# design 1

==> design_1/drive_strength.png <==
Scale: 4 px per um.
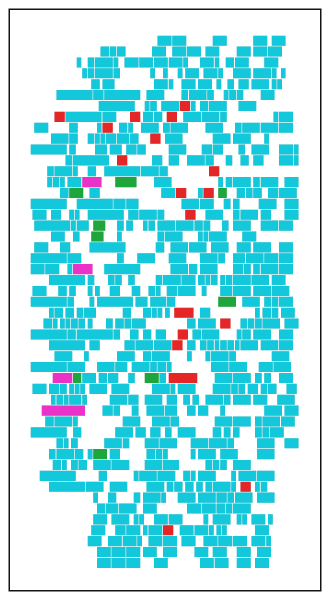

File: config.mk
export PLATFORM = sky130hd
export DESIGN_NAME = threshold_monitor_flat
export DESIGN_NICKNAME = d
export VERILOG_FILES = /design/src/rtl/threshold_monitor_if.sv /design/src/rtl/threshold_monitor.sv /design/src/flat_wrapper.sv
export SDC_FILE = /design/constraint.sdc
export NUM_CORES = 1
export LEC_CHECK = 0
export CAP_MARGIN = 20
export CORE_ASPECT_RATIO = 2
export CORE_MARGIN = 5
export CORE_UTILIZATION = 45
export CTS_BUF_LIST = sky130_fd_sc_hd__clkbuf_2 sky130_fd_sc_hd__clkbuf_4 sky130_fd_sc_hd__clkbuf_8
export DETAILED_ROUTE_END_ITERATION = 10
export HOLD_SLACK_MARGIN = 0.03
export PLACE_DENSITY_LB_ADDON = 0.2
export SLEW_MARGIN = 20
export SYNTH_ARGS = -nofsm -noshare
export SYNTH_HDL_FRONTEND = slang
export SYNTH_SLANG_ARGS = --single-unit
File: constraint.sdc
create_clock -name clk -period 3.23 [get_ports clk]
set_input_delay 0.646 -clock clk [delete_from_list [all_inputs] [get_ports clk]]
set_output_delay 0.646 -clock clk [all_outputs]
set_load 0.02 [all_outputs]
File: src/rtl/threshold_monitor_if.sv
// Sample/threshold/result bundle between the sampling front end and threshold_monitor.
// THRESH_STICKY_EN adds the sticky alarm flags and their clear strobe.
interface threshold_monitor_if #(
  parameter int WIDTH    = 16,
  parameter int CHANNELS = 4
);
  logic                      sample_valid;
  logic [WIDTH*CHANNELS-1:0] in_bus;
  logic [WIDTH-1:0]          thr_high;
  logic [WIDTH-1:0]          thr_low;
  logic [CHANNELS-1:0]       out;
  logic                      any_out;
`ifdef THRESH_STICKY_EN
  logic                      alarm_clr;
  logic [CHANNELS-1:0]       alarm;

  modport master (
    output sample_valid, in_bus, thr_high, thr_low, alarm_clr,
    input  out, any_out, alarm
  );
  modport slave (
    input  sample_valid, in_bus, thr_high, thr_low, alarm_clr,
    output out, any_out, alarm
  );
`else
  modport master (
    output sample_valid, in_bus, thr_high, thr_low,
    input  out, any_out
  );
  modport slave (
    input  sample_valid, in_bus, thr_high, thr_low,
    output out, any_out
  );
`endif
endinterface

File: src/rtl/threshold_monitor.sv
// Per-channel hysteresis threshold detector with DEBOUNCE-sample debounce; out registered, any_out = |out.
// Optional macro THRESH_STICKY_EN adds sticky per-channel rise alarms with a clear strobe.
module threshold_monitor #(
  parameter int WIDTH    = 16,
  parameter int CHANNELS = 4,
  parameter int DEBOUNCE = 4
) (
  input logic              clk,
  input logic              rst,
  threshold_monitor_if.slave mon
);

  localparam int CW = $clog2(DEBOUNCE + 1);
  localparam logic [CW-1:0] DB_CNT = CW'(DEBOUNCE);

  typedef enum logic [1:0] {
    LOW       = 2'd0,
    RISE_PEND = 2'd1,
    HIGH      = 2'd2,
    FALL_PEND = 2'd3
  } state_t;

  state_t              state_q [CHANNELS];
  state_t              state_d [CHANNELS];
  logic [CW-1:0]       cnt_q   [CHANNELS];
  logic [CW-1:0]       cnt_d   [CHANNELS];
  logic [WIDTH-1:0]    sample  [CHANNELS];
  logic [CHANNELS-1:0] above;
  logic [CHANNELS-1:0] below;
  logic [CHANNELS-1:0] out_q;
  logic [CHANNELS-1:0] out_d;

  // Strict unsigned compares: a sample equal to a threshold qualifies as neither.
  always_comb begin
    above = '0;
    below = '0;
    for (int k = 0; k < CHANNELS; k++) begin
      sample[k] = mon.in_bus[k*WIDTH +: WIDTH];
      above[k]  = sample[k] > mon.thr_high;
      below[k]  = sample[k] < mon.thr_low;
    end
  end

  always_comb begin
    out_d = '0;
    for (int k = 0; k < CHANNELS; k++) begin
      state_d[k] = state_q[k];
      cnt_d[k]   = cnt_q[k];
      if (mon.sample_valid) begin
        case (state_q[k])
          LOW: begin
            if (above[k]) begin
              if (DEBOUNCE == 1) begin
                state_d[k] = HIGH;
                cnt_d[k]   = '0;
              end else begin
                state_d[k] = RISE_PEND;
                cnt_d[k]   = CW'(1);
              end
            end
          end
          RISE_PEND: begin
            if (!above[k]) begin
              state_d[k] = LOW;
              cnt_d[k]   = '0;
            end else if (cnt_q[k] + CW'(1) == DB_CNT) begin
              state_d[k] = HIGH;
              cnt_d[k]   = '0;
            end else begin
              cnt_d[k]   = cnt_q[k] + CW'(1);
            end
          end
          HIGH: begin
            if (below[k]) begin
              if (DEBOUNCE == 1) begin
                state_d[k] = LOW;
                cnt_d[k]   = '0;
              end else begin
                state_d[k] = FALL_PEND;
                cnt_d[k]   = CW'(1);
              end
            end
          end
          FALL_PEND: begin
            if (!below[k]) begin
              state_d[k] = HIGH;
              cnt_d[k]   = '0;
            end else if (cnt_q[k] + CW'(1) == DB_CNT) begin
              state_d[k] = LOW;
              cnt_d[k]   = '0;
            end else begin
              cnt_d[k]   = cnt_q[k] + CW'(1);
            end
          end
          default: begin
            state_d[k] = LOW;
            cnt_d[k]   = '0;
          end
        endcase
      end
      // Output is registered from next state so it flips on the qualifying edge itself.
      out_d[k] = (state_d[k] == HIGH) || (state_d[k] == FALL_PEND);
    end
  end

  always_ff @(posedge clk or posedge rst) begin
    if (rst) begin
      for (int k = 0; k < CHANNELS; k++) begin
        state_q[k] <= LOW;
        cnt_q[k]   <= '0;
      end
      out_q <= '0;
    end else begin
      for (int k = 0; k < CHANNELS; k++) begin
        state_q[k] <= state_d[k];
        cnt_q[k]   <= cnt_d[k];
      end
      out_q <= out_d;
    end
  end

  assign mon.out     = out_q;
  assign mon.any_out = |out_q;

`ifdef THRESH_STICKY_EN
  logic [CHANNELS-1:0] rise;
  logic [CHANNELS-1:0] alarm_q;
  logic [CHANNELS-1:0] alarm_d;

  // A rise on the same edge as a clear keeps its flag.
  always_comb begin
    rise    = out_d & ~out_q;
    alarm_d = (alarm_q & ~{CHANNELS{mon.alarm_clr}}) | rise;
  end

  always_ff @(posedge clk or posedge rst) begin
    if (rst) begin
      alarm_q <= '0;
    end else begin
      alarm_q <= alarm_d;
    end
  end

  assign mon.alarm = alarm_q;
`endif

endmodule

File: src/flat_wrapper.sv
// flat-port wrapper written by rule: the top's interface ports become plain ports
module threshold_monitor_flat 
#(
  parameter int WIDTH    = 16,
  parameter int CHANNELS = 4,
  parameter int DEBOUNCE = 4
)
  (clk, rst, mon_sample_valid, mon_in_bus, mon_thr_high, mon_thr_low, mon_out, mon_any_out);
  threshold_monitor_if #(.WIDTH(WIDTH), .CHANNELS(CHANNELS)) mon_i ();
  input logic clk;
  input logic rst;
  input wire logic [$bits(mon_i.sample_valid)-1:0] mon_sample_valid;
  input wire logic [$bits(mon_i.in_bus)-1:0] mon_in_bus;
  input wire logic [$bits(mon_i.thr_high)-1:0] mon_thr_high;
  input wire logic [$bits(mon_i.thr_low)-1:0] mon_thr_low;
  output wire logic [$bits(mon_i.out)-1:0] mon_out;
  output wire logic [$bits(mon_i.any_out)-1:0] mon_any_out;
  assign mon_i.sample_valid = mon_sample_valid;
  assign mon_i.in_bus = mon_in_bus;
  assign mon_i.thr_high = mon_thr_high;
  assign mon_i.thr_low = mon_thr_low;
  assign mon_out = mon_i.out;
  assign mon_any_out = mon_i.any_out;
  threshold_monitor #(.WIDTH(WIDTH), .CHANNELS(CHANNELS), .DEBOUNCE(DEBOUNCE)) u_core (.clk(clk), .rst(rst), .mon(mon_i));
endmodule
# design 2

### config.mk
export PLATFORM = sky130hd
export DESIGN_NAME = hidden_cpu_driver
export DESIGN_NICKNAME = d
export VERILOG_FILES = /design/src/rtl/hidden_cpu_drv_pkg.sv /design/src/rtl/hidden_cpu_res_fifo.sv /design/src/rtl/hidden_cpu_driver.sv
export SDC_FILE = /design/constraint.sdc
export NUM_CORES = 1
export LEC_CHECK = 0
export ABC_AREA = 1
export CORE_MARGIN = 4
export CORE_UTILIZATION = 45
export CTS_CLUSTER_DIAMETER = 30
export DETAILED_ROUTE_END_ITERATION = 10
export GPL_TIMING_DRIVEN = 0
export PLACE_DENSITY = 0.74
export SYNTH_ARGS = -nofsm -noshare
export SYNTH_HDL_FRONTEND = slang
export SYNTH_SLANG_ARGS = --single-unit
### constraint.sdc
create_clock -name clk -period 1.66 [get_ports clk]
set_input_delay 0.249 -clock clk [delete_from_list [all_inputs] [get_ports clk]]
set_output_delay 0.249 -clock clk [all_outputs]
set_load 0.01 [all_outputs]
### src/rtl/hidden_cpu_drv_pkg.sv
// Shared types and bit positions for the tiny-CPU host driver.
// Holds the driver state enum, the cpuIn bus layout and the instruction field widths.
package hidden_cpu_drv_pkg;

    typedef enum logic [2:0] {
        IDLE,
        RSTL,
        RSTH,
        SETUP,
        HIGH,
        FIN
    } drv_state_t;

    localparam int CLK_BIT   = 0;
    localparam int RST_BIT   = 1;
    localparam int INSTR_LSB = 2;

    localparam int OPCODE_W     = 2;
    localparam int ADDR_FIELD_W = 4;
    localparam int INSTR_W      = OPCODE_W + ADDR_FIELD_W;
    localparam int OPCODE_LSB   = ADDR_FIELD_W;

    function automatic logic [7:0] cpu_word(input logic [INSTR_W-1:0] instr,
                                            input logic               cpu_rst,
                                            input logic               cpu_clk);
        logic [7:0] w;
        w                         = 8'h00;
        w[INSTR_LSB +: INSTR_W]   = instr;
        w[RST_BIT]                = cpu_rst;
        w[CLK_BIT]                = cpu_clk;
        return w;
    endfunction

endpackage

### src/rtl/hidden_cpu_res_fifo.sv
// Synchronous result FIFO for the CPU driver; head is presented combinationally.
// An empty FIFO presents zero on pop_data so the consumer never sees stale data.
module hidden_cpu_res_fifo #(
    parameter int DEPTH = 4,
    parameter int WIDTH = 8
) (
    input  logic             clk,
    input  logic             rst,
    input  logic             push,
    input  logic [WIDTH-1:0] push_data,
    input  logic             pop,
    output logic [WIDTH-1:0] pop_data,
    output logic             full,
    output logic             empty
);

    localparam int AW = $clog2(DEPTH);

    logic [WIDTH-1:0] mem [DEPTH];
    logic [AW-1:0]    wr_ptr;
    logic [AW-1:0]    rd_ptr;
    logic [AW:0]      count;
    logic             do_push;
    logic             do_pop;

    assign full    = (count == (AW+1)'(DEPTH));
    assign empty   = (count == '0);
    assign do_pop  = pop && !empty;
    // A push into a full FIFO is accepted when the head leaves in the same cycle.
    assign do_push = push && (!full || do_pop);

    always_ff @(posedge clk or negedge rst) begin
        if (!rst) begin
            wr_ptr <= '0;
            rd_ptr <= '0;
            count  <= '0;
        end else begin
            if (do_push) wr_ptr <= wr_ptr + 1'b1;
            if (do_pop)  rd_ptr <= rd_ptr + 1'b1;
            case ({do_push, do_pop})
                2'b10:   count <= count + 1'b1;
                2'b01:   count <= count - 1'b1;
                default: count <= count;
            endcase
        end
    end

    always_ff @(posedge clk) begin
        if (do_push) mem[wr_ptr] <= push_data;
    end

    assign pop_data = empty ? '0 : mem[rd_ptr];

endmodule

### src/rtl/hidden_cpu_driver.sv
// Host-side driver that clocks, resets and feeds instructions to the tiny CPU.
// Result FIFO and back-pressure stall exist only with HIDDEN_CPU_DRIVER_TRACE_EN defined.
//   state | meaning
//   IDLE  | cpuIn=0, program buffer writable, waiting for start
//   RSTL  | CPU reset asserted, CPU clock low
//   RSTH  | CPU reset asserted, CPU clock high (the reset edge)
//   SETUP | instruction presented, CPU clock low; may stall on a full FIFO
//   HIGH  | instruction held, CPU clock high; result captured on last cycle
//   FIN   | one-cycle done pulse
module hidden_cpu_driver
    import hidden_cpu_drv_pkg::*;
#(
    parameter int DEPTH       = 16,
    parameter int HALF_PERIOD = 2,
    parameter int FIFO_DEPTH  = 4
) (
    input  logic                     clk,
    input  logic                     rst,
    input  logic                     progWe,
    input  logic [$clog2(DEPTH)-1:0] progAddr,
    input  logic [INSTR_W-1:0]       progData,
    input  logic                     start,
    input  logic [7:0]               stepCount,
    output logic                     busy,
    output logic                     done,
    output logic [7:0]               cpuIn,
    input  logic [7:0]               cpuOut,
    output logic                     resValid,
    output logic [7:0]               resData,
    input  logic                     resReady
);

    localparam int PAW = $clog2(DEPTH);
    localparam int HPW = (HALF_PERIOD > 1) ? $clog2(HALF_PERIOD) : 1;
    localparam logic [HPW-1:0] PHASE_LOAD = HPW'(HALF_PERIOD - 1);

    drv_state_t           state;
    drv_state_t           state_next;
    logic [HPW-1:0]       phase_cnt;
    logic                 phase_last;
    logic [7:0]           steps;
    logic [PAW-1:0]       iptr;
    logic [INSTR_W-1:0]   instr_mem [DEPTH];
    logic [INSTR_W-1:0]   cur_instr;
    logic                 step_done;
    logic                 fifo_full;
    logic [7:0]           cpu_word_c;

    assign phase_last = (phase_cnt == '0);
    assign cur_instr  = instr_mem[iptr];

    // Program buffer is deliberately not reset so it survives across runs.
    always_ff @(posedge clk) begin
        if (progWe && state == IDLE) instr_mem[progAddr] <= progData;
    end

    always_ff @(posedge clk or negedge rst) begin
        if (!rst) begin
            state     <= IDLE;
            phase_cnt <= '0;
            steps     <= '0;
            iptr      <= '0;
        end else begin
            state <= state_next;
            if (state_next != state)
                phase_cnt <= PHASE_LOAD;
            else if (phase_cnt != '0)
                phase_cnt <= phase_cnt - 1'b1;

            if (state == IDLE && start) begin
                steps <= stepCount;
                iptr  <= '0;
            end else if (step_done) begin
                steps <= steps - 1'b1;
                iptr  <= iptr + 1'b1;
            end
        end
    end

    always_comb begin
        state_next = state;
        cpu_word_c = 8'h00;
        step_done  = 1'b0;
        case (state)
            IDLE: begin
                if (start) state_next = RSTL;
            end
            RSTL: begin
                cpu_word_c = cpu_word(6'd0, 1'b1, 1'b0);
                if (phase_last) state_next = RSTH;
            end
            RSTH: begin
                cpu_word_c = cpu_word(6'd0, 1'b1, 1'b1);
                if (phase_last) state_next = (steps != 8'd0) ? SETUP : FIN;
            end
            SETUP: begin
                cpu_word_c = cpu_word(cur_instr, 1'b0, 1'b0);
                if (phase_last && !fifo_full) state_next = HIGH;
            end
            HIGH: begin
                cpu_word_c = cpu_word(cur_instr, 1'b0, 1'b1);
                if (phase_last) begin
                    step_done  = 1'b1;
                    state_next = (steps == 8'd1) ? FIN : SETUP;
                end
            end
            FIN: begin
                state_next = IDLE;
            end
            default: begin
                state_next = IDLE;
            end
        endcase
    end

    assign cpuIn = cpu_word_c;
    assign busy  = (state != IDLE);
    assign done  = (state == FIN);

`ifdef HIDDEN_CPU_DRIVER_TRACE_EN
    logic fifo_empty;

    hidden_cpu_res_fifo #(
        .DEPTH (FIFO_DEPTH),
        .WIDTH (8)
    ) u_res_fifo (
        .clk       (clk),
        .rst       (rst),
        .push      (step_done),
        .push_data (cpuOut),
        .pop       (resValid && resReady),
        .pop_data  (resData),
        .full      (fifo_full),
        .empty     (fifo_empty)
    );

    assign resValid = !fifo_empty;
`else
    logic unused_inputs;
    assign unused_inputs = ^{resReady, cpuOut};
    assign fifo_full     = 1'b0;
    assign resValid      = 1'b0;
    assign resData       = 8'h00;
`endif

endmodule

# design 3

===== config.mk =====
export PLATFORM = sky130hd
export DESIGN_NAME = reg_write_arbiter_flat
export DESIGN_NICKNAME = d
export VERILOG_FILES = /design/src/rtl/reg_write_arbiter_pkg.sv /design/src/rtl/reg_write_arbiter_if.sv /design/src/rtl/dff.sv /design/src/rtl/reg_write_arbiter_rr_arb.sv /design/src/rtl/reg_write_arbiter.sv /design/src/flat_wrapper.sv
export SDC_FILE = /design/constraint.sdc
export NUM_CORES = 1
export LEC_CHECK = 0
export CORE_AREA = 2 2 149 151
export CTS_CLUSTER_DIAMETER = 80
export DETAILED_ROUTE_END_ITERATION = 6
export DIE_AREA = 0 0 151 153
export PLACE_DENSITY = 0.92
export SETUP_SLACK_MARGIN = 0.05
export SYNTH_ARGS = -nofsm -noshare
export SYNTH_HDL_FRONTEND = slang
export SYNTH_SLANG_ARGS = --single-unit
export TNS_END_PERCENT = 20

===== constraint.sdc =====
create_clock -name clk_i -period 4.01 [get_ports clk_i]
set_input_delay 0.802 -clock clk_i [delete_from_list [all_inputs] [get_ports clk_i]]
set_output_delay 0.802 -clock clk_i [all_outputs]
set_load 0.03 [all_outputs]

===== src/rtl/reg_write_arbiter_pkg.sv =====
// Shared constants and helpers for the register write arbiter.
// Grant-id width stays at least one bit for any requester count.
package reg_write_arbiter_pkg;

  localparam int unsigned def_width   = 32;
  localparam int unsigned def_els     = 8;
  localparam int unsigned def_num_req = 2;

  function automatic int unsigned id_width(input int unsigned n);
    return (n > 1) ? $clog2(n) : 1;
  endfunction

endpackage


===== src/rtl/reg_write_arbiter_if.sv =====
// Multi-requester write bus: packed per-requester slices plus grant.
// Slice k of each vector belongs to requester k.
interface reg_write_arbiter_if #(
  parameter int width_p   = 32,
  parameter int addr_w    = 3,
  parameter int num_req_p = 2
);

  logic [num_req_p-1:0]         req_v_i;
  logic [num_req_p*addr_w-1:0]  req_addr_i;
  logic [num_req_p*width_p-1:0] req_data_i;
  logic [num_req_p-1:0]         req_ready_o;

  modport master (
    output req_v_i,
    output req_addr_i,
    output req_data_i,
    input  req_ready_o
  );

  modport slave (
    input  req_v_i,
    input  req_addr_i,
    input  req_data_i,
    output req_ready_o
  );

endinterface


===== src/rtl/dff.sv =====
// Enable-gated register with synchronous active-high reset.
module dff #(
  parameter int              width_p     = 32,
  parameter logic [width_p-1:0] reset_val_p = '0
) (
  input  logic               clk_i,
  input  logic               rst_i,
  input  logic               w_v_i,
  input  logic [width_p-1:0] data_i,
  output logic [width_p-1:0] data_o
);

  always_ff @(posedge clk_i) begin
    if (rst_i)
      data_o <= reset_val_p;
    else if (w_v_i)
      data_o <= data_i;
  end

endmodule


===== src/rtl/reg_write_arbiter_rr_arb.sv =====
// Round-robin arbiter: scan starts one past the last granted index.
module rr_arb
  import reg_write_arbiter_pkg::*;
#(
  parameter int num_req_p = 2
) (
  input  logic                             clk_i,
  input  logic                             rst_i,
  input  logic [num_req_p-1:0]             v_i,
  input  logic                             yumi_i,
  output logic [num_req_p-1:0]             grant_o,
  output logic [id_width(num_req_p)-1:0]   grant_id_o,
  output logic                             grant_v_o
);

  localparam int id_w = id_width(num_req_p);

  logic [id_w-1:0] ptr_r;
  logic [id_w-1:0] idx;

  always_comb begin
    grant_o    = '0;
    grant_id_o = '0;
    grant_v_o  = 1'b0;
    idx        = '0;
    for (int i = 1; i <= num_req_p; i++) begin
      idx = id_w'((int'(ptr_r) + i) % num_req_p);
      if (!grant_v_o && v_i[idx]) begin
        grant_v_o    = 1'b1;
        grant_id_o   = idx;
        grant_o[idx] = 1'b1;
      end
    end
    if (rst_i) begin
      grant_o   = '0;
      grant_v_o = 1'b0;
    end
  end

  always_ff @(posedge clk_i) begin
    if (rst_i)
      ptr_r <= id_w'(num_req_p - 1);
    else if (yumi_i)
      ptr_r <= grant_id_o;
  end

endmodule


===== src/rtl/reg_write_arbiter.sv =====
// Round-robin shared write port into a dff register bank.
module reg_write_arbiter
  import reg_write_arbiter_pkg::*;
#(
  parameter int                 width_p     = 32,
  parameter int                 els_p       = 8,
  parameter int                 num_req_p   = 2,
  parameter logic [width_p-1:0] reset_val_p = '0,
  localparam int                addr_w      = $clog2(els_p),
  localparam int                id_w        = id_width(num_req_p)
) (
  input  logic                clk_i,
  input  logic                rst_i,
  reg_write_arbiter_if.slave  bus,
  input  logic [addr_w-1:0]   r_addr_i,
  output logic [width_p-1:0]  r_data_o,
  output logic                grant_v_o,
  output logic [id_w-1:0]     grant_id_o,
  output logic                err_o
);

  logic [num_req_p-1:0] grant;
  logic [addr_w-1:0]    w_addr;
  logic [width_p-1:0]   w_data;
  logic                 in_range;
  logic [els_p-1:0]     w_en;
  logic [width_p-1:0]   regs [els_p];

  rr_arb #(.num_req_p(num_req_p)) u_arb (
    .clk_i      (clk_i),
    .rst_i      (rst_i),
    .v_i        (bus.req_v_i),
    .yumi_i     (grant_v_o),
    .grant_o    (grant),
    .grant_id_o (grant_id_o),
    .grant_v_o  (grant_v_o)
  );

  assign bus.req_ready_o = grant;

  assign w_addr   = bus.req_addr_i[int'(grant_id_o)*addr_w +: addr_w];
  assign w_data   = bus.req_data_i[int'(grant_id_o)*width_p +: width_p];
  assign in_range = int'(w_addr) < els_p;

  for (genvar i = 0; i < els_p; i++) begin : g_bank
    assign w_en[i] = grant_v_o & in_range & (w_addr == addr_w'(i));
    dff #(
      .width_p     (width_p),
      .reset_val_p (reset_val_p)
    ) u_reg (
      .clk_i  (clk_i),
      .rst_i  (rst_i),
      .w_v_i  (w_en[i]),
      .data_i (w_data),
      .data_o (regs[i])
    );
  end

  // No bypass: a same-cycle read sees the pre-write value.
  always_comb begin
    r_data_o = '0;
    if (int'(r_addr_i) < els_p)
      r_data_o = regs[r_addr_i];
  end

  always_ff @(posedge clk_i) begin
    if (rst_i)
      err_o <= 1'b0;
    else if (grant_v_o && !in_range)
      err_o <= 1'b1;
  end

endmodule


===== src/flat_wrapper.sv =====
// flat-port wrapper written by rule: the top's interface ports become plain ports
module reg_write_arbiter_flat import reg_write_arbiter_pkg::*;
#(
  parameter int                 width_p     = 32,
  parameter int                 els_p       = 8,
  parameter int                 num_req_p   = 2,
  parameter logic [width_p-1:0] reset_val_p = '0,
  localparam int                addr_w      = $clog2(els_p),
  localparam int                id_w        = id_width(num_req_p)
)
  (clk_i, rst_i, r_addr_i, r_data_o, grant_v_o, grant_id_o, err_o, bus_req_v_i, bus_req_addr_i, bus_req_data_i, bus_req_ready_o);
  reg_write_arbiter_if #(.width_p(width_p), .num_req_p(num_req_p)) bus_i ();
  input  logic clk_i;
  input  logic rst_i;
  input  logic [addr_w-1:0] r_addr_i;
  output logic [width_p-1:0] r_data_o;
  output logic grant_v_o;
  output logic [id_w-1:0] grant_id_o;
  output logic err_o;
  input wire logic [$bits(bus_i.req_v_i)-1:0] bus_req_v_i;
  input wire logic [$bits(bus_i.req_addr_i)-1:0] bus_req_addr_i;
  input wire logic [$bits(bus_i.req_data_i)-1:0] bus_req_data_i;
  output wire logic [$bits(bus_i.req_ready_o)-1:0] bus_req_ready_o;
  assign bus_i.req_v_i = bus_req_v_i;
  assign bus_i.req_addr_i = bus_req_addr_i;
  assign bus_i.req_data_i = bus_req_data_i;
  assign bus_req_ready_o = bus_i.req_ready_o;
  reg_write_arbiter #(.width_p(width_p), .els_p(els_p), .num_req_p(num_req_p), .reset_val_p(reset_val_p)) u_core (.clk_i(clk_i), .rst_i(rst_i), .bus(bus_i), .r_addr_i(r_addr_i), .r_data_o(r_data_o), .grant_v_o(grant_v_o), .grant_id_o(grant_id_o), .err_o(err_o));
endmodule

==> design_1/gate_families.png <==
Scale: 4 px per um.
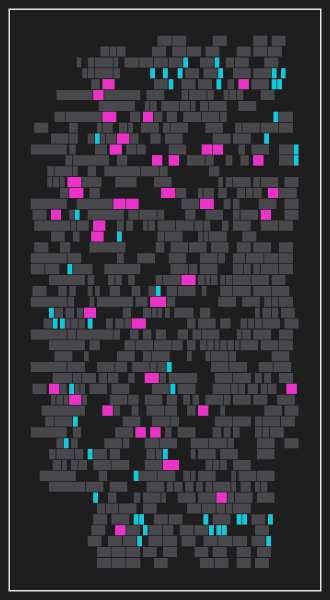
color	family	cells	most used
magenta	AND-OR and OR-AND gates	38	a21o_1
cyan	inverters	46	inv_1

Notes on design_1/drive_strength.png above:
color	size	cells	share
cyan	drive 1 or less	575	95%
red	drive 3 to 4	18	3.0%
green	drive 2	9	1.5%
magenta	drive 6 and up	4	0.66%

==> run_results.csv, design 1 <==
group,metric,value,unit
synthesis,logic_family,"adder cells",
synthesis,async_flop_share,100.0,%
route,drtPass1Iterations,5,
sta,post-route-period-util,96.74,%
route,routed.top_layer,"met4",
pwr,p_int,1.000,mW
pwr,combPwrFrac,53.9,%
setup_path,rr_worst_depth,7,
worst_hold_path,min_from,"u_core.cnt_q[11]$_DFFE_PP0P_",
cts,cts_tree,"done",
outcome,status,"complete, no violations",
cts,cts_root_buf,"clkbuf_8",
synthesis,ys_sh_simple,15.80,%
sta,layout_setup_ws,105.5,ps
sta,slew_violations,0,
pwr,p_switching,0.6470,mW
sta,relSlewSlack,36.82,%
synthesis,synth_adder_area_share,40.26,%
synthesis,ys_area,4103,sq um
setup_path,critPathMaxStageDelay,490,ps
die,die-area,11240,sq um
setup_path,worst-path-stages,10,
die,taps,102,
route,viasPerCell,5.881,
sta,max_freq,320.0,MHz
cts,cts_resized,0,
pwr,p_clk_share,16.5,%
-- design 1: worst register-to-register path: stages, from the launching register on --
cell and delay, ps:
dfrtp_1 440, ha_1 230, nor2b_1 140, o21ai_0 170, nor2_1 220, nand3b_1 80, or3_1 330, a22o_1 210
-- design 1: synth_stat cells, types with 2 or more instances --
cell type	n	area, sq um
o21ai_0	27	135.1
a22o_1	3	26.28
a31oi_1	3	18.77
and3_1	3	18.77
nand2_1	29	108.9
o22ai_1	6	37.54
nand4_1	19	118.9
inv_1	46	172.7
nor2_1	20	75.07
a32o_1	2	20.02
clkbuf_1	2	7.510
nor4_1	6	37.54
a21o_1	13	97.59
o31a_1	4	35.03
o211ai_1	3	22.52
a21o_2	2	17.52
nand2b_1	5	31.28
or3_1	3	18.77
a21boi_0	3	22.52
nor3_1	2	10.01
o21a_1	6	45.04
a211oi_1	5	37.54
ha_1	132	1652
nor2b_1	10	62.56
and4_1	3	26.28
a221o_1	2	20.02
a21oi_1	61	305.3
dfrtp_1	24	600.6
nand3_1	14	70.07
o31ai_1	2	15.01
or2_2	2	12.51
a2111o_1	2	22.52
or2_1	2	12.51
o221ai_1	2	17.52
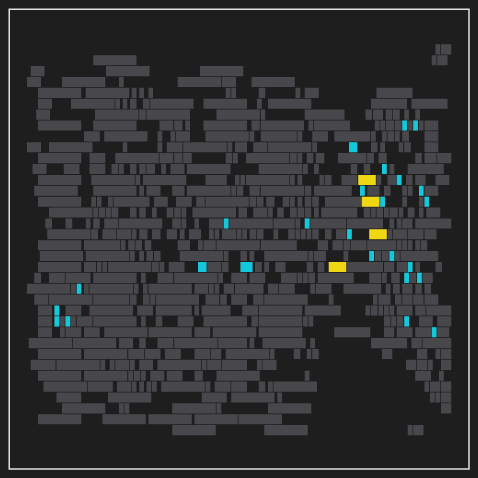
(design_2/gate_families.png)
Scale: 4 px per um.
color	family	cells	most used
cyan	inverters	25	inv_1
yellow	adder and majority cells	4	ha_1

==> design_2/met3.png <==
Scale: 2 px per um.
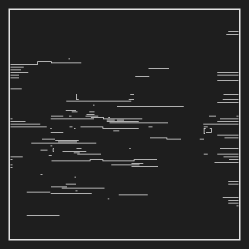
main direction	horizontal
share of all routed wire	6.8%
nets with wire on the layer	82
wire length on this layer	879 um

==> run_results.csv, design 2 <==
group,metric,value,unit
finish,num-fill-cells,861,
pwr,p_int,4.167,mW
outcome,failed_checks,"negative setup slack",
synthesis,ys_area,5110,sq um
setup_path,critPathTopFamily,"buffers and inverters",
synthesis,synth_area,5110,sq um
pwr,p_switching,1.152,mW
cts,cts_buffers,9,
die,ios,50,
grt,top_usage_layer,"met2",
pwr,p_comb,0.158,mW
setup_path,worst_path_max_delay_cell,"dfrtp_1",
finish,area_growth,28.87,%
finish,seq_area,3287,sq um
synthesis,synthCells,493,
grt,use_met1,25.04,%
pwr,p_per_area,807.7,nW/um^2
sta,setup_viol,54,
synthesis,mux_area_share,0,%
finish,largest_cell_class,"flip-flops and latches",
sta,tightest_slew,780.5,ps
cts,clk_pin_slew,70,ps
sta,max_freq,470.5,MHz
route,routed_wl,12990,um
finish,mostFrequentLayoutCells,"nand2_1 (144), edfxtp_1 (96), nand3_1 (58), buf_4 (27), nand3_2 (25)",
place,dp_cells,672,
place,port_buffers,31,
synthesis,synth_adder_area_share,0.9794,%
sta,layout_setup_ws,-465.3,ps
outcome,status,"finished, violations left",
## design 2: cells by family after synthesis
family,Yosys count
xor gates and xnor gates,2
DFF,112
other,1
adders and majority gates,4
buffers and inverters,54
AOI/OAI and AO/OA,30
and+or+nand+nor,290
## design 2: through the flow
stage | hold slack [ps] | setup TNS (ps) | setup WS (ps)
CTS | 372.8 | -5391 | -412.0
floorplan | -46.59 | -2741 | -28.56
finish | 360.4 | -5028 | -465.3
global route | 430.2 | -10740 | -534.2
detailed placement | 496.5 | -47900 | -628.3
global placement | 490.7 | -43060 | -607.1
## design 2: synthesized netlist by cell type, drive strengths merged
cell	count
dfrtp	16
o211ai	3
xnor2	1
conb	1
clkbuf	4
a21boi	1
nand4	4
xor2	1
o31ai	1
clkinv	3
nor3	2
nand2	165
a21oi	8
o21ai	16
ha	4
buf	25
nor2	28
nand3b	1
nand3	90
edfxtp	96
inv	22
o21a	1
## design 2: what timing repair did
| action | in CTS | in global routing |
|---|---|---|
| setup endpoints to repair | 106 | 106 |
| buffers inserted | 17 | 3 |
| pin swaps | 22 | 23 |
| gates resized | 123 | 49 |
| gates cloned | 1 | 0 |
==> design_3/gate_families.png <==
Scale: 3 px per um.
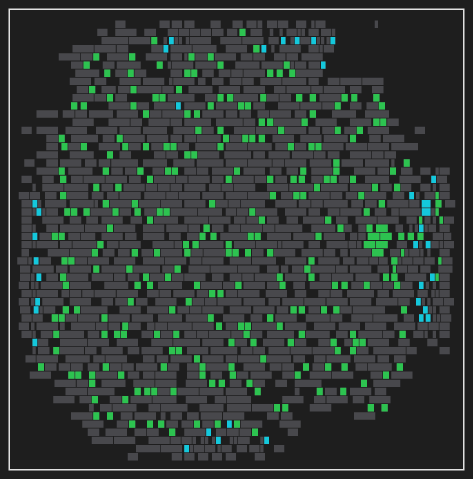
color	family	cells	most used	where
green	NOR gates	276	nor2b_1	widely spread
cyan	inverting AOI/OAI gates	35	a21oi_1	widely spread

==> run_results.csv, design 3 <==
group,metric,value,unit
outcome,status,"complete, no violations",
synthesis,synth_flops,257,
route,drc,0,
route,ant_nets,0,
sta,post-route-period-util,88.72,%
cts,clock_path_buffers,3,
grt,grt_start_max_net_pins,164,
grt,top_usage_layer,"met2",
setup_path,critPathMaxStageDelay,600,ps
setup_path,setup.worst_path.end_class,"output port",
route,wl_met3,1464,um
setup_path,r2r_slack,1540,ps
synthesis,ys_cells,1084,
worst_hold_path,holdCritPathClass,"reg2reg",
cts,cts_root_buf,"clkbuf_16",
finish,sh_comb_area,47.40,%
finish,mostFrequentLayoutCells,"mux2_2 (284), nor2b_1 (262), dfxtp_1 (257), clkdlybuf4s50_1 (108), nand2_1 (68)",
synthesis,synth_cell_type_count,21,
route,drtPass1Iterations,5,
die,taps,280,
grt,met2_usage,41.54,%
-- design 3: flip-flops by register name, summed over array words and instances (netlist names) --
signal,count
u_core.u_arb.ptr_r,1
u_core.g_bank.u_reg.data_o,256
-- design 3: kinds of logic (layout without fill, tap and decap cells) --
| group | after synthesis | after routing | share of synthesized area (%) |
|---|---|---|---|
| simple gates | 347 | 347 | 15.72 |
| other cells | 1 | 1 | 0.03000 |
| mux | 356 | 356 | 37.79 |
| flops | 257 | 257 | 41.15 |
| buf+inv | 87 | 179 | 3.763 |
| compound gates | 36 | 36 | 1.541 |
-- design 3: through the flow --
step	std cells	util, %	hold WS [ps]	area [sq um]	setup slack [ps]
final	1456	68.12	510.3	14640	452.2
after global routing	1456	68.12	543.0	14640	353.6
after CTS	1456	68.12	504.6	14640	432.3
after detailed placement	1415	64.32	491.8	13820	436.8
after global placement	1415	64.32	472.0	13820	457.1
after floorplan	1084	-	451.9	12500	999.0
-- design 3: where the power goes --
part,switching (mW),total [mW],internal [mW]
registers,0.0254,2.64,2.61
clock network,0.960,2.36,1.40
logic,0.292,0.555,0.263
total,1.28,5.55,4.27

# design 4

==> design_4/gate_families.png <==
Scale: 4 px per um.
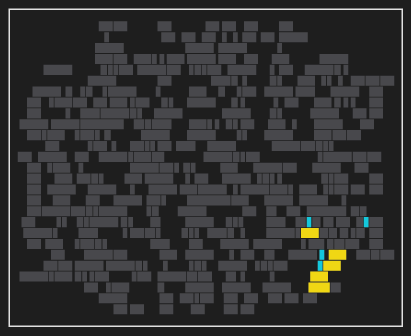

### src/rtl/pipe_skid_stage.sv
// rtl/pipe_skid_stage.sv - two-entry skid buffer pipeline stage
// in_ready is decoded from registered state only, so out_ready never reaches it combinationally.
module pipe_skid_stage #(
  parameter int WIDTH = 32
) (
  input  logic             clk,
  input  logic             reset,
  input  logic             flush,
  input  logic             in_valid,
  input  logic [WIDTH-1:0] in_data,
  output logic             in_ready,
  output logic             out_valid,
  output logic [WIDTH-1:0] out_data,
  input  logic             out_ready,
  output logic [1:0]       occupancy
);

  localparam logic [1:0] ST_EMPTY = 2'd0;
  localparam logic [1:0] ST_HALF  = 2'd1;
  localparam logic [1:0] ST_FULL  = 2'd2;

  logic [1:0]       r_state;
  logic [WIDTH-1:0] r_main;
  logic [WIDTH-1:0] r_skid;

  always_ff @(posedge clk) begin
    if (reset) begin
      r_state <= ST_EMPTY;
      r_main  <= '0;
      r_skid  <= '0;
    end else if (flush) begin
      r_state <= ST_EMPTY;
    end else begin
      case (r_state)
        ST_EMPTY: begin
          if (in_valid) begin
            r_main  <= in_data;
            r_state <= ST_HALF;
          end
        end
        ST_HALF: begin
          if (in_valid && out_ready) begin
            r_main <= in_data;
          end else if (in_valid) begin
            r_skid  <= in_data;
            r_state <= ST_FULL;
          end else if (out_ready) begin
            r_state <= ST_EMPTY;
          end
        end
        ST_FULL: begin
          if (out_ready) begin
            r_main  <= r_skid;
            r_state <= ST_HALF;
          end
        end
        default: r_state <= ST_EMPTY;
      endcase
    end
  end

  always_comb begin
    in_ready  = 1'b0;
    out_valid = 1'b0;
    occupancy = 2'd0;
    case (r_state)
      ST_EMPTY: begin
        in_ready = 1'b1;
      end
      ST_HALF: begin
        in_ready  = 1'b1;
        out_valid = 1'b1;
        occupancy = 2'd1;
      end
      ST_FULL: begin
        out_valid = 1'b1;
        occupancy = 2'd2;
      end
      default: begin
        in_ready  = 1'b0;
        out_valid = 1'b0;
        occupancy = 2'd0;
      end
    endcase
  end

  assign out_data = r_main;

endmodule

### config.mk
export PLATFORM = sky130hd
export DESIGN_NAME = pipe_skid_stage
export DESIGN_NICKNAME = d
export VERILOG_FILES = /design/src/rtl/pipe_skid_stage.sv
export SDC_FILE = /design/constraint.sdc
export NUM_CORES = 1
export LEC_CHECK = 0
export ABC_CLOCK_PERIOD_IN_PS = 6900
export CORE_ASPECT_RATIO = 0.8
export CORE_MARGIN = 1.5
export CORE_UTILIZATION = 40
export DETAILED_ROUTE_END_ITERATION = 7
export GPL_ROUTABILITY_DRIVEN = 1
export PLACE_DENSITY = 0.64
export SYNTH_ARGS = -nofsm -noshare
export SYNTH_HDL_FRONTEND = slang
export SYNTH_SLANG_ARGS = --single-unit
### constraint.sdc
create_clock -name clk -period 6.9 [get_ports clk]
set_clock_uncertainty 0.15 [all_clocks]
set_input_delay 2.07 -clock clk [delete_from_list [all_inputs] [get_ports clk]]
set_output_delay 2.07 -clock clk [all_outputs]
set_load 0.005 [all_outputs]
# design 5

### src/rtl/cache_controller.sv
// Sequencing FSM for a direct-mapped, write-through, no-write-allocate data cache.
// Serialises one CPU access at a time, refills on load miss, and counts hits/misses.
module cache_controller #(
  parameter int DATA_WIDTH = 32,
  parameter int ADDR_WIDTH = 32,
  parameter int CNT_WIDTH  = 16
) (
  input  logic                  clk,
  input  logic                  rst_n,
  input  logic                  cpu_req_i,
  input  logic                  cpu_we_i,
  input  logic [ADDR_WIDTH-1:0] cpu_addr_i,
  input  logic [DATA_WIDTH-1:0] cpu_wdata_i,
  output logic [DATA_WIDTH-1:0] cpu_rdata_o,
  output logic                  cpu_done_o,
  output logic                  stall_o,
  output logic [ADDR_WIDTH-1:0] cache_addr_o,
  output logic                  cache_we_o,
  output logic [DATA_WIDTH-1:0] cache_wdata_o,
  input  logic [DATA_WIDTH-1:0] cache_rdata_i,
  input  logic                  cache_hit_i,
  output logic                  mem_req_o,
  output logic                  mem_we_o,
  output logic [ADDR_WIDTH-1:0] mem_addr_o,
  output logic [DATA_WIDTH-1:0] mem_wdata_o,
  input  logic [DATA_WIDTH-1:0] mem_rdata_i,
  input  logic                  mem_ready_i,
  output logic [CNT_WIDTH-1:0]  hit_count_o,
  output logic [CNT_WIDTH-1:0]  miss_count_o
);

  typedef enum logic [2:0] {IDLE, LOOKUP, MEM_RD, FILL, MEM_WR, RESPOND} state_t;

  state_t                state;
  logic [ADDR_WIDTH-1:0] addr_q;
  logic                  we_q;
  logic [DATA_WIDTH-1:0] wdata_q;
  logic [DATA_WIDTH-1:0] fill_q;
  logic [DATA_WIDTH-1:0] rdata_q;
  logic [CNT_WIDTH-1:0]  hit_cnt;
  logic [CNT_WIDTH-1:0]  miss_cnt;

  always_ff @(posedge clk) begin
    if (!rst_n) begin
      state    <= IDLE;
      addr_q   <= '0;
      we_q     <= 1'b0;
      wdata_q  <= '0;
      fill_q   <= '0;
      rdata_q  <= '0;
      hit_cnt  <= '0;
      miss_cnt <= '0;
    end else begin
      case (state)
        IDLE: if (cpu_req_i) begin
          addr_q  <= cpu_addr_i;
          we_q    <= cpu_we_i;
          wdata_q <= cpu_wdata_i;
          state   <= LOOKUP;
        end
        LOOKUP: begin
          if (cache_hit_i) begin
            if (hit_cnt != '1) hit_cnt <= hit_cnt + CNT_WIDTH'(1);
          end else begin
            if (miss_cnt != '1) miss_cnt <= miss_cnt + CNT_WIDTH'(1);
          end
          if (we_q) state <= MEM_WR;
          else if (cache_hit_i) begin
            rdata_q <= cache_rdata_i;
            state   <= RESPOND;
          end else state <= MEM_RD;
        end
        MEM_RD: if (mem_ready_i) begin
          rdata_q <= mem_rdata_i;
          fill_q  <= mem_rdata_i;
          state   <= FILL;
        end
        FILL:    state <= RESPOND;
        MEM_WR:  if (mem_ready_i) state <= RESPOND;
        RESPOND: state <= IDLE;
        default: state <= IDLE;
      endcase
    end
  end

  // Store-hit update must land in the lookup cycle, so it follows cache_hit_i directly.
  assign cache_we_o    = (state == FILL) || ((state == LOOKUP) && we_q && cache_hit_i);
  assign cache_addr_o  = addr_q;
  assign cache_wdata_o = (state == FILL) ? fill_q : wdata_q;

  assign mem_req_o   = (state == MEM_RD) || (state == MEM_WR);
  assign mem_we_o    = (state == MEM_WR);
  assign mem_addr_o  = addr_q;
  assign mem_wdata_o = wdata_q;

  assign cpu_done_o   = (state == RESPOND);
  assign stall_o      = (state == LOOKUP) || (state == MEM_RD) || (state == FILL) || (state == MEM_WR);
  assign cpu_rdata_o  = rdata_q;
  assign hit_count_o  = hit_cnt;
  assign miss_count_o = miss_cnt;

endmodule

### config.mk
export PLATFORM = sky130hd
export DESIGN_NAME = cache_controller
export DESIGN_NICKNAME = d
export VERILOG_FILES = /design/src/rtl/cache_controller.sv
export SDC_FILE = /design/constraint.sdc
export NUM_CORES = 1
export LEC_CHECK = 0
export CORE_MARGIN = 10
export CORE_UTILIZATION = 46
export CTS_BUF_LIST = sky130_fd_sc_hd__clkbuf_4
export CTS_CLUSTER_DIAMETER = 200
export DETAILED_ROUTE_END_ITERATION = 12
export PLACE_DENSITY = 0.88
export SYNTH_ARGS = -nofsm -noshare
export SYNTH_HDL_FRONTEND = slang
export SYNTH_SLANG_ARGS = --single-unit
### constraint.sdc
create_clock -name clk -period 4.1 [get_ports clk]
set_clock_uncertainty 0.1 [all_clocks]
set_input_delay 1.23 -clock clk [delete_from_list [all_inputs] [get_ports clk]]
set_output_delay 1.23 -clock clk [all_outputs]
set_load 0.01 [all_outputs]
# design 6

===== config.mk =====
export PLATFORM = sky130hd
export DESIGN_NAME = fetch_pc_gen
export DESIGN_NICKNAME = d
export VERILOG_FILES = /design/src/rtl/fetch_pc_gen.sv
export SDC_FILE = /design/constraint.sdc
export NUM_CORES = 1
export LEC_CHECK = 0
export CAP_MARGIN = 30
export CORE_UTILIZATION = 45
export DETAILED_ROUTE_END_ITERATION = 8
export GPL_TIMING_DRIVEN = 0
export HOLD_SLACK_MARGIN = 0.12
export PLACE_DENSITY_LB_ADDON = 0.3
export SETUP_SLACK_MARGIN = 0.15
export SKIP_CTS_REPAIR_TIMING = 1
export SYNTH_ARGS = -nofsm -noshare
export SYNTH_HDL_FRONTEND = slang
export SYNTH_SLANG_ARGS = --single-unit

===== constraint.sdc =====
create_clock -name clk -period 2.9 [get_ports clk]
set_clock_uncertainty 0.05 [all_clocks]
set_input_delay 0.435 -clock clk [delete_from_list [all_inputs] [get_ports clk]]
set_output_delay 0.435 -clock clk [all_outputs]
set_load 0.01 [all_outputs]

===== src/rtl/fetch_pc_gen.sv =====
`default_nettype none
// ============================================================================
// Module   : fetch_pc_gen
// Purpose  : Pre-IF next-PC sequencer. Holds the fetch PC and applies flush,
//            misprediction-correction and delay-slot-aware taken redirects.
// Revision : 1.0  initial release
// ============================================================================
module fetch_pc_gen #(
   parameter logic [31:0] RESET_PC = 32'hBFC0_0000
) (
   input  logic        clk,
   input  logic        reset,
   input  logic        flush_ex,
   input  logic        flush_eret,
   input  logic        flush_tlb,
   input  logic [31:0] flush_target,
   input  logic        bpu_flush,
   input  logic        bpu_is_correction,
   input  logic [31:0] bpu_correct_target,
   input  logic        pred_valid,
   input  logic        pred_br_taken,
   input  logic [31:0] pred_target,
   input  logic        if_ready,
   output logic [31:0] if_pc,
   output logic        if_valid,
   output logic        if_adel,
   output logic        correct_finish
);

   typedef enum logic [1:0] {
      ST_SEQ     = 2'd0,
      ST_WAIT_DS = 2'd1,
      ST_CORR    = 2'd2
   } state_t;

   localparam logic [31:0] c_PC_STEP = 32'd4;

   state_t      r_state;
   logic [31:0] r_pc;
   logic [31:0] r_pending;
   logic        r_kill;

   logic        w_flush;
   logic        w_corr_redirect;
   logic        w_redirect_any;
   logic        w_accept;
   logic        w_take;
   logic        w_ds_release;
   logic [31:0] w_pc_inc;

   assign w_flush         = flush_ex | flush_eret | flush_tlb;
   assign w_corr_redirect = bpu_flush & bpu_is_correction;
   assign w_redirect_any  = w_flush | w_corr_redirect;

   // No request is issued in a redirect cycle: the PC on the bus is stale.
   assign if_valid = ~reset & ~w_redirect_any;
   assign w_accept = if_valid & if_ready;

   // A prediction right after any redirect describes a squashed fetch.
   assign w_take       = pred_valid & pred_br_taken & ~r_kill & (r_state == ST_SEQ);
   assign w_ds_release = (r_state == ST_WAIT_DS) & w_accept;
   assign w_pc_inc     = r_pc + c_PC_STEP;

   assign if_pc          = r_pc;
   assign if_adel        = if_valid & (r_pc[1:0] != 2'b00);
   assign correct_finish = (r_state == ST_CORR) & w_accept;

   always_ff @(posedge clk) begin
      if (reset) begin
         r_pc      <= RESET_PC;
         r_state   <= ST_SEQ;
         r_pending <= 32'd0;
         r_kill    <= 1'b0;
      end else begin
         r_kill <= w_redirect_any | (w_take & w_accept) | w_ds_release;

         if (w_flush) begin
            r_pc      <= flush_target;
            r_state   <= ST_SEQ;
            r_pending <= 32'd0;
         end else if (w_corr_redirect) begin
            r_pc    <= bpu_correct_target;
            r_state <= ST_CORR;
         end else if (w_take) begin
            // if_pc is the delay slot; the target follows once it is accepted.
            if (w_accept) begin
               r_pc <= pred_target;
            end else begin
               r_pending <= pred_target;
               r_state   <= ST_WAIT_DS;
            end
         end else begin
            case (r_state)
               ST_SEQ: begin
                  if (w_accept) r_pc <= w_pc_inc;
               end
               ST_WAIT_DS: begin
                  if (w_accept) begin
                     r_pc    <= r_pending;
                     r_state <= ST_SEQ;
                  end
               end
               ST_CORR: begin
                  if (w_accept) begin
                     r_pc    <= w_pc_inc;
                     r_state <= ST_SEQ;
                  end
               end
               default: r_state <= ST_SEQ;
            endcase
         end
      end
   end

endmodule
`default_nettype wire



==> layout pictures side by side <==
The metal 3 layer.
(a)
Scale: 3 px per um.
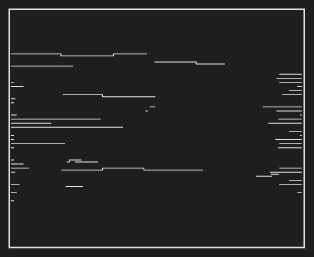
(b)
Scale: 3 px per um.
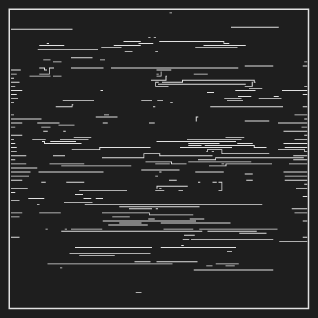
(c)
Scale: 2 px per um.
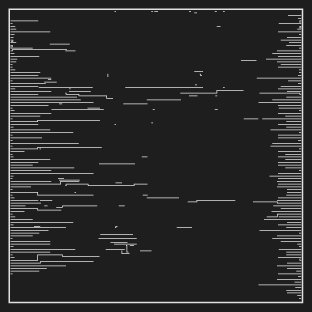
For design 4, see (a).
For design 6, see (b).
For design 5, see (c).
- largest die: (c)
- smallest die: (a)

==> design_4/met2.png <==
Scale: 3 px per um.
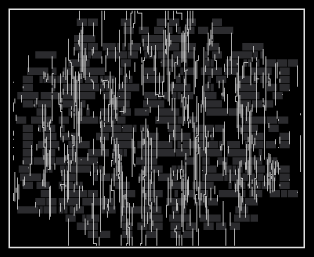
longest straight run	35.0 um
share of all routed wire	44%
wire length on this layer	2730 um
nets with wire on the layer	325
main direction	vertical

Notes on design_4/gate_families.png above:
color	family	cells	most used	where
yellow	adder and majority cells	5	ha_1	lower right
cyan	inverters	4	inv_1	lower right

==> run_results.csv, design 4 <==
group,metric,value,unit
synthesis,aoi_share,20.56,%
sta,relSlewSlack,18.95,%
synthesis,synth_adder_area_share,2.173,%
die,die_w,97.85,um
outcome,status,"complete, no violations",
finish,n_antenna_cell,0,
route,vias,2309,
sta,fin_crit,4245,ps
sta,fin_tns_setup,0,ps
die,die-area,7718,sq um
setup_path,critical_path_class,"reg2out",
pwr,seq-power,0.410,mW
sta,hold_viol,0,
synthesis,synth_cell_type_count,24,
sta,setup_viol,0,
cts,clk_pin_slew,70,ps
setup_path,critPathMaxStageDelay,610,ps
synthesis,synth.most_common_cell,"nand2_1",
pwr,power.group.top,"sequential cells",
pwr,p_switching,0.2158,mW
setup_path,worstPathRequired,4680,ps
setup_path,arrival,2020,ps
cts,htree_levels,3,
die,ios,73,
setup_path,startpoint,"r_state[0]$_SDFFE_PP0P_",
grt,grt_usage,17.40,%
## design 4: per-stage QoR
step,setup WS (ps),instance area [sq um],cells
6_report,2655,3835,465
5_1_grt,2505,3835,465
4_1_cts,2586,3835,465
3_5_place_dp,2472,3617,449
3_3_place_gp,2532,3617,449
2_1_floorplan,3361,2879,310
## design 4: final cells by class
| cell class | instances | area [sq um] | area share, % |
|---|---|---|---|
| Clock buffer | 9 | 123.9 | 3.230 |
| Clock inverter | 7 | 93.84 | 2.447 |
| Inverter | 4 | 15.01 | 0.3915 |
| Multi-Input combinational cell | 216 | 1426 | 37.19 |
| Sequential cell | 66 | 1321 | 34.45 |
| Tap cell | 87 | 108.9 | 2.838 |
| Timing Repair Buffer | 76 | 745.7 | 19.45 |
## design 4: layer usage
metal,track usage (%),part of all wire (%)
met1,21.84,48
met2,27.10,44
met3,8.451,7.2
met4,3.857,0.88
met5,0,0
## design 4: worst paths after layout
kind              cells after the start                  endpoint  slack [ps]
hold / removal                        2   r_skid[18]$_SDFFE_PP0P_         310
setup / recovery                      4              occupancy[1]        2660
setup reg to reg                      8  out_data[5]$_SDFFE_PP0P_        4130
hold reg to reg                       2   r_skid[18]$_SDFFE_PP0P_         310
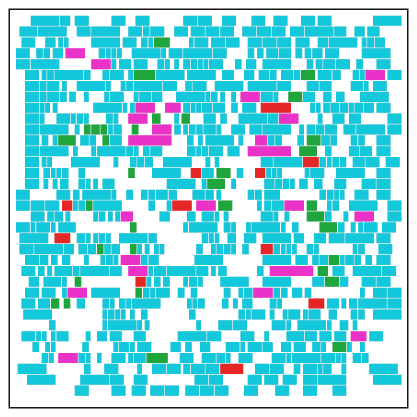
(design_6/drive_strength.png)
Scale: 4 px per um.
color	size	cells	share
cyan	drive 1 or less	659	91%
red	drive 3 to 4	11	1.5%
green	drive 2	34	4.7%
magenta	drive 6 and up	23	3.2%

==> run_results.csv, design 6 <==
group,metric,value,unit
synthesis,ys_area,4254,sq um
synthesis,synth_area_leader_cell,"dfxtp_1",
setup_path,critPathMaxStageDelay,530,ps
setup_path,path_common_cell,"clkdlybuf4s50_1",
grt,antenna_found_initial,0,
sta,relSlewSlack,41.06,%
die,die_w,99.23,um
cts,htree_levels,3,
pwr,ir_drop,0.2011,mV
worst_hold_path,holdCritPathClass,"reg2reg",
route,drt-initial-drc-count,465,
synthesis,synth_cell_type_count,65,
place,post-place-ws,-794.0,ps
cts,clock_sink_count,67,
outcome,status,"complete, no violations",
cts,cts_tree,"done",
cts,cts_root_buf,"clkbuf_8",
finish,fin_util,66.45,%
job,maxCapViolCount,0,
sta,layout_setup_ws,17.42,ps
route,viasPerCell,6.280,
grt,grt_start_max_net_pins,14,
finish,stdcell_count,838,
setup_path,setup.worst_path.end_class,"output port",
place,place.gp.congestion,0.9339,
synthesis,aoi_share,27.71,%
grt,grt_usage,36.93,%
cts,clkLatencyLatePin,360,ps
sta,hold_viol,0,
sta,post-route-period-util,99.40,%
## design 6: area by class of cell
type                            instances  area share, %
Buffer                                 43          4.402
Inverter                                6         0.3686
Timing Repair Buffer                  140          22.93
Clock buffer                            9          2.027
Tap cell                              111          2.273
Sequential cell                        67          21.95
Clock inverter                          7          2.027
Multi-Input combinational cell        455          44.02
## design 6: registers in the layout, indices dropped and copies added (netlist names)
signal,flops
r_state,2
if_pc,32
r_pending,32
r_kill,1
## design 6: per-layer routing
layer	track usage, %	share of wire [%]	vias to the layer above
met5	0	0	-
met4	16.52	3.7	0
met3	6.254	9.4	57
met2	59.78	46	332
met1	48.28	41	2470
li1	-	-	2404
## design 6: final timing paths
path                         startpoint                         end  depth (start not counted)
max                           flush_tlb              correct_finish                          7
min          r_pending[20]$_SDFFE_PP0P_  r_pending[20]$_SDFFE_PP0P_                          2
max reg2reg     r_state[1]$_SDFFE_PP0P_      if_pc[12]$_SDFFE_PP0P_                          7
min reg2reg  r_pending[20]$_SDFFE_PP0P_  r_pending[20]$_SDFFE_PP0P_                          2
## design 6: report_power, final
part,switching [mW],leakage (nW),internal [mW]
logic,0.272,1.45,0.289
clock network,0.432,0.120,0.579
registers,0.0553,0.549,0.955
==> design_5/final_congestion.png <==
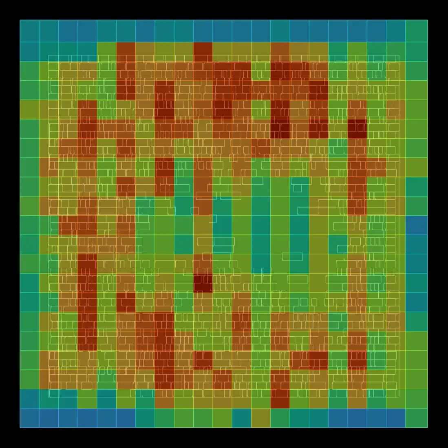
Final Core Density: 70.59%
met3 GRT Util: 10.56%
Top Usage Layer GRT: met2
met1 Use GR: 25.04%

==> design_5/drive_strength.png <==
Scale: 3 px per um.
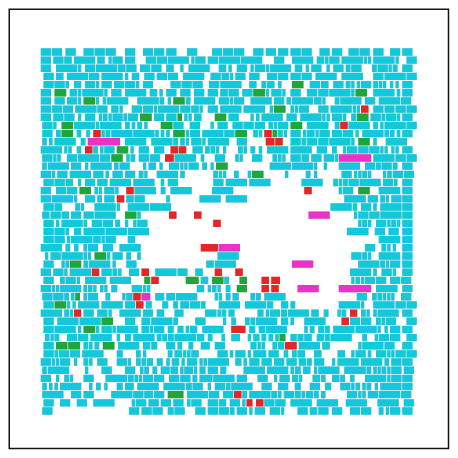
color	size	cells	share
red	drive 3 to 4	36	3.1%
magenta	drive 6 and up	8	0.69%
cyan	drive 1 or less	1075	93%
green	drive 2	42	3.6%

==> run_results.csv, design 5 <==
group,metric,value,unit
outcome,status,"complete, no violations",
synthesis,xor_share,0.1201,%
synthesis,logic_family,"simple AND/OR/NAND/NOR gates",
setup_path,worstPathRequired,2770,ps
setup_path,worst-path-stages,5,
grt,first_global_vias,7263,
synthesis,mux_area_share,11.53,%
die,rows,45,
finish,area_growth,48.80,%
place,port_buffers,330,
synthesis,aoi_share,14.55,%
setup_path,worst-path-buf-inv,3,
finish,nNetsFinal,1285,
synthesis,yosysTopAreaCellShare,45.02,%
cts,clkLatencyLatePin,550,ps
route,wl_met2,13230,um
cts,hold_buffers,0,
synthesis,synth_cell_type_count,44,
grt,antenna_found_initial,2,
pwr,p_clk,1.00,mW
cts,cts_buffers,17,
place,place.gp.congestion,0.8795,
synthesis,synth_area,7292,sq um
synthesis,synth_flops,164,
sta,slew_violations,0,
setup_path,crit_path_start_kind,"register",
-- design 5: area by class of cell --
type	instances	area [sq um]
multi-input combinational	609	3501
clock buffer	17	127.6
clock inverter	14	162.7
sequential	164	3283
fill	1213	4521
timing repair buffer	344	3458
inverter	13	51.30
tap	211	264.0
antenna	1	2.502
-- design 5: worst min-delay path by stage --
stage,cells past startpoint,from,to
3_5_place_dp,2,fill_q[12]$_SDFFE_PN0P_,fill_q[12]$_SDFFE_PN0P_
6_report,2,fill_q[2]$_SDFFE_PN0P_,fill_q[2]$_SDFFE_PN0P_
4_1_cts,2,fill_q[2]$_SDFFE_PN0P_,fill_q[2]$_SDFFE_PN0P_
5_1_grt,2,fill_q[13]$_SDFFE_PN0P_,fill_q[13]$_SDFFE_PN0P_
3_3_place_gp,2,fill_q[10]$_SDFFE_PN0P_,fill_q[10]$_SDFFE_PN0P_
2_1_floorplan,2,fill_q[0]$_SDFFE_PN0P_,fill_q[0]$_SDFFE_PN0P_
-- design 5: through the flow --
stage,setup slack (ps),utilization [%]
floorplan,928.7,-
global placement,291.3,68.69
detailed placement,283.0,68.69
CTS,183.5,70.57
global route,53.63,70.59
finish,228.6,70.59

# design 7

==> design_7/met3.png <==
Scale: 3 px per um.
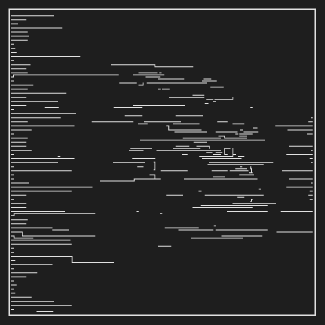

### config.mk
export PLATFORM = sky130hd
export DESIGN_NAME = regfile_wb_scheduler
export DESIGN_NICKNAME = d
export VERILOG_FILES = /design/src/rtl/regfile_wb_scheduler.sv
export SDC_FILE = /design/constraint.sdc
export NUM_CORES = 1
export LEC_CHECK = 0
export CORE_MARGIN = 5
export CORE_UTILIZATION = 51
export CTS_CLUSTER_SIZE = 40
export DETAILED_ROUTE_END_ITERATION = 7
export HOLD_SLACK_MARGIN = 0.06
export PLACE_DENSITY = 0.88
export SLEW_MARGIN = 20
export SYNTH_ARGS = -nofsm -noshare
export SYNTH_HDL_FRONTEND = slang
export SYNTH_SLANG_ARGS = --single-unit
### constraint.sdc
create_clock -name clk -period 3.5 [get_ports clk]
set_input_delay 0.525 -clock clk [delete_from_list [all_inputs] [get_ports clk]]
set_output_delay 0.525 -clock clk [all_outputs]
set_load 0.02 [all_outputs]
### src/rtl/regfile_wb_scheduler.sv
// regfile_wb_scheduler: arbitrates writeback requesters onto the register file write port and tracks busy registers.
// Define WB_RR_ARB_EN for round-robin arbitration; the default is fixed priority (lowest index wins).
module regfile_wb_scheduler #(
    parameter int NUM_REQ    = 2,
    parameter int REG_ADDR_W = 5,
    parameter int DATA_W     = 32
) (
    input  logic                         clk,
    input  logic                         reset,
    input  logic [NUM_REQ-1:0]           wb_req,
    input  logic [NUM_REQ*REG_ADDR_W-1:0] wb_reg,
    input  logic [NUM_REQ*DATA_W-1:0]    wb_data,
    output logic [NUM_REQ-1:0]           wb_gnt,
    output logic                         rf_write_en,
    output logic [REG_ADDR_W-1:0]        rf_write_reg,
    output logic [DATA_W-1:0]            rf_write_data,
    input  logic                         iss_valid,
    input  logic [REG_ADDR_W-1:0]        iss_reg,
    output logic                         iss_stall,
    input  logic [REG_ADDR_W-1:0]        rd_reg1,
    input  logic [REG_ADDR_W-1:0]        rd_reg2,
    output logic                         hazard1,
    output logic                         hazard2
);
    localparam int NUM_REGS = 2**REG_ADDR_W;
    localparam int IDX_W    = (NUM_REQ > 1) ? $clog2(NUM_REQ) : 1;

    logic [NUM_REGS-1:0]   busy, clr_mask, set_mask;
    logic [IDX_W-1:0]      gnt_idx;
    logic                  any_gnt;
    logic [REG_ADDR_W-1:0] gnt_reg;
    logic [DATA_W-1:0]     gnt_data;

`ifdef WB_RR_ARB_EN
    logic [IDX_W-1:0] rr_ptr, cand;
    // search begins just after the last winner so every requester gets a turn
    always_comb begin
        gnt_idx = '0;
        any_gnt = 1'b0;
        cand    = '0;
        for (int k = 1; k <= NUM_REQ; k++) begin
            cand = IDX_W'((int'(rr_ptr) + k) % NUM_REQ);
            if (!any_gnt && wb_req[cand]) begin
                any_gnt = 1'b1;
                gnt_idx = cand;
            end
        end
    end
    always_ff @(posedge clk or posedge reset) begin
        if (reset)
            rr_ptr <= IDX_W'(NUM_REQ - 1);
        else if (any_gnt)
            rr_ptr <= gnt_idx;
    end
`else
    always_comb begin
        gnt_idx = '0;
        any_gnt = 1'b0;
        for (int i = NUM_REQ - 1; i >= 0; i--) begin
            if (wb_req[i]) begin
                any_gnt = 1'b1;
                gnt_idx = IDX_W'(i);
            end
        end
    end
`endif

    assign gnt_reg   = wb_reg[gnt_idx*REG_ADDR_W +: REG_ADDR_W];
    assign gnt_data  = wb_data[gnt_idx*DATA_W +: DATA_W];
    assign wb_gnt    = any_gnt ? (NUM_REQ'(1) << gnt_idx) : '0;
    assign iss_stall = iss_valid & busy[iss_reg];
    assign hazard1   = busy[rd_reg1];
    assign hazard2   = busy[rd_reg2];
    // register 0 is hardwired, so it is never reserved nor released
    assign clr_mask  = (any_gnt && gnt_reg != '0) ? (NUM_REGS'(1) << gnt_reg) : '0;
    assign set_mask  = (iss_valid && !iss_stall && iss_reg != '0) ? (NUM_REGS'(1) << iss_reg) : '0;

    always_ff @(posedge clk or posedge reset) begin
        if (reset) begin
            rf_write_en   <= 1'b0;
            rf_write_reg  <= '0;
            rf_write_data <= '0;
            busy          <= '0;
        end else begin
            busy        <= (busy & ~clr_mask) | set_mask;
            rf_write_en <= any_gnt && gnt_reg != '0;
            if (any_gnt) begin
                rf_write_reg  <= gnt_reg;
                rf_write_data <= gnt_data;
            end
        end
    end
endmodule

# design 8

**src/rtl/alu_control_decoder.sv**
```systemverilog
// rtl/alu_control_decoder.sv - registered ALUOp/Funct to ALUControl decoder with illegal-funct counter
module alu_control_decoder #(
  parameter int CNT_W = 8
) (
  input  logic             clk,
  input  logic             reset,
  input  logic             in_valid,
  input  logic [1:0]       ALUOp,
  input  logic [5:0]       Funct,
  output logic             out_valid,
  output logic [2:0]       ALUControl,
  output logic             illegal_funct,
  output logic [CNT_W-1:0] illegal_count
);

  localparam logic [2:0] CTL_AND = 3'b000;
  localparam logic [2:0] CTL_OR  = 3'b001;
  localparam logic [2:0] CTL_ADD = 3'b010;
  localparam logic [2:0] CTL_SUB = 3'b110;
  localparam logic [2:0] CTL_SLT = 3'b111;

  logic [2:0] dec_ctrl;
  logic       dec_illegal;
  logic       cnt_sat;

  always_comb begin
    dec_ctrl    = CTL_ADD;
    dec_illegal = 1'b0;
    case (ALUOp)
      2'b00: dec_ctrl = CTL_ADD;
      2'b01: dec_ctrl = CTL_SUB;
      default: begin
        // ALUOp 10 and 11 both select the R-type funct decode
        case (Funct)
          6'b100000: dec_ctrl = CTL_ADD;
          6'b100010: dec_ctrl = CTL_SUB;
          6'b100100: dec_ctrl = CTL_AND;
          6'b100101: dec_ctrl = CTL_OR;
          6'b101010: dec_ctrl = CTL_SLT;
          default: begin
            dec_ctrl    = CTL_ADD;
            dec_illegal = 1'b1;
          end
        endcase
      end
    endcase
  end

  assign cnt_sat = &illegal_count;

  always_ff @(posedge clk) begin
    if (reset) begin
      out_valid     <= 1'b0;
      ALUControl    <= CTL_ADD;
      illegal_funct <= 1'b0;
      illegal_count <= '0;
    end else begin
      out_valid <= in_valid;
      if (in_valid) begin
        ALUControl    <= dec_ctrl;
        illegal_funct <= dec_illegal;
        if (dec_illegal && !cnt_sat) begin
          illegal_count <= illegal_count + 1'b1;
        end
      end else begin
        illegal_funct <= 1'b0;
      end
    end
  end

endmodule

```
**config.mk**
```make
export PLATFORM = sky130hd
export DESIGN_NAME = alu_control_decoder
export DESIGN_NICKNAME = d
export VERILOG_FILES = /design/src/rtl/alu_control_decoder.sv
export SDC_FILE = /design/constraint.sdc
export NUM_CORES = 1
export LEC_CHECK = 0
export CAP_MARGIN = 0
export CORE_ASPECT_RATIO = 0.7
export CORE_MARGIN = 5
export CORE_UTILIZATION = 35
export CTS_CLUSTER_SIZE = 14
export DETAILED_ROUTE_END_ITERATION = 12
export GPL_TIMING_DRIVEN = 0
export PLACE_DENSITY_LB_ADDON = 0.1
export SYNTH_ARGS = -nofsm -noshare
export SYNTH_HDL_FRONTEND = slang
export SYNTH_SLANG_ARGS = --single-unit
```
**constraint.sdc**
```tcl
create_clock -name clk -period 4.8 [get_ports clk]
set_input_delay 1.2 -clock clk [delete_from_list [all_inputs] [get_ports clk]]
set_output_delay 1.2 -clock clk [all_outputs]
set_load 0.05 [all_outputs]
```
==> design_8/gate_families.png <==
Scale: 8 px per um.
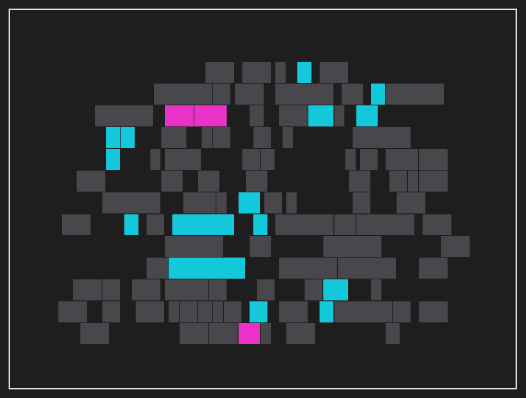
color	family	cells
cyan	inverting AOI/OAI gates	15
magenta	AND-OR and OR-AND gates	3

==> run_results.csv, design 8 <==
group,metric,value,unit
outcome,status,"complete, no violations",
sta,setup_viol,0,
place,dp_cells,119,
setup_path,worst-path-buf-inv,1,
grt,antenna_found_initial,0,
worst_hold_path,holdCritPathClass,"reg2reg",
finish,mostFrequentLayoutCells,"clkdlybuf4s50_1 (22), dfxtp_1 (13), nor2_1 (7), nand4_1 (6), a21oi_1 (6)",
finish,area_growth,39.53,%
finish,clock_buffers,4,
finish,bufAreaShareNonClock,24.06,%
grt,first_global_vias,600,
setup_path,path_max_fanout,7,
sta,slew_violations,0,
sta,hold_viol,0,
cts,htree_levels,1,
cts,cts_root_buf,"clkbuf_4",
cts,cts_tree,"done",
route,ant_nets,0,
cts,cts_buffers,3,
finish,largest_cell_class,"logic gates",
finish,sh_comb_area,43.47,%
-- design 8: layer usage --
metal	share of wire, %	track usage [%]	routed length, um
met1	54	16.03	877
met3	6.2	6.938	101
met5	0	0	0
met2	39	18.20	645
met4	0.61	2.490	10
-- design 8: registers in the layout, summed over array words and instances (netlist names) --
signal	flops
illegal_count	8
illegal_funct	1
ALUControl	3
out_valid	1
-- design 8: logic make-up after synthesis --
group | count (synthesis) | share of synthesized area, %
AND-OR/OR-AND | 18 | 22.38
AND/OR/NAND/NOR | 37 | 31.05
buffers and inverters | 3 | 1.805
adder cells (fa/ha/maj) | 1 | 1.805
flip-flops | 13 | 37.55
multiplexers | 3 | 5.414
-- design 8: worst paths after layout --
check / from / endpoint / depth (start not counted)
max reg2reg: illegal_count[0]$_SDFFE_PP0P_ / illegal_count[2]$_SDFFE_PP0P_ / 6
min: ALUControl[0]$_SDFFE_PP0P_ / ALUControl[0]$_SDFFE_PP0P_ / 2
min reg2reg: ALUControl[0]$_SDFFE_PP0P_ / ALUControl[0]$_SDFFE_PP0P_ / 2
max: illegal_count[3]$_SDFFE_PP0P_ / illegal_count[3] / 1
==> design_7/met2.png <==
Scale: 3 px per um.
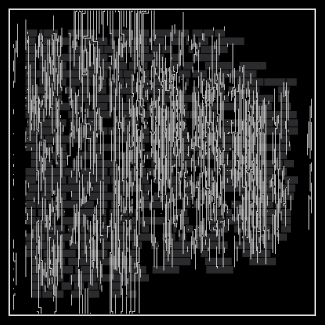
nets with wire on the layer	556
longest straight run	53.0 um
main direction	vertical
wire length on this layer	6750 um
share of all routed wire	49%

## Picture notes: design_7/met3.png
longest straight run	41.4 um
main direction	horizontal
share of all routed wire	11%
nets with wire on the layer	159

==> run_results.csv, design 7 <==
group,metric,value,unit
outcome,status,"complete, no violations",
grt,grt_pass1_wl,21800,um
synthesis,ys_seq_share,41.00,%
route,drtPass1Iterations,5,
die,die-area,10310,sq um
route,viasPerCell,6.296,
sta,slew_violations,0,
die,core_area,8175,sq um
finish,stdcell_count,631,
cts,cts_root_buf,"clkbuf_8",
cts,clock_sink_count,70,
synthesis,aoi_share,18.07,%
job,maxCapViolCount,0,
synthesis,mux_area_share,25.18,%
finish,seq_area,1752,sq um
synthesis,ys_sh_simple,10.92,%
route,vias,3973,
synthesis,logic_family,"multiplexers",
==> design 7: what timing repair did <==
action | CTS | global route
resized | 1 | 3
endpoints found under the setup margin | 1 | 2
cloned | 0 | 0
==> design 7: metal layers <==
layer,track usage [%],part of all wire [%],vias to the layer above,wire (um)
li1,-,-,1751,-
met5,0,0,-,0
met3,9.435,11,38,1505
met1,34.06,37,1914,5105
met2,45.07,49,270,6754
met4,11.35,3.1,0,421
==> design 7: worst max-delay path: stages <==
cell and delay [ps]:
clkdlybuf4s50_1 510, buf_12 140, mux4_2 490, mux4_2 480, mux2_2 280, dlygate4sd2_1 320
==> design 7: final timing paths <==
| check | endpoint | depth (start not counted) |
|---|---|---|
| min | busy[0]$_DFF_PP0_ | 0 |
| max reg2reg | busy[4]$_DFF_PP0_ | 6 |
| max in group asynchronous | busy[31]$_DFF_PP0_ | 3 |
| max | hazard1 | 6 |
| min reg2reg | busy[0]$_DFF_PP0_ | 0 |
| min in group asynchronous | rf_write_reg[1]$_DFFE_PP0P_ | 3 |

==> notes/layouts.md <==
Pictures saved along the way, in no particular order.

Congestion heat map.
picture 1
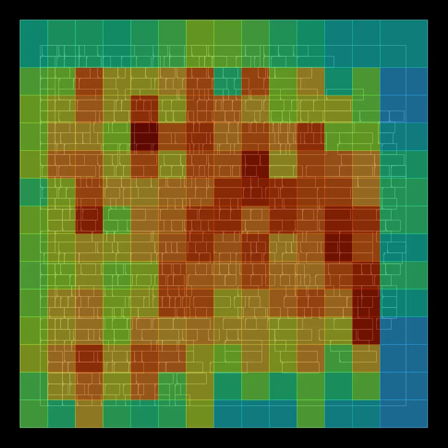
picture 2
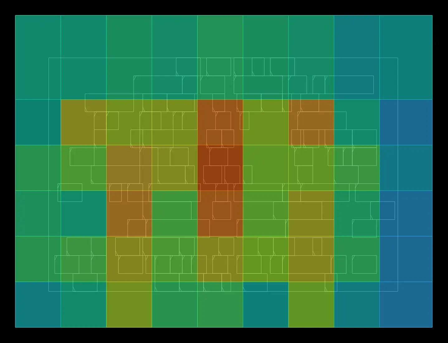
- picture 2 = design 8
- picture 1 = design 7
The one with the highest utilization is picture 1.


# design 9

==> design_9/met2.png <==
Scale: 1 px per um.
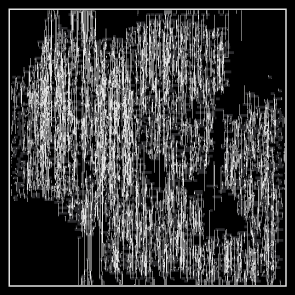

**src/rtl/ifetch_queue_if.sv**
```systemverilog
// Fetch-side bus bundle: memory request/response channel plus the instruction
// stream toward the datapath. master = ifetch_queue, slave = memory/datapath side.
interface ifetch_queue_if;
  logic        mem_req_valid;
  logic        mem_req_ready;
  logic [63:0] mem_req_addr;
  logic        mem_rsp_valid;
  logic [31:0] mem_rsp_data;
  logic        inst_valid;
  logic        inst_ready;
  logic [31:0] inst;
  logic [63:0] inst_pc;

  modport master (
    output mem_req_valid, mem_req_addr, inst_valid, inst, inst_pc,
    input  mem_req_ready, mem_rsp_valid, mem_rsp_data, inst_ready
  );

  modport slave (
    input  mem_req_valid, mem_req_addr, inst_valid, inst, inst_pc,
    output mem_req_ready, mem_rsp_valid, mem_rsp_data, inst_ready
  );
endinterface

```
**src/rtl/ifetch_queue.sv**
```systemverilog
// Instruction fetch front-end: credit-limited in-order word fetch, DEPTH-entry
// PC-tagged queue, redirect flush. Define IFQ_BYPASS_EN for same-cycle response bypass.
module ifetch_queue #(
  parameter int          DEPTH    = 4,
  parameter logic [63:0] RESET_PC = 64'd0
) (
  input  logic           clk,
  input  logic           rst,
  input  logic           redirect,
  input  logic [63:0]    redirect_pc,
  ifetch_queue_if.master bus
);

  localparam int PW = $clog2(DEPTH);
  localparam int CW = PW + 1;

  typedef logic [PW-1:0] ptr_t;
  typedef logic [CW-1:0] cnt_t;

  typedef struct packed {
    logic [31:0] data;
    logic [63:0] pc;
  } entry_t;

  logic        run_q, run_d;
  logic [63:0] fetch_pc_q, fetch_pc_d;
  logic [63:0] rsp_pc_q, rsp_pc_d;
  cnt_t        in_flight_q, in_flight_d;
  cnt_t        drop_cnt_q, drop_cnt_d;
  cnt_t        count_q, count_d;
  ptr_t        rd_ptr_q, rd_ptr_d;
  ptr_t        wr_ptr_q, wr_ptr_d;
  entry_t      store_q [DEPTH];
  entry_t      store_d [DEPTH];

  logic [63:0] redirect_addr;
  logic        req_valid, req_fire;
  logic        rsp_drop, rsp_keep;
  logic        head_valid, bypass, push, pop;

  // Credits cover requests in flight plus entries queued, so a push always has room.
  always_comb begin
    redirect_addr = redirect_pc & ~64'h3;
    req_valid     = run_q && !redirect && ((in_flight_q + count_q) < cnt_t'(DEPTH));
    req_fire      = req_valid && bus.mem_req_ready;
    rsp_drop      = (drop_cnt_q != '0);
    rsp_keep      = bus.mem_rsp_valid && !rsp_drop && !redirect;
    head_valid    = (count_q != '0);
`ifdef IFQ_BYPASS_EN
    bypass        = run_q && !head_valid && rsp_keep;
`else
    bypass        = 1'b0;
`endif
    push          = rsp_keep && !(bypass && bus.inst_ready);
    pop           = head_valid && bus.inst_ready && !redirect;
  end

  always_comb begin
    // NOTE: every variable gets a default first so no path leaves it unassigned (no latch).
    run_d       = 1'b1;
    fetch_pc_d  = fetch_pc_q;
    rsp_pc_d    = rsp_pc_q;
    drop_cnt_d  = drop_cnt_q;
    count_d     = count_q;
    rd_ptr_d    = rd_ptr_q;
    wr_ptr_d    = wr_ptr_q;
    store_d     = store_q;
    in_flight_d = in_flight_q + cnt_t'(req_fire) - cnt_t'(bus.mem_rsp_valid);

    if (redirect) begin
      // Everything still outstanding (minus a response landing now) is stale.
      fetch_pc_d = redirect_addr;
      rsp_pc_d   = redirect_addr;
      drop_cnt_d = in_flight_q - cnt_t'(bus.mem_rsp_valid);
      count_d    = '0;
      rd_ptr_d   = '0;
      wr_ptr_d   = '0;
    end else begin
      if (req_fire) fetch_pc_d = fetch_pc_q + 64'd4;
      if (rsp_keep) rsp_pc_d = rsp_pc_q + 64'd4;
      if (bus.mem_rsp_valid && rsp_drop) drop_cnt_d = drop_cnt_q - cnt_t'(1);
      if (push) begin
        store_d[wr_ptr_q] = '{data: bus.mem_rsp_data, pc: rsp_pc_q};
        wr_ptr_d          = wr_ptr_q + ptr_t'(1);
      end
      if (pop) rd_ptr_d = rd_ptr_q + ptr_t'(1);
      count_d = count_q + cnt_t'(push) - cnt_t'(pop);
    end
  end

  // NOTE: sequential state uses non-blocking assignments so all flops update together.
  always_ff @(posedge clk or negedge rst) begin
    if (!rst) begin
      run_q       <= 1'b0;
      fetch_pc_q  <= RESET_PC;
      rsp_pc_q    <= RESET_PC;
      in_flight_q <= '0;
      drop_cnt_q  <= '0;
      count_q     <= '0;
      rd_ptr_q    <= '0;
      wr_ptr_q    <= '0;
      // NOTE: queue storage is reset because inst/inst_pc read it directly and must be 0 in reset.
      store_q     <= '{default: '0};
    end else begin
      run_q       <= run_d;
      fetch_pc_q  <= fetch_pc_d;
      rsp_pc_q    <= rsp_pc_d;
      in_flight_q <= in_flight_d;
      drop_cnt_q  <= drop_cnt_d;
      count_q     <= count_d;
      rd_ptr_q    <= rd_ptr_d;
      wr_ptr_q    <= wr_ptr_d;
      store_q     <= store_d;
    end
  end

  assign bus.mem_req_valid = req_valid;
  assign bus.mem_req_addr  = fetch_pc_q;
  assign bus.inst_valid    = head_valid || bypass;
  assign bus.inst          = bypass ? bus.mem_rsp_data : store_q[rd_ptr_q].data;
  assign bus.inst_pc       = bypass ? rsp_pc_q         : store_q[rd_ptr_q].pc;

endmodule

```
**src/flat_wrapper.sv**
```systemverilog
// flat-port wrapper written by rule: the top's interface ports become plain ports
module ifetch_queue_flat 
#(
  parameter int          DEPTH    = 4,
  parameter logic [63:0] RESET_PC = 64'd0
)
  (clk, rst, redirect, redirect_pc, bus_mem_req_valid, bus_mem_req_addr, bus_inst_valid, bus_inst, bus_inst_pc, bus_mem_req_ready, bus_mem_rsp_valid, bus_mem_rsp_data, bus_inst_ready);
  ifetch_queue_if bus_i ();
  input  logic clk;
  input  logic rst;
  input  logic redirect;
  input  logic [63:0] redirect_pc;
  output wire logic [$bits(bus_i.mem_req_valid)-1:0] bus_mem_req_valid;
  output wire logic [$bits(bus_i.mem_req_addr)-1:0] bus_mem_req_addr;
  output wire logic [$bits(bus_i.inst_valid)-1:0] bus_inst_valid;
  output wire logic [$bits(bus_i.inst)-1:0] bus_inst;
  output wire logic [$bits(bus_i.inst_pc)-1:0] bus_inst_pc;
  input wire logic [$bits(bus_i.mem_req_ready)-1:0] bus_mem_req_ready;
  input wire logic [$bits(bus_i.mem_rsp_valid)-1:0] bus_mem_rsp_valid;
  input wire logic [$bits(bus_i.mem_rsp_data)-1:0] bus_mem_rsp_data;
  input wire logic [$bits(bus_i.inst_ready)-1:0] bus_inst_ready;
  assign bus_mem_req_valid = bus_i.mem_req_valid;
  assign bus_mem_req_addr = bus_i.mem_req_addr;
  assign bus_inst_valid = bus_i.inst_valid;
  assign bus_inst = bus_i.inst;
  assign bus_inst_pc = bus_i.inst_pc;
  assign bus_i.mem_req_ready = bus_mem_req_ready;
  assign bus_i.mem_rsp_valid = bus_mem_rsp_valid;
  assign bus_i.mem_rsp_data = bus_mem_rsp_data;
  assign bus_i.inst_ready = bus_inst_ready;
  ifetch_queue #(.DEPTH(DEPTH), .RESET_PC(RESET_PC)) u_core (.clk(clk), .rst(rst), .redirect(redirect), .redirect_pc(redirect_pc), .bus(bus_i));
endmodule
```
**config.mk**
```make
export PLATFORM = sky130hd
export DESIGN_NAME = ifetch_queue_flat
export DESIGN_NICKNAME = d
export VERILOG_FILES = /design/src/rtl/ifetch_queue_if.sv /design/src/rtl/ifetch_queue.sv /design/src/flat_wrapper.sv
export SDC_FILE = /design/constraint.sdc
export NUM_CORES = 1
export LEC_CHECK = 0
export ABC_AREA = 1
export ABC_CLOCK_PERIOD_IN_PS = 3400
export CORE_MARGIN = 2
export CORE_UTILIZATION = 35
export DETAILED_ROUTE_END_ITERATION = 6
export SLEW_MARGIN = 10
export SYNTH_ARGS = -nofsm -noshare
export SYNTH_HDL_FRONTEND = slang
export SYNTH_SLANG_ARGS = --single-unit
```
**constraint.sdc**
```tcl
create_clock -name clk -period 3.4 [get_ports clk]
set_input_delay 0.68 -clock clk [delete_from_list [all_inputs] [get_ports clk]]
set_output_delay 0.68 -clock clk [all_outputs]
set_load 0.005 [all_outputs]
```
# design 10

==> config.mk <==
export PLATFORM = sky130hd
export DESIGN_NAME = decode_operand_stage_flat
export DESIGN_NICKNAME = d
export VERILOG_FILES = /design/src/rtl/decode_operand_stage_if.sv /design/src/rtl/decode_operand_stage.sv /design/src/flat_wrapper.sv
export SDC_FILE = /design/constraint.sdc
export NUM_CORES = 2
export LEC_CHECK = 0
export CORE_UTILIZATION = 30
export DETAILED_ROUTE_END_ITERATION = 6
export GPL_TIMING_DRIVEN = 0
export PLACE_DENSITY = 0.53
export REMOVE_ABC_BUFFERS = 1
export SLEW_MARGIN = 15
export SYNTH_ARGS = -nofsm -noshare
export SYNTH_HDL_FRONTEND = slang
export SYNTH_SLANG_ARGS = --single-unit
==> constraint.sdc <==
create_clock -name clk -period 5.1 [get_ports clk]
set_clock_uncertainty 0.2 [all_clocks]
set_input_delay 0.765 -clock clk [delete_from_list [all_inputs] [get_ports clk]]
set_output_delay 0.765 -clock clk [all_outputs]
set_load 0.005 [all_outputs]
==> src/rtl/decode_operand_stage_if.sv <==
`default_nettype none
// ============================================================================
// Module      : decode_operand_stage_if
// Description : Bundle of the decode/operand-fetch stage's external signals:
//               instruction valid/ready input side, decoded-operand
//               valid/ready output side, and register-file writeback port.
//               master = upstream/downstream environment, slave = the stage.
// Ports       : in_valid/in_ready/in_instr, out_valid/out_ready/out_a/out_b/
//               out_sel/out_rd/out_illegal, wb_en/wb_addr/wb_data
// Revision    : 1.0 - initial release
// ============================================================================
interface decode_operand_stage_if;
   logic        in_valid;
   logic        in_ready;
   logic [31:0] in_instr;
   logic        out_valid;
   logic        out_ready;
   logic [31:0] out_a;
   logic [31:0] out_b;
   logic [2:0]  out_sel;
   logic [4:0]  out_rd;
   logic        out_illegal;
   logic        wb_en;
   logic [4:0]  wb_addr;
   logic [31:0] wb_data;

   modport master (
      output in_valid, in_instr, out_ready, wb_en, wb_addr, wb_data,
      input  in_ready, out_valid, out_a, out_b, out_sel, out_rd, out_illegal
   );

   modport slave (
      input  in_valid, in_instr, out_ready, wb_en, wb_addr, wb_data,
      output in_ready, out_valid, out_a, out_b, out_sel, out_rd, out_illegal
   );
endinterface
`default_nettype wire

==> src/rtl/decode_operand_stage.sv <==
`default_nettype none
// ============================================================================
// Module      : decode_operand_stage
// Description : Decode and operand-fetch stage ahead of the 32-bit ALU.
//               Accepts MIPS R-type words, reads operands from a 32x32
//               register file (with writeback bypass), maps funct to the
//               ALU select code and presents the result from one output
//               pipeline register under valid/ready flow control.
// Ports       : clk - rising-edge clock
//               rst - synchronous active-high reset
//               bus - decode_operand_stage_if.slave (handshake, outputs, wb)
// Revision    : 1.0 - initial release
// ============================================================================
module decode_operand_stage #(
   parameter logic [31:0] REG_RESET_VALUE = 32'h0000_0000
) (
   input  wire logic             clk,
   input  wire logic             rst,
   decode_operand_stage_if.slave bus
);
   localparam logic [2:0] C_SEL_ADD = 3'b000;
   localparam logic [2:0] C_SEL_MUL = 3'b001;
   localparam logic [2:0] C_SEL_AND = 3'b010;
   localparam logic [2:0] C_SEL_OR  = 3'b011;
   localparam logic [2:0] C_SEL_XOR = 3'b100;
   localparam logic [2:0] C_SEL_NOR = 3'b101;
   localparam logic [2:0] C_SEL_SLL = 3'b110;
   localparam logic [2:0] C_SEL_SRL = 3'b111;

   logic [31:0] rf_q [32];

   // Output bundle plus the source addresses/kind needed for held refresh
   logic        valid_q;
   logic [31:0] a_q, b_q;
   logic [2:0]  sel_q;
   logic [4:0]  rd_q, rs_q, rt_q;
   logic        illegal_q, shift_q;

   logic [31:0] a_d, b_d;
   logic [2:0]  sel_d;
   logic        illegal_d, shift_d;
   logic [31:0] rs_val, rt_val;

   logic        accept, xfer, wb_live;
   logic [5:0]  opcode, funct;
   logic [4:0]  rs, rt, rd, shamt;

   assign opcode = bus.in_instr[31:26];
   assign rs     = bus.in_instr[25:21];
   assign rt     = bus.in_instr[20:16];
   assign rd     = bus.in_instr[15:11];
   assign shamt  = bus.in_instr[10:6];
   assign funct  = bus.in_instr[5:0];

   assign bus.in_ready = !valid_q || bus.out_ready;
   assign accept       = bus.in_valid && bus.in_ready;
   assign xfer         = valid_q && bus.out_ready;
   // Writes to R0 are dropped, so they never bypass or refresh either
   assign wb_live      = bus.wb_en && (bus.wb_addr != 5'd0);

   always_comb begin
      rs_val = (rs == 5'd0) ? 32'd0 : rf_q[rs];
      if (wb_live && (bus.wb_addr == rs)) rs_val = bus.wb_data;
      rt_val = (rt == 5'd0) ? 32'd0 : rf_q[rt];
      if (wb_live && (bus.wb_addr == rt)) rt_val = bus.wb_data;

      sel_d     = C_SEL_ADD;
      illegal_d = 1'b0;
      shift_d   = 1'b0;
      if (opcode != 6'd0) begin
         illegal_d = 1'b1;
      end else begin
         case (funct)
            6'd32:   sel_d = C_SEL_ADD;
            6'd24:   sel_d = C_SEL_MUL;
            6'd36:   sel_d = C_SEL_AND;
            6'd37:   sel_d = C_SEL_OR;
            6'd38:   sel_d = C_SEL_XOR;
            6'd39:   sel_d = C_SEL_NOR;
            6'd0:    begin sel_d = C_SEL_SLL; shift_d = 1'b1; end
            6'd2:    begin sel_d = C_SEL_SRL; shift_d = 1'b1; end
            default: illegal_d = 1'b1;
         endcase
      end

      if (illegal_d) begin
         a_d = 32'd0;
         b_d = 32'd0;
      end else if (shift_d) begin
         a_d = rt_val;
         b_d = {27'd0, shamt};
      end else begin
         a_d = rs_val;
         b_d = rt_val;
      end
   end

   always_ff @(posedge clk) begin
      if (rst) begin
         for (int i = 0; i < 32; i++) begin
            rf_q[i] <= (i == 0) ? 32'd0 : REG_RESET_VALUE;
         end
         valid_q   <= 1'b0;
         a_q       <= 32'd0;
         b_q       <= 32'd0;
         sel_q     <= 3'd0;
         rd_q      <= 5'd0;
         rs_q      <= 5'd0;
         rt_q      <= 5'd0;
         illegal_q <= 1'b0;
         shift_q   <= 1'b0;
      end else begin
         if (wb_live) rf_q[bus.wb_addr] <= bus.wb_data;

         if (accept) begin
            valid_q   <= 1'b1;
            a_q       <= a_d;
            b_q       <= b_d;
            sel_q     <= sel_d;
            rd_q      <= rd;
            rs_q      <= rs;
            rt_q      <= rt;
            illegal_q <= illegal_d;
            shift_q   <= shift_d;
         end else if (xfer) begin
            valid_q <= 1'b0;
         end else if (valid_q && !illegal_q && wb_live) begin
            // Held bundle: keep operands coherent with the register file.
            // A shift's B is the shamt immediate and is never refreshed.
            if (shift_q) begin
               if (bus.wb_addr == rt_q) a_q <= bus.wb_data;
            end else begin
               if (bus.wb_addr == rs_q) a_q <= bus.wb_data;
               if (bus.wb_addr == rt_q) b_q <= bus.wb_data;
            end
         end
      end
   end

   assign bus.out_valid   = valid_q;
   assign bus.out_a       = a_q;
   assign bus.out_b       = b_q;
   assign bus.out_sel     = sel_q;
   assign bus.out_rd      = rd_q;
   assign bus.out_illegal = illegal_q;
endmodule
`default_nettype wire

==> src/flat_wrapper.sv <==
// flat-port wrapper written by rule: the top's interface ports become plain ports
module decode_operand_stage_flat 
#(
   parameter logic [31:0] REG_RESET_VALUE = 32'h0000_0000
)
  (clk, rst, bus_in_valid, bus_in_instr, bus_out_ready, bus_wb_en, bus_wb_addr, bus_wb_data, bus_in_ready, bus_out_valid, bus_out_a, bus_out_b, bus_out_sel, bus_out_rd, bus_out_illegal);
  decode_operand_stage_if bus_i ();
  input  wire logic clk;
  input  wire logic rst;
  input wire logic [$bits(bus_i.in_valid)-1:0] bus_in_valid;
  input wire logic [$bits(bus_i.in_instr)-1:0] bus_in_instr;
  input wire logic [$bits(bus_i.out_ready)-1:0] bus_out_ready;
  input wire logic [$bits(bus_i.wb_en)-1:0] bus_wb_en;
  input wire logic [$bits(bus_i.wb_addr)-1:0] bus_wb_addr;
  input wire logic [$bits(bus_i.wb_data)-1:0] bus_wb_data;
  output wire logic [$bits(bus_i.in_ready)-1:0] bus_in_ready;
  output wire logic [$bits(bus_i.out_valid)-1:0] bus_out_valid;
  output wire logic [$bits(bus_i.out_a)-1:0] bus_out_a;
  output wire logic [$bits(bus_i.out_b)-1:0] bus_out_b;
  output wire logic [$bits(bus_i.out_sel)-1:0] bus_out_sel;
  output wire logic [$bits(bus_i.out_rd)-1:0] bus_out_rd;
  output wire logic [$bits(bus_i.out_illegal)-1:0] bus_out_illegal;
  assign bus_i.in_valid = bus_in_valid;
  assign bus_i.in_instr = bus_in_instr;
  assign bus_i.out_ready = bus_out_ready;
  assign bus_i.wb_en = bus_wb_en;
  assign bus_i.wb_addr = bus_wb_addr;
  assign bus_i.wb_data = bus_wb_data;
  assign bus_in_ready = bus_i.in_ready;
  assign bus_out_valid = bus_i.out_valid;
  assign bus_out_a = bus_i.out_a;
  assign bus_out_b = bus_i.out_b;
  assign bus_out_sel = bus_i.out_sel;
  assign bus_out_rd = bus_i.out_rd;
  assign bus_out_illegal = bus_i.out_illegal;
  decode_operand_stage #(.REG_RESET_VALUE(REG_RESET_VALUE)) u_core (.clk(clk), .rst(rst), .bus(bus_i));
endmodule
==> design_10/met2.png <==
Scale: 1 px per um.
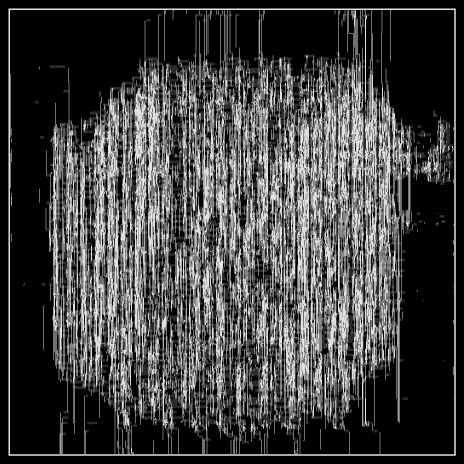
share of all routed wire	47%
main direction	vertical
nets with wire on the layer	3564

==> run_results.csv, design 10 <==
group,metric,value,unit
route,routed.top_layer,"met4",
setup_path,worst-path-buf-inv,2,
setup_path,worstPathRequired,5550,ps
sta,layout_setup_ws,622.0,ps
sta,fin_tns_setup,0,ps
outcome,status,"complete, no violations",
pwr,combPwrFrac,12.5,%
setup_path,critPathTopFamily,"simple AND/OR/NAND/NOR gates",
route,vias,40210,
route,viasPerCell,5.775,
route,wl_met1,91620,um
synthesis,ys_cells,4276,
route,wire_per_inst,32.89,um
grt,antenna_found_initial,17,
route,ant_nets,0,
synthesis,synth-edff-count,1024,
finish,nNetsFinal,4393,
cts,cts_tree,"done",
job,warnings,26,
finish,seq_area,32450,sq um
cts,htree_levels,4,
place,post-place-ws,-33.73,ps
pwr,p_comb,2.86,mW
die,die-area,197400,sq um
route,drtPass1Iterations,5,
grt,grt_start_max_net_pins,78,
## design 10: area by class of cell
type                            instances  share of cell area [%]
Clock buffer                          192                   5.345
Timing Repair Buffer                  335                   7.707
Inverter                               10                 0.06753
Tap cell                             2526                   4.489
Sequential cell                      1109                   46.09
Multi-Input combinational cell       2730                   35.59
Clock inverter                         54                  0.6931
Antenna cell                            6                 0.02133
## design 10: routing by layer
metal	track usage [%]	up-vias
met1	30.17	20890
met3	4.092	506
met4	9.776	0
met2	36.64	2302
met5	0	-
li1	-	16500
## design 10: placed cells by master, fill, tap and decap left out, types with 60 or more instances in the layout
cell type,synthesis,routed
buf_12,0,71
mux4_2,377,377
a22oi_1,85,85
o22ai_1,85,85
and2_1,964,963
dfxtp_1,85,85
buf_16,0,77
clkbuf_16,0,136
clkdlybuf4s50_1,0,134
edfxtp_1,1024,1024
a21oi_1,93,93
mux2i_1,302,302
a221oi_1,60,60
nor2_1,105,70
nand2_1,122,120
nand3_1,69,64
==> design_9/final_congestion.png <==
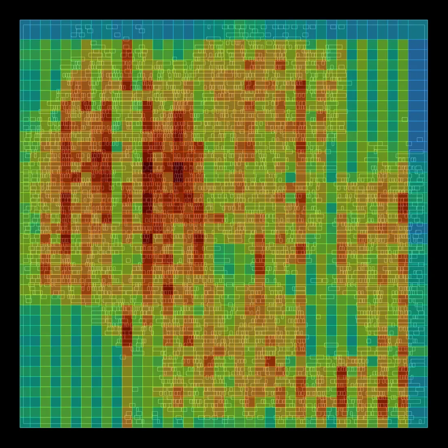
M2 GR Usage: 34.67%
Final Core Density: 43.15%
met3 GRT Util: 2.775%
Top Usage Layer GRT: met2

==> design_9/gate_families.png <==
Scale: 1.5 px per um.
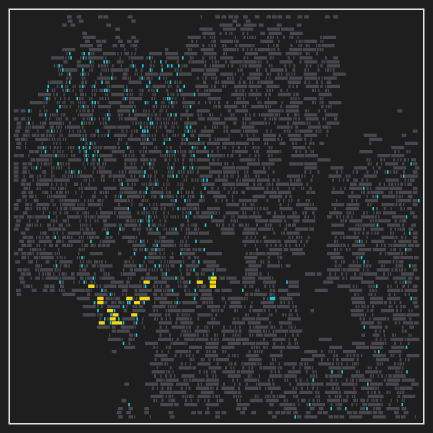
color	family	cells	most used
yellow	adder and majority cells	17	ha_1
cyan	inverters	237	inv_1

Notes on design_9/met2.png above:
share of all routed wire	45%
longest straight run	116 um
wire length on this layer	37.8 mm
main direction	vertical
nets with wire on the layer	2838

==> run_results.csv, design 9 <==
group,metric,value,unit
route,ant_nets,0,
setup_path,rr_worst_depth,11,
die,die-area,75780,sq um
grt,first_global_vias,22160,
sta,fin_worst_skew,13.39,ps
setup_path,reg2reg_from,"u_core.count_q[1]$_DFF_PN0_",
cts,clock_path_buffers,3,
setup_path,crit_path_start_kind,"register",
finish,layout.area.comb,11290,sq um
place,hpwl,58080,um
outcome,status,"complete, no violations",
cts,cts_resized,2,
cts,clk_pin_slew,60,ps
pwr,seq-power,8.27,mW
pwr,power,21.94,mW
route,vias,23420,
pwr,p_clk,6.31,mW
synthesis,synth.most_common_cell,"nand2_1",
die,ios,264,
sta,hold_ws,69.43,ps
die,core_area,72960,sq um
synthesis,synthFlopType,"dfrtp_1",
finish,largest_register_ffs,376,
setup_path,reg2reg_to,"u_core.in_flight_q[2]$_DFF_PN0_",
route,wire_per_inst,18.22,um
setup_path,cp-endpoint,"bus_inst[5]",
place,dp_cells,4459,
synthesis,common_cells,"nand2_1 (948), o21ai_0 (630), dfrtp_1 (514)",
design 9: logic make-up (layout without fill, tap and decap cells):
kind of cell / Yosys count / in the layout / synth area share (%)
xor gates and xnor gates: 64 / 64 / 2.176
DFF: 514 / 514 / 49.93
AOI/OAI and AO/OA: 789 / 789 / 16.22
buffers and inverters: 413 / 663 / 6.490
other: 2 / 5 / 0.02916
and+or+nand+nor: 1557 / 1557 / 24.26
adders and majority gates: 17 / 17 / 0.8841
design 9: metal layers:
metal,track usage (%),up-vias,routed length (um)
met3,2.775,131,4360
met5,0,-,0
met4,7.624,0,2785
met2,34.67,686,37790
met1,30.74,11260,38280
li1,-,11350,-
design 9: cells in the final DEF, fill, tap and decap left out, types with 18 or more instances in the layout:
cell             instances
buf_12                  20
buf_4                   39
clkbuf_16               59
clkdlybuf4s50_1        252
clkinv_2                18
dfrtp_1                512
inv_1                  230
nand2_1                945
nand3_1                142
nand4_1                 21
nor2_1                 402
o211ai_1                29
o21ai_0                630
o22ai_1                 91
xnor2_1                 26
xor2_1                  38
design 9: critical path, stage by stage (launching register included):
cell	delay [ps]
dfrtp_4	570
inv_2	130
buf_12	220
buf_12	200
o21ai_0	100
o22ai_1	210
clkdlybuf4s50_1	560

# design 11

--- src/rtl/uart_irq_ctrl_if.sv ---
// UART interrupt controller register/event bundle.
// master drives events and register writes; slave is the controller.
interface uart_irq_ctrl_if #(
    parameter int N_SRC = 4
);
    logic [N_SRC-1:0] ev_i;
    logic             mask_we;
    logic [N_SRC-1:0] mask_wd;
    logic             clr_we;
    logic [N_SRC-1:0] clr_wd;
    logic [N_SRC-1:0] mask_o;
    logic [N_SRC-1:0] pend_o;
    logic [N_SRC-1:0] stat_o;
    logic             irq;

    modport master (
        output ev_i, mask_we, mask_wd, clr_we, clr_wd,
        input  mask_o, pend_o, stat_o, irq
    );

    modport slave (
        input  ev_i, mask_we, mask_wd, clr_we, clr_wd,
        output mask_o, pend_o, stat_o, irq
    );
endinterface

--- src/rtl/uart_irq_ctrl.sv ---
// UART interrupt controller: edge-latched pending bits, mask, single irq.
// Define UART_IRQ_HOLDOFF_EN to compile in the post-deassert hold-off timer.
module uart_irq_ctrl #(
    parameter int N_SRC   = 4,
    parameter int HOLDOFF = 16
) (
    input  logic           clk,
    input  logic           rstn,
    uart_irq_ctrl_if.slave bus
);
    logic [N_SRC-1:0] ev_q;
    logic [N_SRC-1:0] pend;
    logic [N_SRC-1:0] mask;
    logic [N_SRC-1:0] rise;
    logic [N_SRC-1:0] clr;
    logic [N_SRC-1:0] stat;

    assign rise = bus.ev_i & ~ev_q;
    assign clr  = bus.clr_we ? bus.clr_wd : '0;
    assign stat = pend & mask;

    assign bus.mask_o = mask;
    assign bus.pend_o = pend;
    assign bus.stat_o = stat;

`ifdef UART_IRQ_HOLDOFF_EN
    localparam int CW =
        ($clog2(HOLDOFF + 1) < 1) ? 1 : $clog2(HOLDOFF + 1);
    localparam logic [CW-1:0] CNT_LOAD =
        CW'((HOLDOFF > 0) ? HOLDOFF - 1 : 0);

    typedef enum logic [1:0] {
        S_IDLE,
        S_ASSERT,
        S_HOLD
    } state_t;

    logic [CW-1:0] cnt;
    logic [CW-1:0] cnt_nxt;
`else
    localparam int unused_holdoff = HOLDOFF;

    typedef enum logic {
        S_IDLE,
        S_ASSERT
    } state_t;
`endif

    state_t state;
    state_t state_nxt;

    // Set wins over a same-cycle clear of the same bit.
    always_ff @(posedge clk) begin
        if (!rstn) begin
            ev_q  <= '0;
            pend  <= '0;
            mask  <= '0;
            state <= S_IDLE;
        end else begin
            ev_q  <= bus.ev_i;
            pend  <= (pend & ~clr) | rise;
            if (bus.mask_we) begin
                mask <= bus.mask_wd;
            end
            state <= state_nxt;
        end
    end

`ifdef UART_IRQ_HOLDOFF_EN
    always_ff @(posedge clk) begin
        if (!rstn) begin
            cnt <= '0;
        end else begin
            cnt <= cnt_nxt;
        end
    end
`endif

    always_comb begin
        state_nxt = state;
`ifdef UART_IRQ_HOLDOFF_EN
        cnt_nxt   = cnt;
`endif
        unique case (state)
            S_IDLE: begin
                if (|stat) begin
                    state_nxt = S_ASSERT;
                end
            end
            S_ASSERT: begin
                if (stat == '0) begin
`ifdef UART_IRQ_HOLDOFF_EN
                    if (HOLDOFF > 0) begin
                        state_nxt = S_HOLD;
                        cnt_nxt   = CNT_LOAD;
                    end else begin
                        state_nxt = S_IDLE;
                    end
`else
                    state_nxt = S_IDLE;
`endif
                end
            end
`ifdef UART_IRQ_HOLDOFF_EN
            S_HOLD: begin
                if (cnt == '0) begin
                    state_nxt = S_IDLE;
                end else begin
                    cnt_nxt = cnt - CW'(1);
                end
            end
`endif
            default: begin
                state_nxt = S_IDLE;
            end
        endcase
    end

    assign bus.irq = (state == S_ASSERT);
endmodule
--- src/flat_wrapper.sv ---
// flat-port wrapper written by rule: the top's interface ports become plain ports
module uart_irq_ctrl_flat 
#(
    parameter int N_SRC   = 4,
    parameter int HOLDOFF = 16
)
  (clk, rstn, bus_ev_i, bus_mask_we, bus_mask_wd, bus_clr_we, bus_clr_wd, bus_mask_o, bus_pend_o, bus_stat_o, bus_irq);
  uart_irq_ctrl_if #(.N_SRC(N_SRC)) bus_i ();
  input  logic clk;
  input  logic rstn;
  input wire logic [$bits(bus_i.ev_i)-1:0] bus_ev_i;
  input wire logic [$bits(bus_i.mask_we)-1:0] bus_mask_we;
  input wire logic [$bits(bus_i.mask_wd)-1:0] bus_mask_wd;
  input wire logic [$bits(bus_i.clr_we)-1:0] bus_clr_we;
  input wire logic [$bits(bus_i.clr_wd)-1:0] bus_clr_wd;
  output wire logic [$bits(bus_i.mask_o)-1:0] bus_mask_o;
  output wire logic [$bits(bus_i.pend_o)-1:0] bus_pend_o;
  output wire logic [$bits(bus_i.stat_o)-1:0] bus_stat_o;
  output wire logic [$bits(bus_i.irq)-1:0] bus_irq;
  assign bus_i.ev_i = bus_ev_i;
  assign bus_i.mask_we = bus_mask_we;
  assign bus_i.mask_wd = bus_mask_wd;
  assign bus_i.clr_we = bus_clr_we;
  assign bus_i.clr_wd = bus_clr_wd;
  assign bus_mask_o = bus_i.mask_o;
  assign bus_pend_o = bus_i.pend_o;
  assign bus_stat_o = bus_i.stat_o;
  assign bus_irq = bus_i.irq;
  uart_irq_ctrl #(.N_SRC(N_SRC), .HOLDOFF(HOLDOFF)) u_core (.clk(clk), .rstn(rstn), .bus(bus_i));
endmodule
--- config.mk ---
export PLATFORM = sky130hd
export DESIGN_NAME = uart_irq_ctrl_flat
export DESIGN_NICKNAME = d
export VERILOG_FILES = /design/src/rtl/uart_irq_ctrl_if.sv /design/src/rtl/uart_irq_ctrl.sv /design/src/flat_wrapper.sv
export SDC_FILE = /design/constraint.sdc
export NUM_CORES = 1
export LEC_CHECK = 0
export CORE_MARGIN = 3
export CORE_UTILIZATION = 35
export DETAILED_ROUTE_END_ITERATION = 12
export PLACE_DENSITY = 0.84
export REMOVE_ABC_BUFFERS = 1
export SYNTH_ARGS = -nofsm -noshare
export SYNTH_HDL_FRONTEND = slang
export SYNTH_SLANG_ARGS = --single-unit
--- constraint.sdc ---
create_clock -name clk -period 1 [get_ports clk]
set_input_delay 0.1 -clock clk [delete_from_list [all_inputs] [get_ports clk]]
set_output_delay 0.1 -clock clk [all_outputs]
set_load 0.01 [all_outputs]
# design 12

### config.mk
export PLATFORM = sky130hd
export DESIGN_NAME = sequence_generator
export DESIGN_NICKNAME = d
export VERILOG_FILES = /design/src/rtl/seq_gen_pkg.sv /design/src/rtl/seq_piso.sv /design/src/rtl/sequence_generator.sv
export SDC_FILE = /design/constraint.sdc
export NUM_CORES = 1
export LEC_CHECK = 0
export CAP_MARGIN = 20
export CORE_MARGIN = 2
export CORE_UTILIZATION = 50
export CTS_CLUSTER_SIZE = 40
export DETAILED_ROUTE_END_ITERATION = 8
export PLACE_DENSITY = 0.76
export SYNTH_ARGS = -nofsm -noshare
export SYNTH_HDL_FRONTEND = slang
export SYNTH_SLANG_ARGS = --single-unit
### constraint.sdc
create_clock -name clk -period 2.15 [get_ports clk]
set_input_delay 0.3225 -clock clk [delete_from_list [all_inputs] [get_ports clk]]
set_output_delay 0.3225 -clock clk [all_outputs]
set_load 0.03 [all_outputs]
### src/rtl/seq_gen_pkg.sv
// seq_gen_pkg: shared state encoding, effective-length helper and idle line level
package seq_gen_pkg;
  typedef enum logic [1:0] {S_IDLE, S_SHIFT, S_GAP} state_t;
  localparam logic IDLE_LVL_DEF = 1'b0;
  function automatic int eff_len(int len, int width);
    return (len == 0 || len > width) ? width : len;
  endfunction
endpackage

### src/rtl/seq_piso.sv
// seq_piso: MSB-first load/shift register whose MSB is the bit currently on the line
module seq_piso #(
  parameter int   WIDTH    = 8,
  parameter int   LEN_W    = $clog2(WIDTH) + 1,
  parameter logic IDLE_LVL = 1'b0
) (
  input  logic             clk,
  input  logic             reset,
  input  logic             load,
  input  logic             reload,
  input  logic             shift,
  input  logic [WIDTH-1:0] d,
  input  logic [LEN_W-1:0] len_in,
  output logic             q,
  output logic [LEN_W-1:0] cnt,
  output logic [LEN_W-1:0] len
);
  logic [WIDTH-1:0] dat, sreg;
  assign q = sreg[WIDTH-1];
  // Bit L-1 is aligned to the MSB; any cycle without load/reload/shift parks the line at idle level.
  always_ff @(posedge clk) begin
    if (!reset) begin
      dat  <= '0;
      len  <= '0;
      sreg <= {WIDTH{IDLE_LVL}};
      cnt  <= '0;
    end else if (load) begin
      dat  <= d;
      len  <= len_in;
      sreg <= d << (LEN_W'(WIDTH) - len_in);
      cnt  <= len_in - 1'b1;
    end else if (reload) begin
      sreg <= dat << (LEN_W'(WIDTH) - len);
      cnt  <= len - 1'b1;
    end else if (shift) begin
      sreg <= {sreg[WIDTH-2:0], IDLE_LVL};
      cnt  <= cnt - 1'b1;
    end else begin
      sreg <= {WIDTH{IDLE_LVL}};
      cnt  <= '0;
    end
  end
endmodule

### src/rtl/sequence_generator.sv
// sequence_generator: handshake-loaded serial pattern transmitter with repeats and inter-repeat gaps
module sequence_generator import seq_gen_pkg::*; #(
  parameter int   WIDTH    = 8,
  parameter int   LEN_W    = $clog2(WIDTH) + 1,
  parameter int   REP_W    = 4,
  parameter int   GAP      = 1,
  parameter logic IDLE_LVL = IDLE_LVL_DEF
) (
  input  logic             clk,
  input  logic             reset,
  input  logic             abort,
  input  logic             in_valid,
  output logic             in_ready,
  input  logic [WIDTH-1:0] in_data,
  input  logic [LEN_W-1:0] in_len,
  input  logic [REP_W-1:0] in_rep,
  output logic             x,
  output logic             x_valid,
  output logic             x_first,
  output logic             x_last,
  output logic             busy
);
  localparam int GW = (GAP > 1) ? $clog2(GAP) : 1;
  state_t           state;
  logic [REP_W-1:0] rep;
  logic [GW-1:0]    gcnt;
  logic [LEN_W-1:0] eff, cnt, len;
  logic             acc, end_rep, load, reload, shift;
  assign busy = state != S_IDLE;
  always_comb begin
    eff      = LEN_W'(eff_len(int'(in_len), WIDTH));
    end_rep  = state == S_SHIFT && cnt == '0;
    in_ready = reset && !abort && (state == S_IDLE || (GAP == 0 && end_rep && rep == '0));
    acc      = in_valid && in_ready;
    load     = acc;
    reload   = !abort && !acc && ((GAP == 0 && end_rep && rep != '0) || (state == S_GAP && gcnt == '0));
    shift    = !abort && !acc && state == S_SHIFT && !end_rep;
  end
  seq_piso #(.WIDTH(WIDTH), .LEN_W(LEN_W), .IDLE_LVL(IDLE_LVL)) u_piso (
    .clk(clk), .reset(reset), .load(load), .reload(reload), .shift(shift),
    .d(in_data), .len_in(eff), .q(x), .cnt(cnt), .len(len)
  );
  // Flags describe the bit that the piso will present after this edge.
  always_ff @(posedge clk) begin
    if (!reset) begin
      state   <= S_IDLE;
      rep     <= '0;
      gcnt    <= '0;
      x_valid <= 1'b0;
      x_first <= 1'b0;
      x_last  <= 1'b0;
    end else if (abort) begin
      state   <= S_IDLE;
      x_valid <= 1'b0;
      x_first <= 1'b0;
      x_last  <= 1'b0;
    end else if (acc) begin
      state   <= S_SHIFT;
      rep     <= in_rep;
      x_valid <= 1'b1;
      x_first <= 1'b1;
      x_last  <= eff == LEN_W'(1) && in_rep == '0;
    end else if (state == S_SHIFT && !end_rep) begin
      x_first <= 1'b0;
      x_last  <= cnt == LEN_W'(1) && rep == '0;
    end else if (end_rep && rep != '0) begin
      rep     <= rep - 1'b1;
      state   <= GAP == 0 ? S_SHIFT : S_GAP;
      gcnt    <= GW'(GAP - 1);
      x_valid <= GAP == 0;
      x_first <= GAP == 0;
      x_last  <= GAP == 0 && len == LEN_W'(1) && rep == REP_W'(1);
    end else if (end_rep) begin
      state   <= S_IDLE;
      x_valid <= 1'b0;
      x_first <= 1'b0;
      x_last  <= 1'b0;
    end else if (state == S_GAP) begin
      if (gcnt == '0) begin
        state   <= S_SHIFT;
        x_valid <= 1'b1;
        x_first <= 1'b1;
        x_last  <= len == LEN_W'(1) && rep == '0;
      end else begin
        gcnt <= gcnt - 1'b1;
      end
    end
  end
endmodule
# design 13

File: src/rtl/hub75_receiver.sv
// ---------------------------------------------------------------------------
// hub75_receiver: samples a HUB75 panel bus and replays each latched line as pixel writes.
// Rev 1.0
// ---------------------------------------------------------------------------
`default_nettype none

module hub75_receiver #(
  parameter int COLS        = 20,
  parameter int SYNC_STAGES = 2
) (
  input  logic                    i_clk,
  input  logic                    i_rst_n,
  input  logic                    i_data_clock,
  input  logic                    i_data_latch,
  input  logic                    i_data_blank,
  input  logic [1:0]              i_data_r,
  input  logic [1:0]              i_data_g,
  input  logic [1:0]              i_data_b,
  input  logic [4:0]              i_row_select,
  output logic                    o_wr_valid,
  input  logic                    i_wr_ready,
  output logic [4:0]              o_wr_row,
  output logic [$clog2(COLS)-1:0] o_wr_col,
  output logic [5:0]              o_wr_data,
  output logic                    o_blank,
  output logic                    o_overrun,
  output logic                    o_framing_err
);

  localparam int CW = $clog2(COLS);
  localparam int NW = $clog2(COLS + 1);
  localparam int PW = 14;

  localparam logic [0:0] S_IDLE = 1'b0;
  localparam logic [0:0] S_SEND = 1'b1;

  localparam logic [NW-1:0] c_COLS = NW'(COLS);
  localparam logic [CW-1:0] c_LAST = CW'(COLS - 1);

  // Pin bundle: {clock, latch, blank, colour[5:0], row[4:0]}
  logic [PW-1:0] pins;
  logic [PW-1:0] sync_q [SYNC_STAGES];
  logic [PW-1:0] s;
  logic [1:0]    edge_q;
  logic          clk_rise;
  logic          lat_rise;
  logic [5:0]    colour;
  logic [4:0]    row_s;

  logic [NW-1:0] col_cnt_q, col_cnt_d;
  logic [CW-1:0] rd_col_q, rd_col_d;
  logic [0:0]    state_q, state_d;
  logic [4:0]    row_q, row_d;
  logic          ovr_q, ovr_d;
  logic          frm_q, frm_d;
  logic          commit;

  logic [5:0]    line_q [COLS];
  logic [5:0]    rd_buf_q [COLS];

  assign pins = {i_data_clock, i_data_latch, i_data_blank,
                 i_data_r[1], i_data_g[1], i_data_b[1],
                 i_data_r[0], i_data_g[0], i_data_b[0],
                 i_row_select};

  assign s        = sync_q[SYNC_STAGES-1];
  assign clk_rise = s[13] & ~edge_q[1];
  assign lat_rise = s[12] & ~edge_q[0];
  assign colour   = s[10:5];
  assign row_s    = s[4:0];

  always_ff @(posedge i_clk or negedge i_rst_n) begin
    if (!i_rst_n) begin
      for (int i = 0; i < SYNC_STAGES; i++) sync_q[i] <= '0;
      edge_q <= '0;
    end else begin
      sync_q[0] <= pins;
      for (int i = 1; i < SYNC_STAGES; i++) sync_q[i] <= sync_q[i-1];
      edge_q <= s[13:12];
    end
  end

  always_comb begin
    col_cnt_d = col_cnt_q;
    rd_col_d  = rd_col_q;
    state_d   = state_q;
    row_d     = row_q;
    ovr_d     = ovr_q;
    frm_d     = frm_q;
    commit    = 1'b0;

    if (clk_rise) begin
      if (col_cnt_q == c_COLS) frm_d = 1'b1;
      else                     col_cnt_d = col_cnt_q + NW'(1);
    end

    if (state_q == S_SEND && i_wr_ready) begin
      if (rd_col_q == c_LAST) state_d = S_IDLE;
      else                    rd_col_d = rd_col_q + CW'(1);
    end

    // Still in S_SEND on the final handshake cycle, so a coincident latch is dropped.
    if (lat_rise) begin
      col_cnt_d = '0;
      if (col_cnt_q != c_COLS) frm_d = 1'b1;
      if (state_q == S_IDLE) begin
        commit   = 1'b1;
        state_d  = S_SEND;
        rd_col_d = '0;
        row_d    = row_s;
      end else begin
        ovr_d = 1'b1;
      end
    end
  end

  always_ff @(posedge i_clk or negedge i_rst_n) begin
    if (!i_rst_n) begin
      col_cnt_q <= '0;
      rd_col_q  <= '0;
      state_q   <= S_IDLE;
      row_q     <= '0;
      ovr_q     <= 1'b0;
      frm_q     <= 1'b0;
    end else begin
      col_cnt_q <= col_cnt_d;
      rd_col_q  <= rd_col_d;
      state_q   <= state_d;
      row_q     <= row_d;
      ovr_q     <= ovr_d;
      frm_q     <= frm_d;
    end
  end

  always_ff @(posedge i_clk) begin
    if (clk_rise && col_cnt_q != c_COLS) line_q[col_cnt_q[CW-1:0]] <= colour;
    if (commit) begin
      for (int i = 0; i < COLS; i++) rd_buf_q[i] <= line_q[i];
    end
  end

  assign o_wr_valid    = (state_q == S_SEND);
  assign o_wr_row      = row_q;
  assign o_wr_col      = rd_col_q;
  assign o_wr_data     = o_wr_valid ? rd_buf_q[rd_col_q] : 6'd0;
  assign o_blank       = s[11];
  assign o_overrun     = ovr_q;
  assign o_framing_err = frm_q;

endmodule

`default_nettype wire

File: config.mk
export PLATFORM = sky130hd
export DESIGN_NAME = hub75_receiver
export DESIGN_NICKNAME = d
export VERILOG_FILES = /design/src/rtl/hub75_receiver.sv
export SDC_FILE = /design/constraint.sdc
export NUM_CORES = 1
export LEC_CHECK = 0
export CAP_MARGIN = 40
export CORE_ASPECT_RATIO = 0.9
export CORE_UTILIZATION = 55
export CTS_BUF_LIST = sky130_fd_sc_hd__clkbuf_4 sky130_fd_sc_hd__clkbuf_8
export CTS_CLUSTER_SIZE = 16
export DETAILED_ROUTE_END_ITERATION = 8
export HOLD_SLACK_MARGIN = 0.08
export PLACE_DENSITY = 0.73
export RECOVER_POWER = 50
export SLEW_MARGIN = 20
export SYNTH_ARGS = -nofsm -noshare
export SYNTH_HDL_FRONTEND = slang
export SYNTH_SLANG_ARGS = --single-unit
File: constraint.sdc
create_clock -name i_clk -period 9.4 [get_ports i_clk]
set_input_delay 1.88 -clock i_clk [delete_from_list [all_inputs] [get_ports i_clk]]
set_output_delay 1.88 -clock i_clk [all_outputs]
set_load 0.01 [all_outputs]
==> design_11/met3.png <==
Scale: 6 px per um.
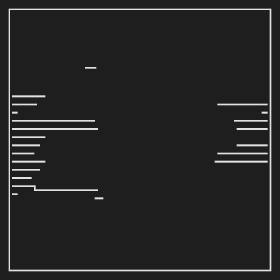
share of all routed wire	10%
wire length on this layer	122 um
longest straight run	14.0 um
nets with wire on the layer	21

==> run_results.csv, design 11 <==
group,metric,value,unit
synthesis,mux_area_share,8.226,%
sta,post-route-period-util,106.6,%
outcome,status,"finished, violations left",
sta,layout_setup_ws,-65.76,ps
cts,htree_levels,1,
outcome,failed_checks,"negative setup slack",
setup_path,arrival,1230,ps
route,wl_met3,121,um
grt,grt_pass1_wl,1966,um
worst_hold_path,min_path_cells,2,
cts,cts_root_buf,"clkbuf_4",
die,die-area,1874,sq um
cts,clkLatencyLatePin,270,ps
setup_path,path_max_fanout,2,
job,maxCapViolCount,0,
place,hpwl,955.4,um
sta,setup_viol,1,
## design 11: synthesized netlist by cell type
master / number
a21boi_0: 4
and2_1: 6
and2_4: 2
buf_2: 1
clkbuf_2: 1
dfxtp_1: 13
mux2i_1: 4
nor2b_1: 8
o21a_1: 4
o41a_1: 1
## design 11: through the flow
stage | cells | total power, mW
after floorplan | 42 | 0.6417
after global placement | 92 | 0.7954
after detailed placement | 92 | 0.8015
after CTS | 97 | 1.099
after global routing | 97 | 1.140
final | 97 | 1.099
## design 11: worst max-delay path: stages, from the launching register on
cell     delay [ps]
dfxtp_2         330
and2_4          160
buf_6           100
o41a_1          360
## design 11: cell type report
| type | instances | area [sq um] |
|---|---|---|
| Timing Repair Buffer | 37 | 311.5 |
| Clock buffer | 4 | 26.28 |
| Fill cell | 97 | 354.1 |
| Tap cell | 14 | 17.52 |
| Multi-Input combinational cell | 29 | 221.5 |
| Sequential cell | 13 | 270.3 |
## design 11: power breakdown
| group | switching [mW] | internal [mW] |
|---|---|---|
| registers | 0.0161 | 0.554 |
| logic | 0.0707 | 0.137 |
| clock network | 0.167 | 0.155 |
| total | 0.254 | 0.846 |
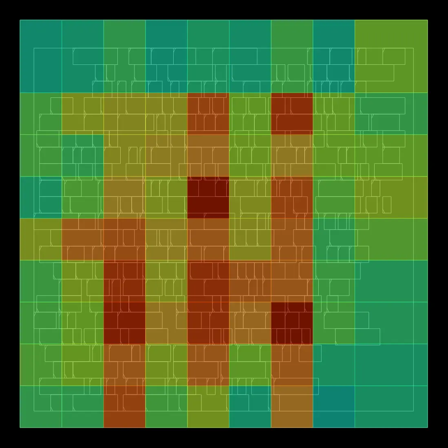
(design_12/final_congestion.png)
Top Usage Layer GRT: met2
M2 GR Usage: 39.48%
Final Core Density: 68.58%
met1 Use GR: 34.43%

==> run_results.csv, design 12 <==
group,metric,value,unit
sta,post-route-period-util,95.02,%
outcome,status,"complete, no violations",
cts,htree_levels,2,
synthesis,async_flop_share,0,%
pwr,p_per_area,545.6,nW/um^2
setup_path,arrival,1720,ps
setup_path,worst-path-buf-inv,2,
synthesis,ys_sh_simple,21.74,%
synthesis,synthCells,245,
synthesis,logic_family,"simple AND/OR/NAND/NOR gates",
setup_path,worst-path-stages,3,
route,routed_wl,4951,um
place,port_buffers,25,
pwr,power.group.top,"sequential cells",
finish,layout.comb_gates.multi_input,188,
place,dp_cells,336,
## design 12: synthesized netlist by cell type (3+ instances only)
library cell / number
nor2_1: 19
nor2b_1: 3
ha_1: 8
a21oi_1: 13
nor3_1: 11
nand2_1: 34
nand3_1: 6
buf_2: 8
o22ai_1: 3
xor2_1: 5
mux2i_1: 19
clkbuf_1: 4
inv_1: 12
dfxtp_1: 32
nand2b_1: 5
mux2_2: 4
o21ai_0: 17
## design 12: routing by layer
metal | part of all wire (%) | vias up
met3 | 5.3 | 8
met5 | 0 | -
met4 | 1.4 | 0
li1 | - | 982
met2 | 46 | 65
met1 | 47 | 894
## design 12: worst min path at each step
stage	to	cells after the start
floorplan	u_piso.dat[0]$_SDFFE_PN0N_	2
global placement	u_piso.dat[7]$_SDFFE_PN0N_	2
detailed placement	u_piso.dat[7]$_SDFFE_PN0N_	2
CTS	u_piso.dat[7]$_SDFFE_PN0N_	2
global route	u_piso.dat[4]$_SDFFE_PN0N_	2
finish	u_piso.dat[7]$_SDFFE_PN0N_	2
## design 12: flip-flops by register name (all words and copies together), names as in the netlist
signal       cells
x_first          1
rep              4
x_last           1
u_piso.sreg      8
u_piso.cnt       4
state            1
u_piso.dat       8
u_piso.len       4
x_valid          1
==> design_13/met3.png <==
Scale: 2 px per um.
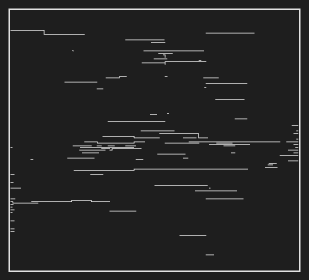
share of all routed wire	5.5%
longest straight run	56.8 um
main direction	horizontal
nets with wire on the layer	60

==> run_results.csv, design 13 <==
group,metric,value,unit
finish,largest_cell_class,"flip-flops and latches",
grt,grt_start_max_net_pins,74,
pwr,combPwrFrac,18.9,%
outcome,status,"finished, violations left",
job,maxCapViolCount,1,
finish,layout-drive-gt1-share,16.33,%
sta,fin_worst_skew,19.22,ps
pwr,p_switching,0.7887,mW
finish,clock_buffers,61,
route,wl_met2,8072,um
sta,slew_violations,36,
finish,num-fill-cells,1197,
finish,seq_share,72.97,%
outcome,failed_checks,"max-capacitance violations, max-slew violations",
route,wire_per_inst,20.19,um
synthesis,common_cells,"edfxtp_1 (240), dfrtp_1 (48), mux2i_1 (28)",
[design 13: stage by stage]
step           hold WS [ps]  instances
2_1_floorplan         331.2        483
3_3_place_gp          332.8        743
3_5_place_dp          334.7        747
4_1_cts               348.2        825
5_1_grt               349.7        828
6_report              346.6        828
[design 13: worst min path at each step]
stage	startpoint	end	slack, ps	depth (start not counted)
2_1_floorplan	sync_q[14]$_DFF_PN0_	s[0]$_DFF_PN0_	330	0
3_5_place_dp	sync_q[22]$_DFF_PN0_	s[8]$_DFF_PN0_	330	0
5_1_grt	sync_q[15]$_DFF_PN0_	s[1]$_DFF_PN0_	350	0
4_1_cts	sync_q[22]$_DFF_PN0_	s[8]$_DFF_PN0_	350	0
6_report	sync_q[14]$_DFF_PN0_	s[0]$_DFF_PN0_	350	0
3_3_place_gp	sync_q[15]$_DFF_PN0_	s[1]$_DFF_PN0_	330	0
[design 13: critical path, stage by stage (launching register included)]
cell	delay [ps]
dfrtp_1	720
nand3_1	380
o221ai_1	380
a21oi_1	100
a21oi_1	290
clkdlybuf4s50_1	600


==> notes/layouts.md <==
Pictures saved along the way, in no particular order.

Cells by drive strength.
shot_01.png
Scale: 4 px per um.
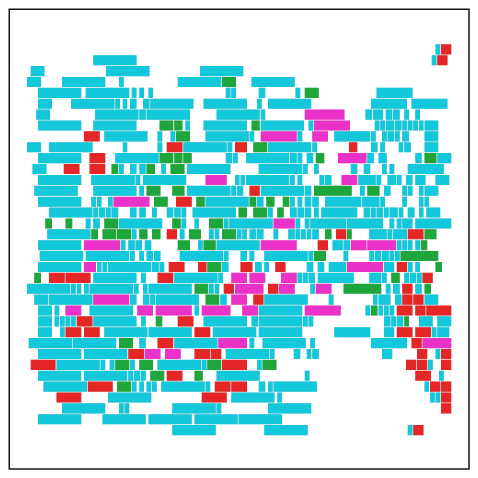
shot_02.png
Scale: 4 px per um.
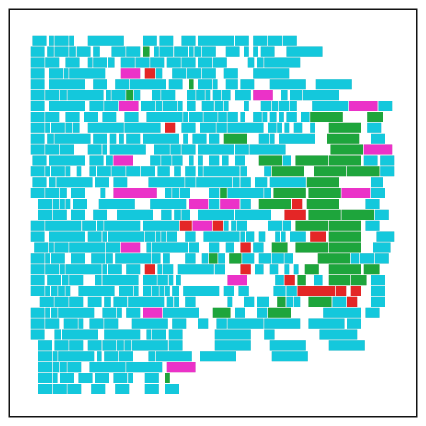
shot_03.png
Scale: 4 px per um.
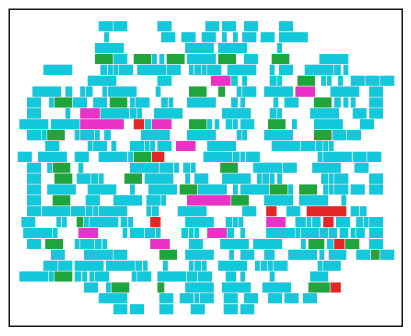
shot_04.png
Scale: 3 px per um.
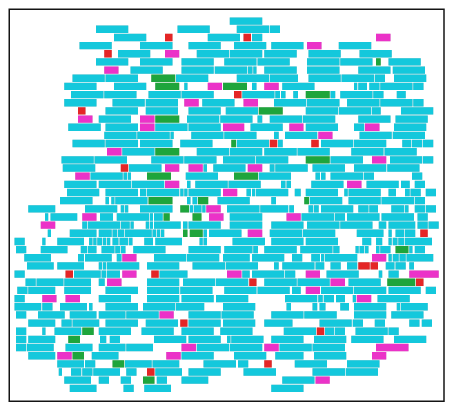
shot_05.png
Scale: 8 px per um.
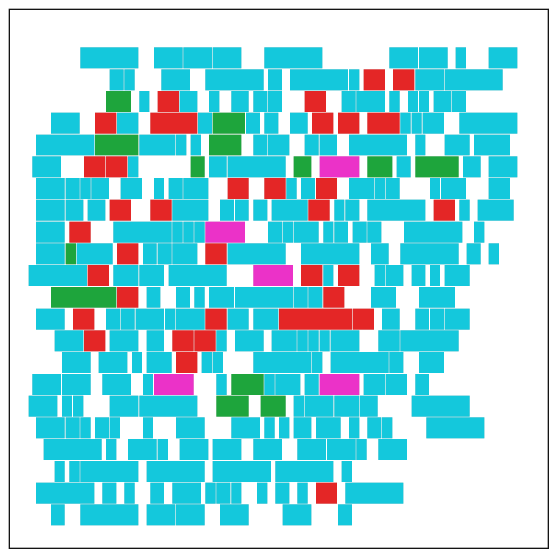
shot_06.png
Scale: 12 px per um.
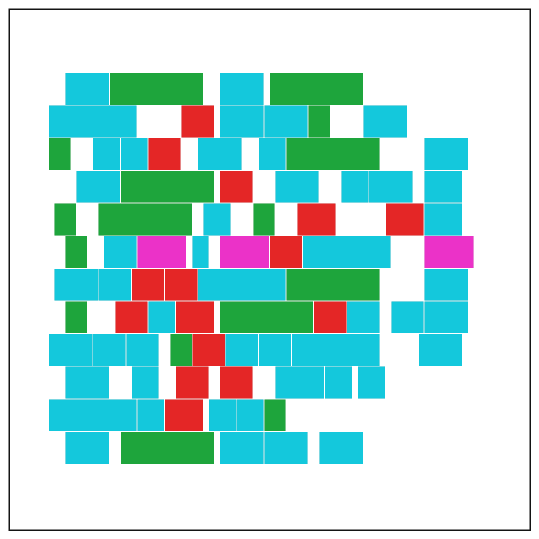
design 12: shot_05.png
design 13: shot_04.png
design 4: shot_03.png
design 2: shot_01.png
design 11: shot_06.png
design 7: shot_02.png
Of these, most cells: shot_04.png
Of these, smallest die: shot_06.png

Key to shot_05.png:
color	size	cells	share
magenta	drive 6 and up	5	1.7%
green	drive 2	13	4.4%
red	drive 3 to 4	35	12%
cyan	drive 1 or less	242	82%


## Gallery

Gate-type map.
image #1
Scale: 4 px per um.
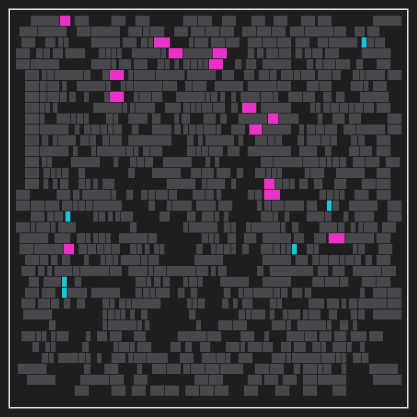
image #2
Scale: 8 px per um.
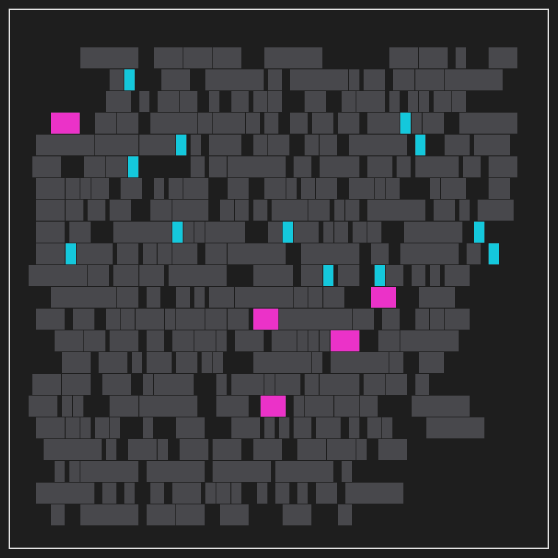
image #3
Scale: 4 px per um.
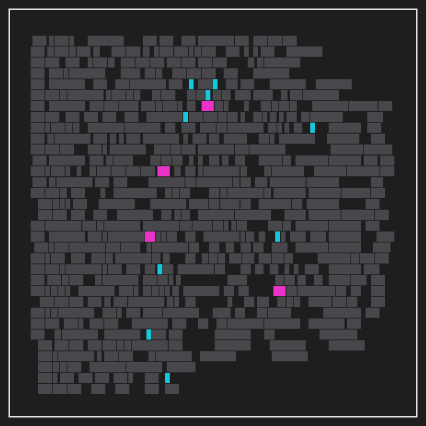
image #4
Scale: 3 px per um.
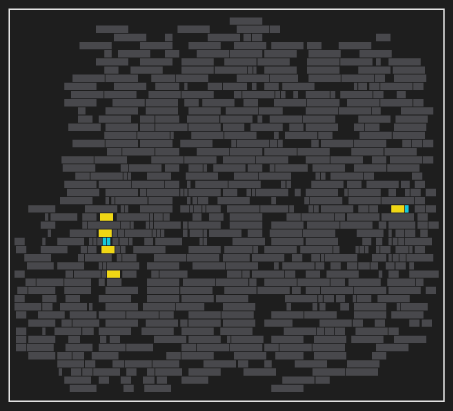
image #5
Scale: 3 px per um.
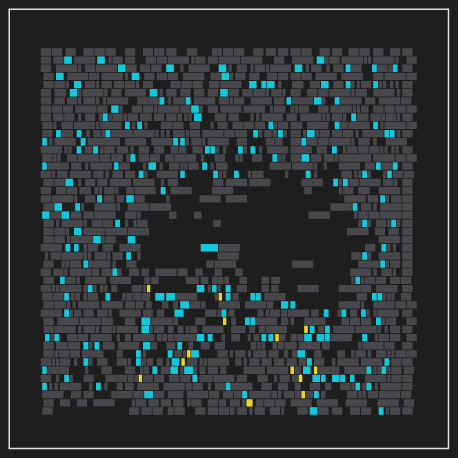
image #6
Scale: 12 px per um.
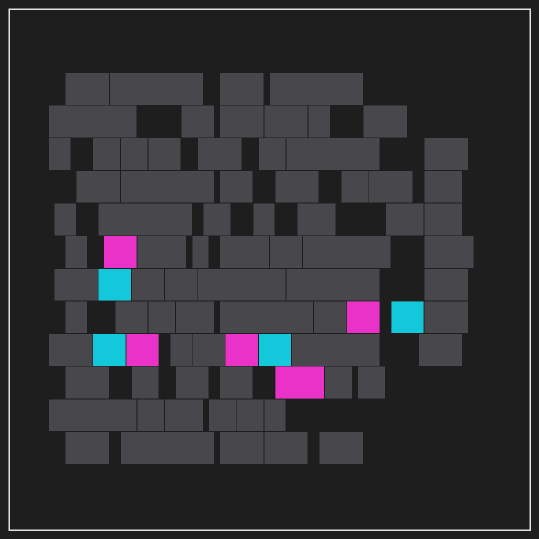
The one with the most cells is image #5.
The one with the fewest cells is image #6.
design 13 -> image #4
design 11 -> image #6
design 5 -> image #5
design 6 -> image #1
design 7 -> image #3
design 12 -> image #2

Power and IR drop assume default switching activity.
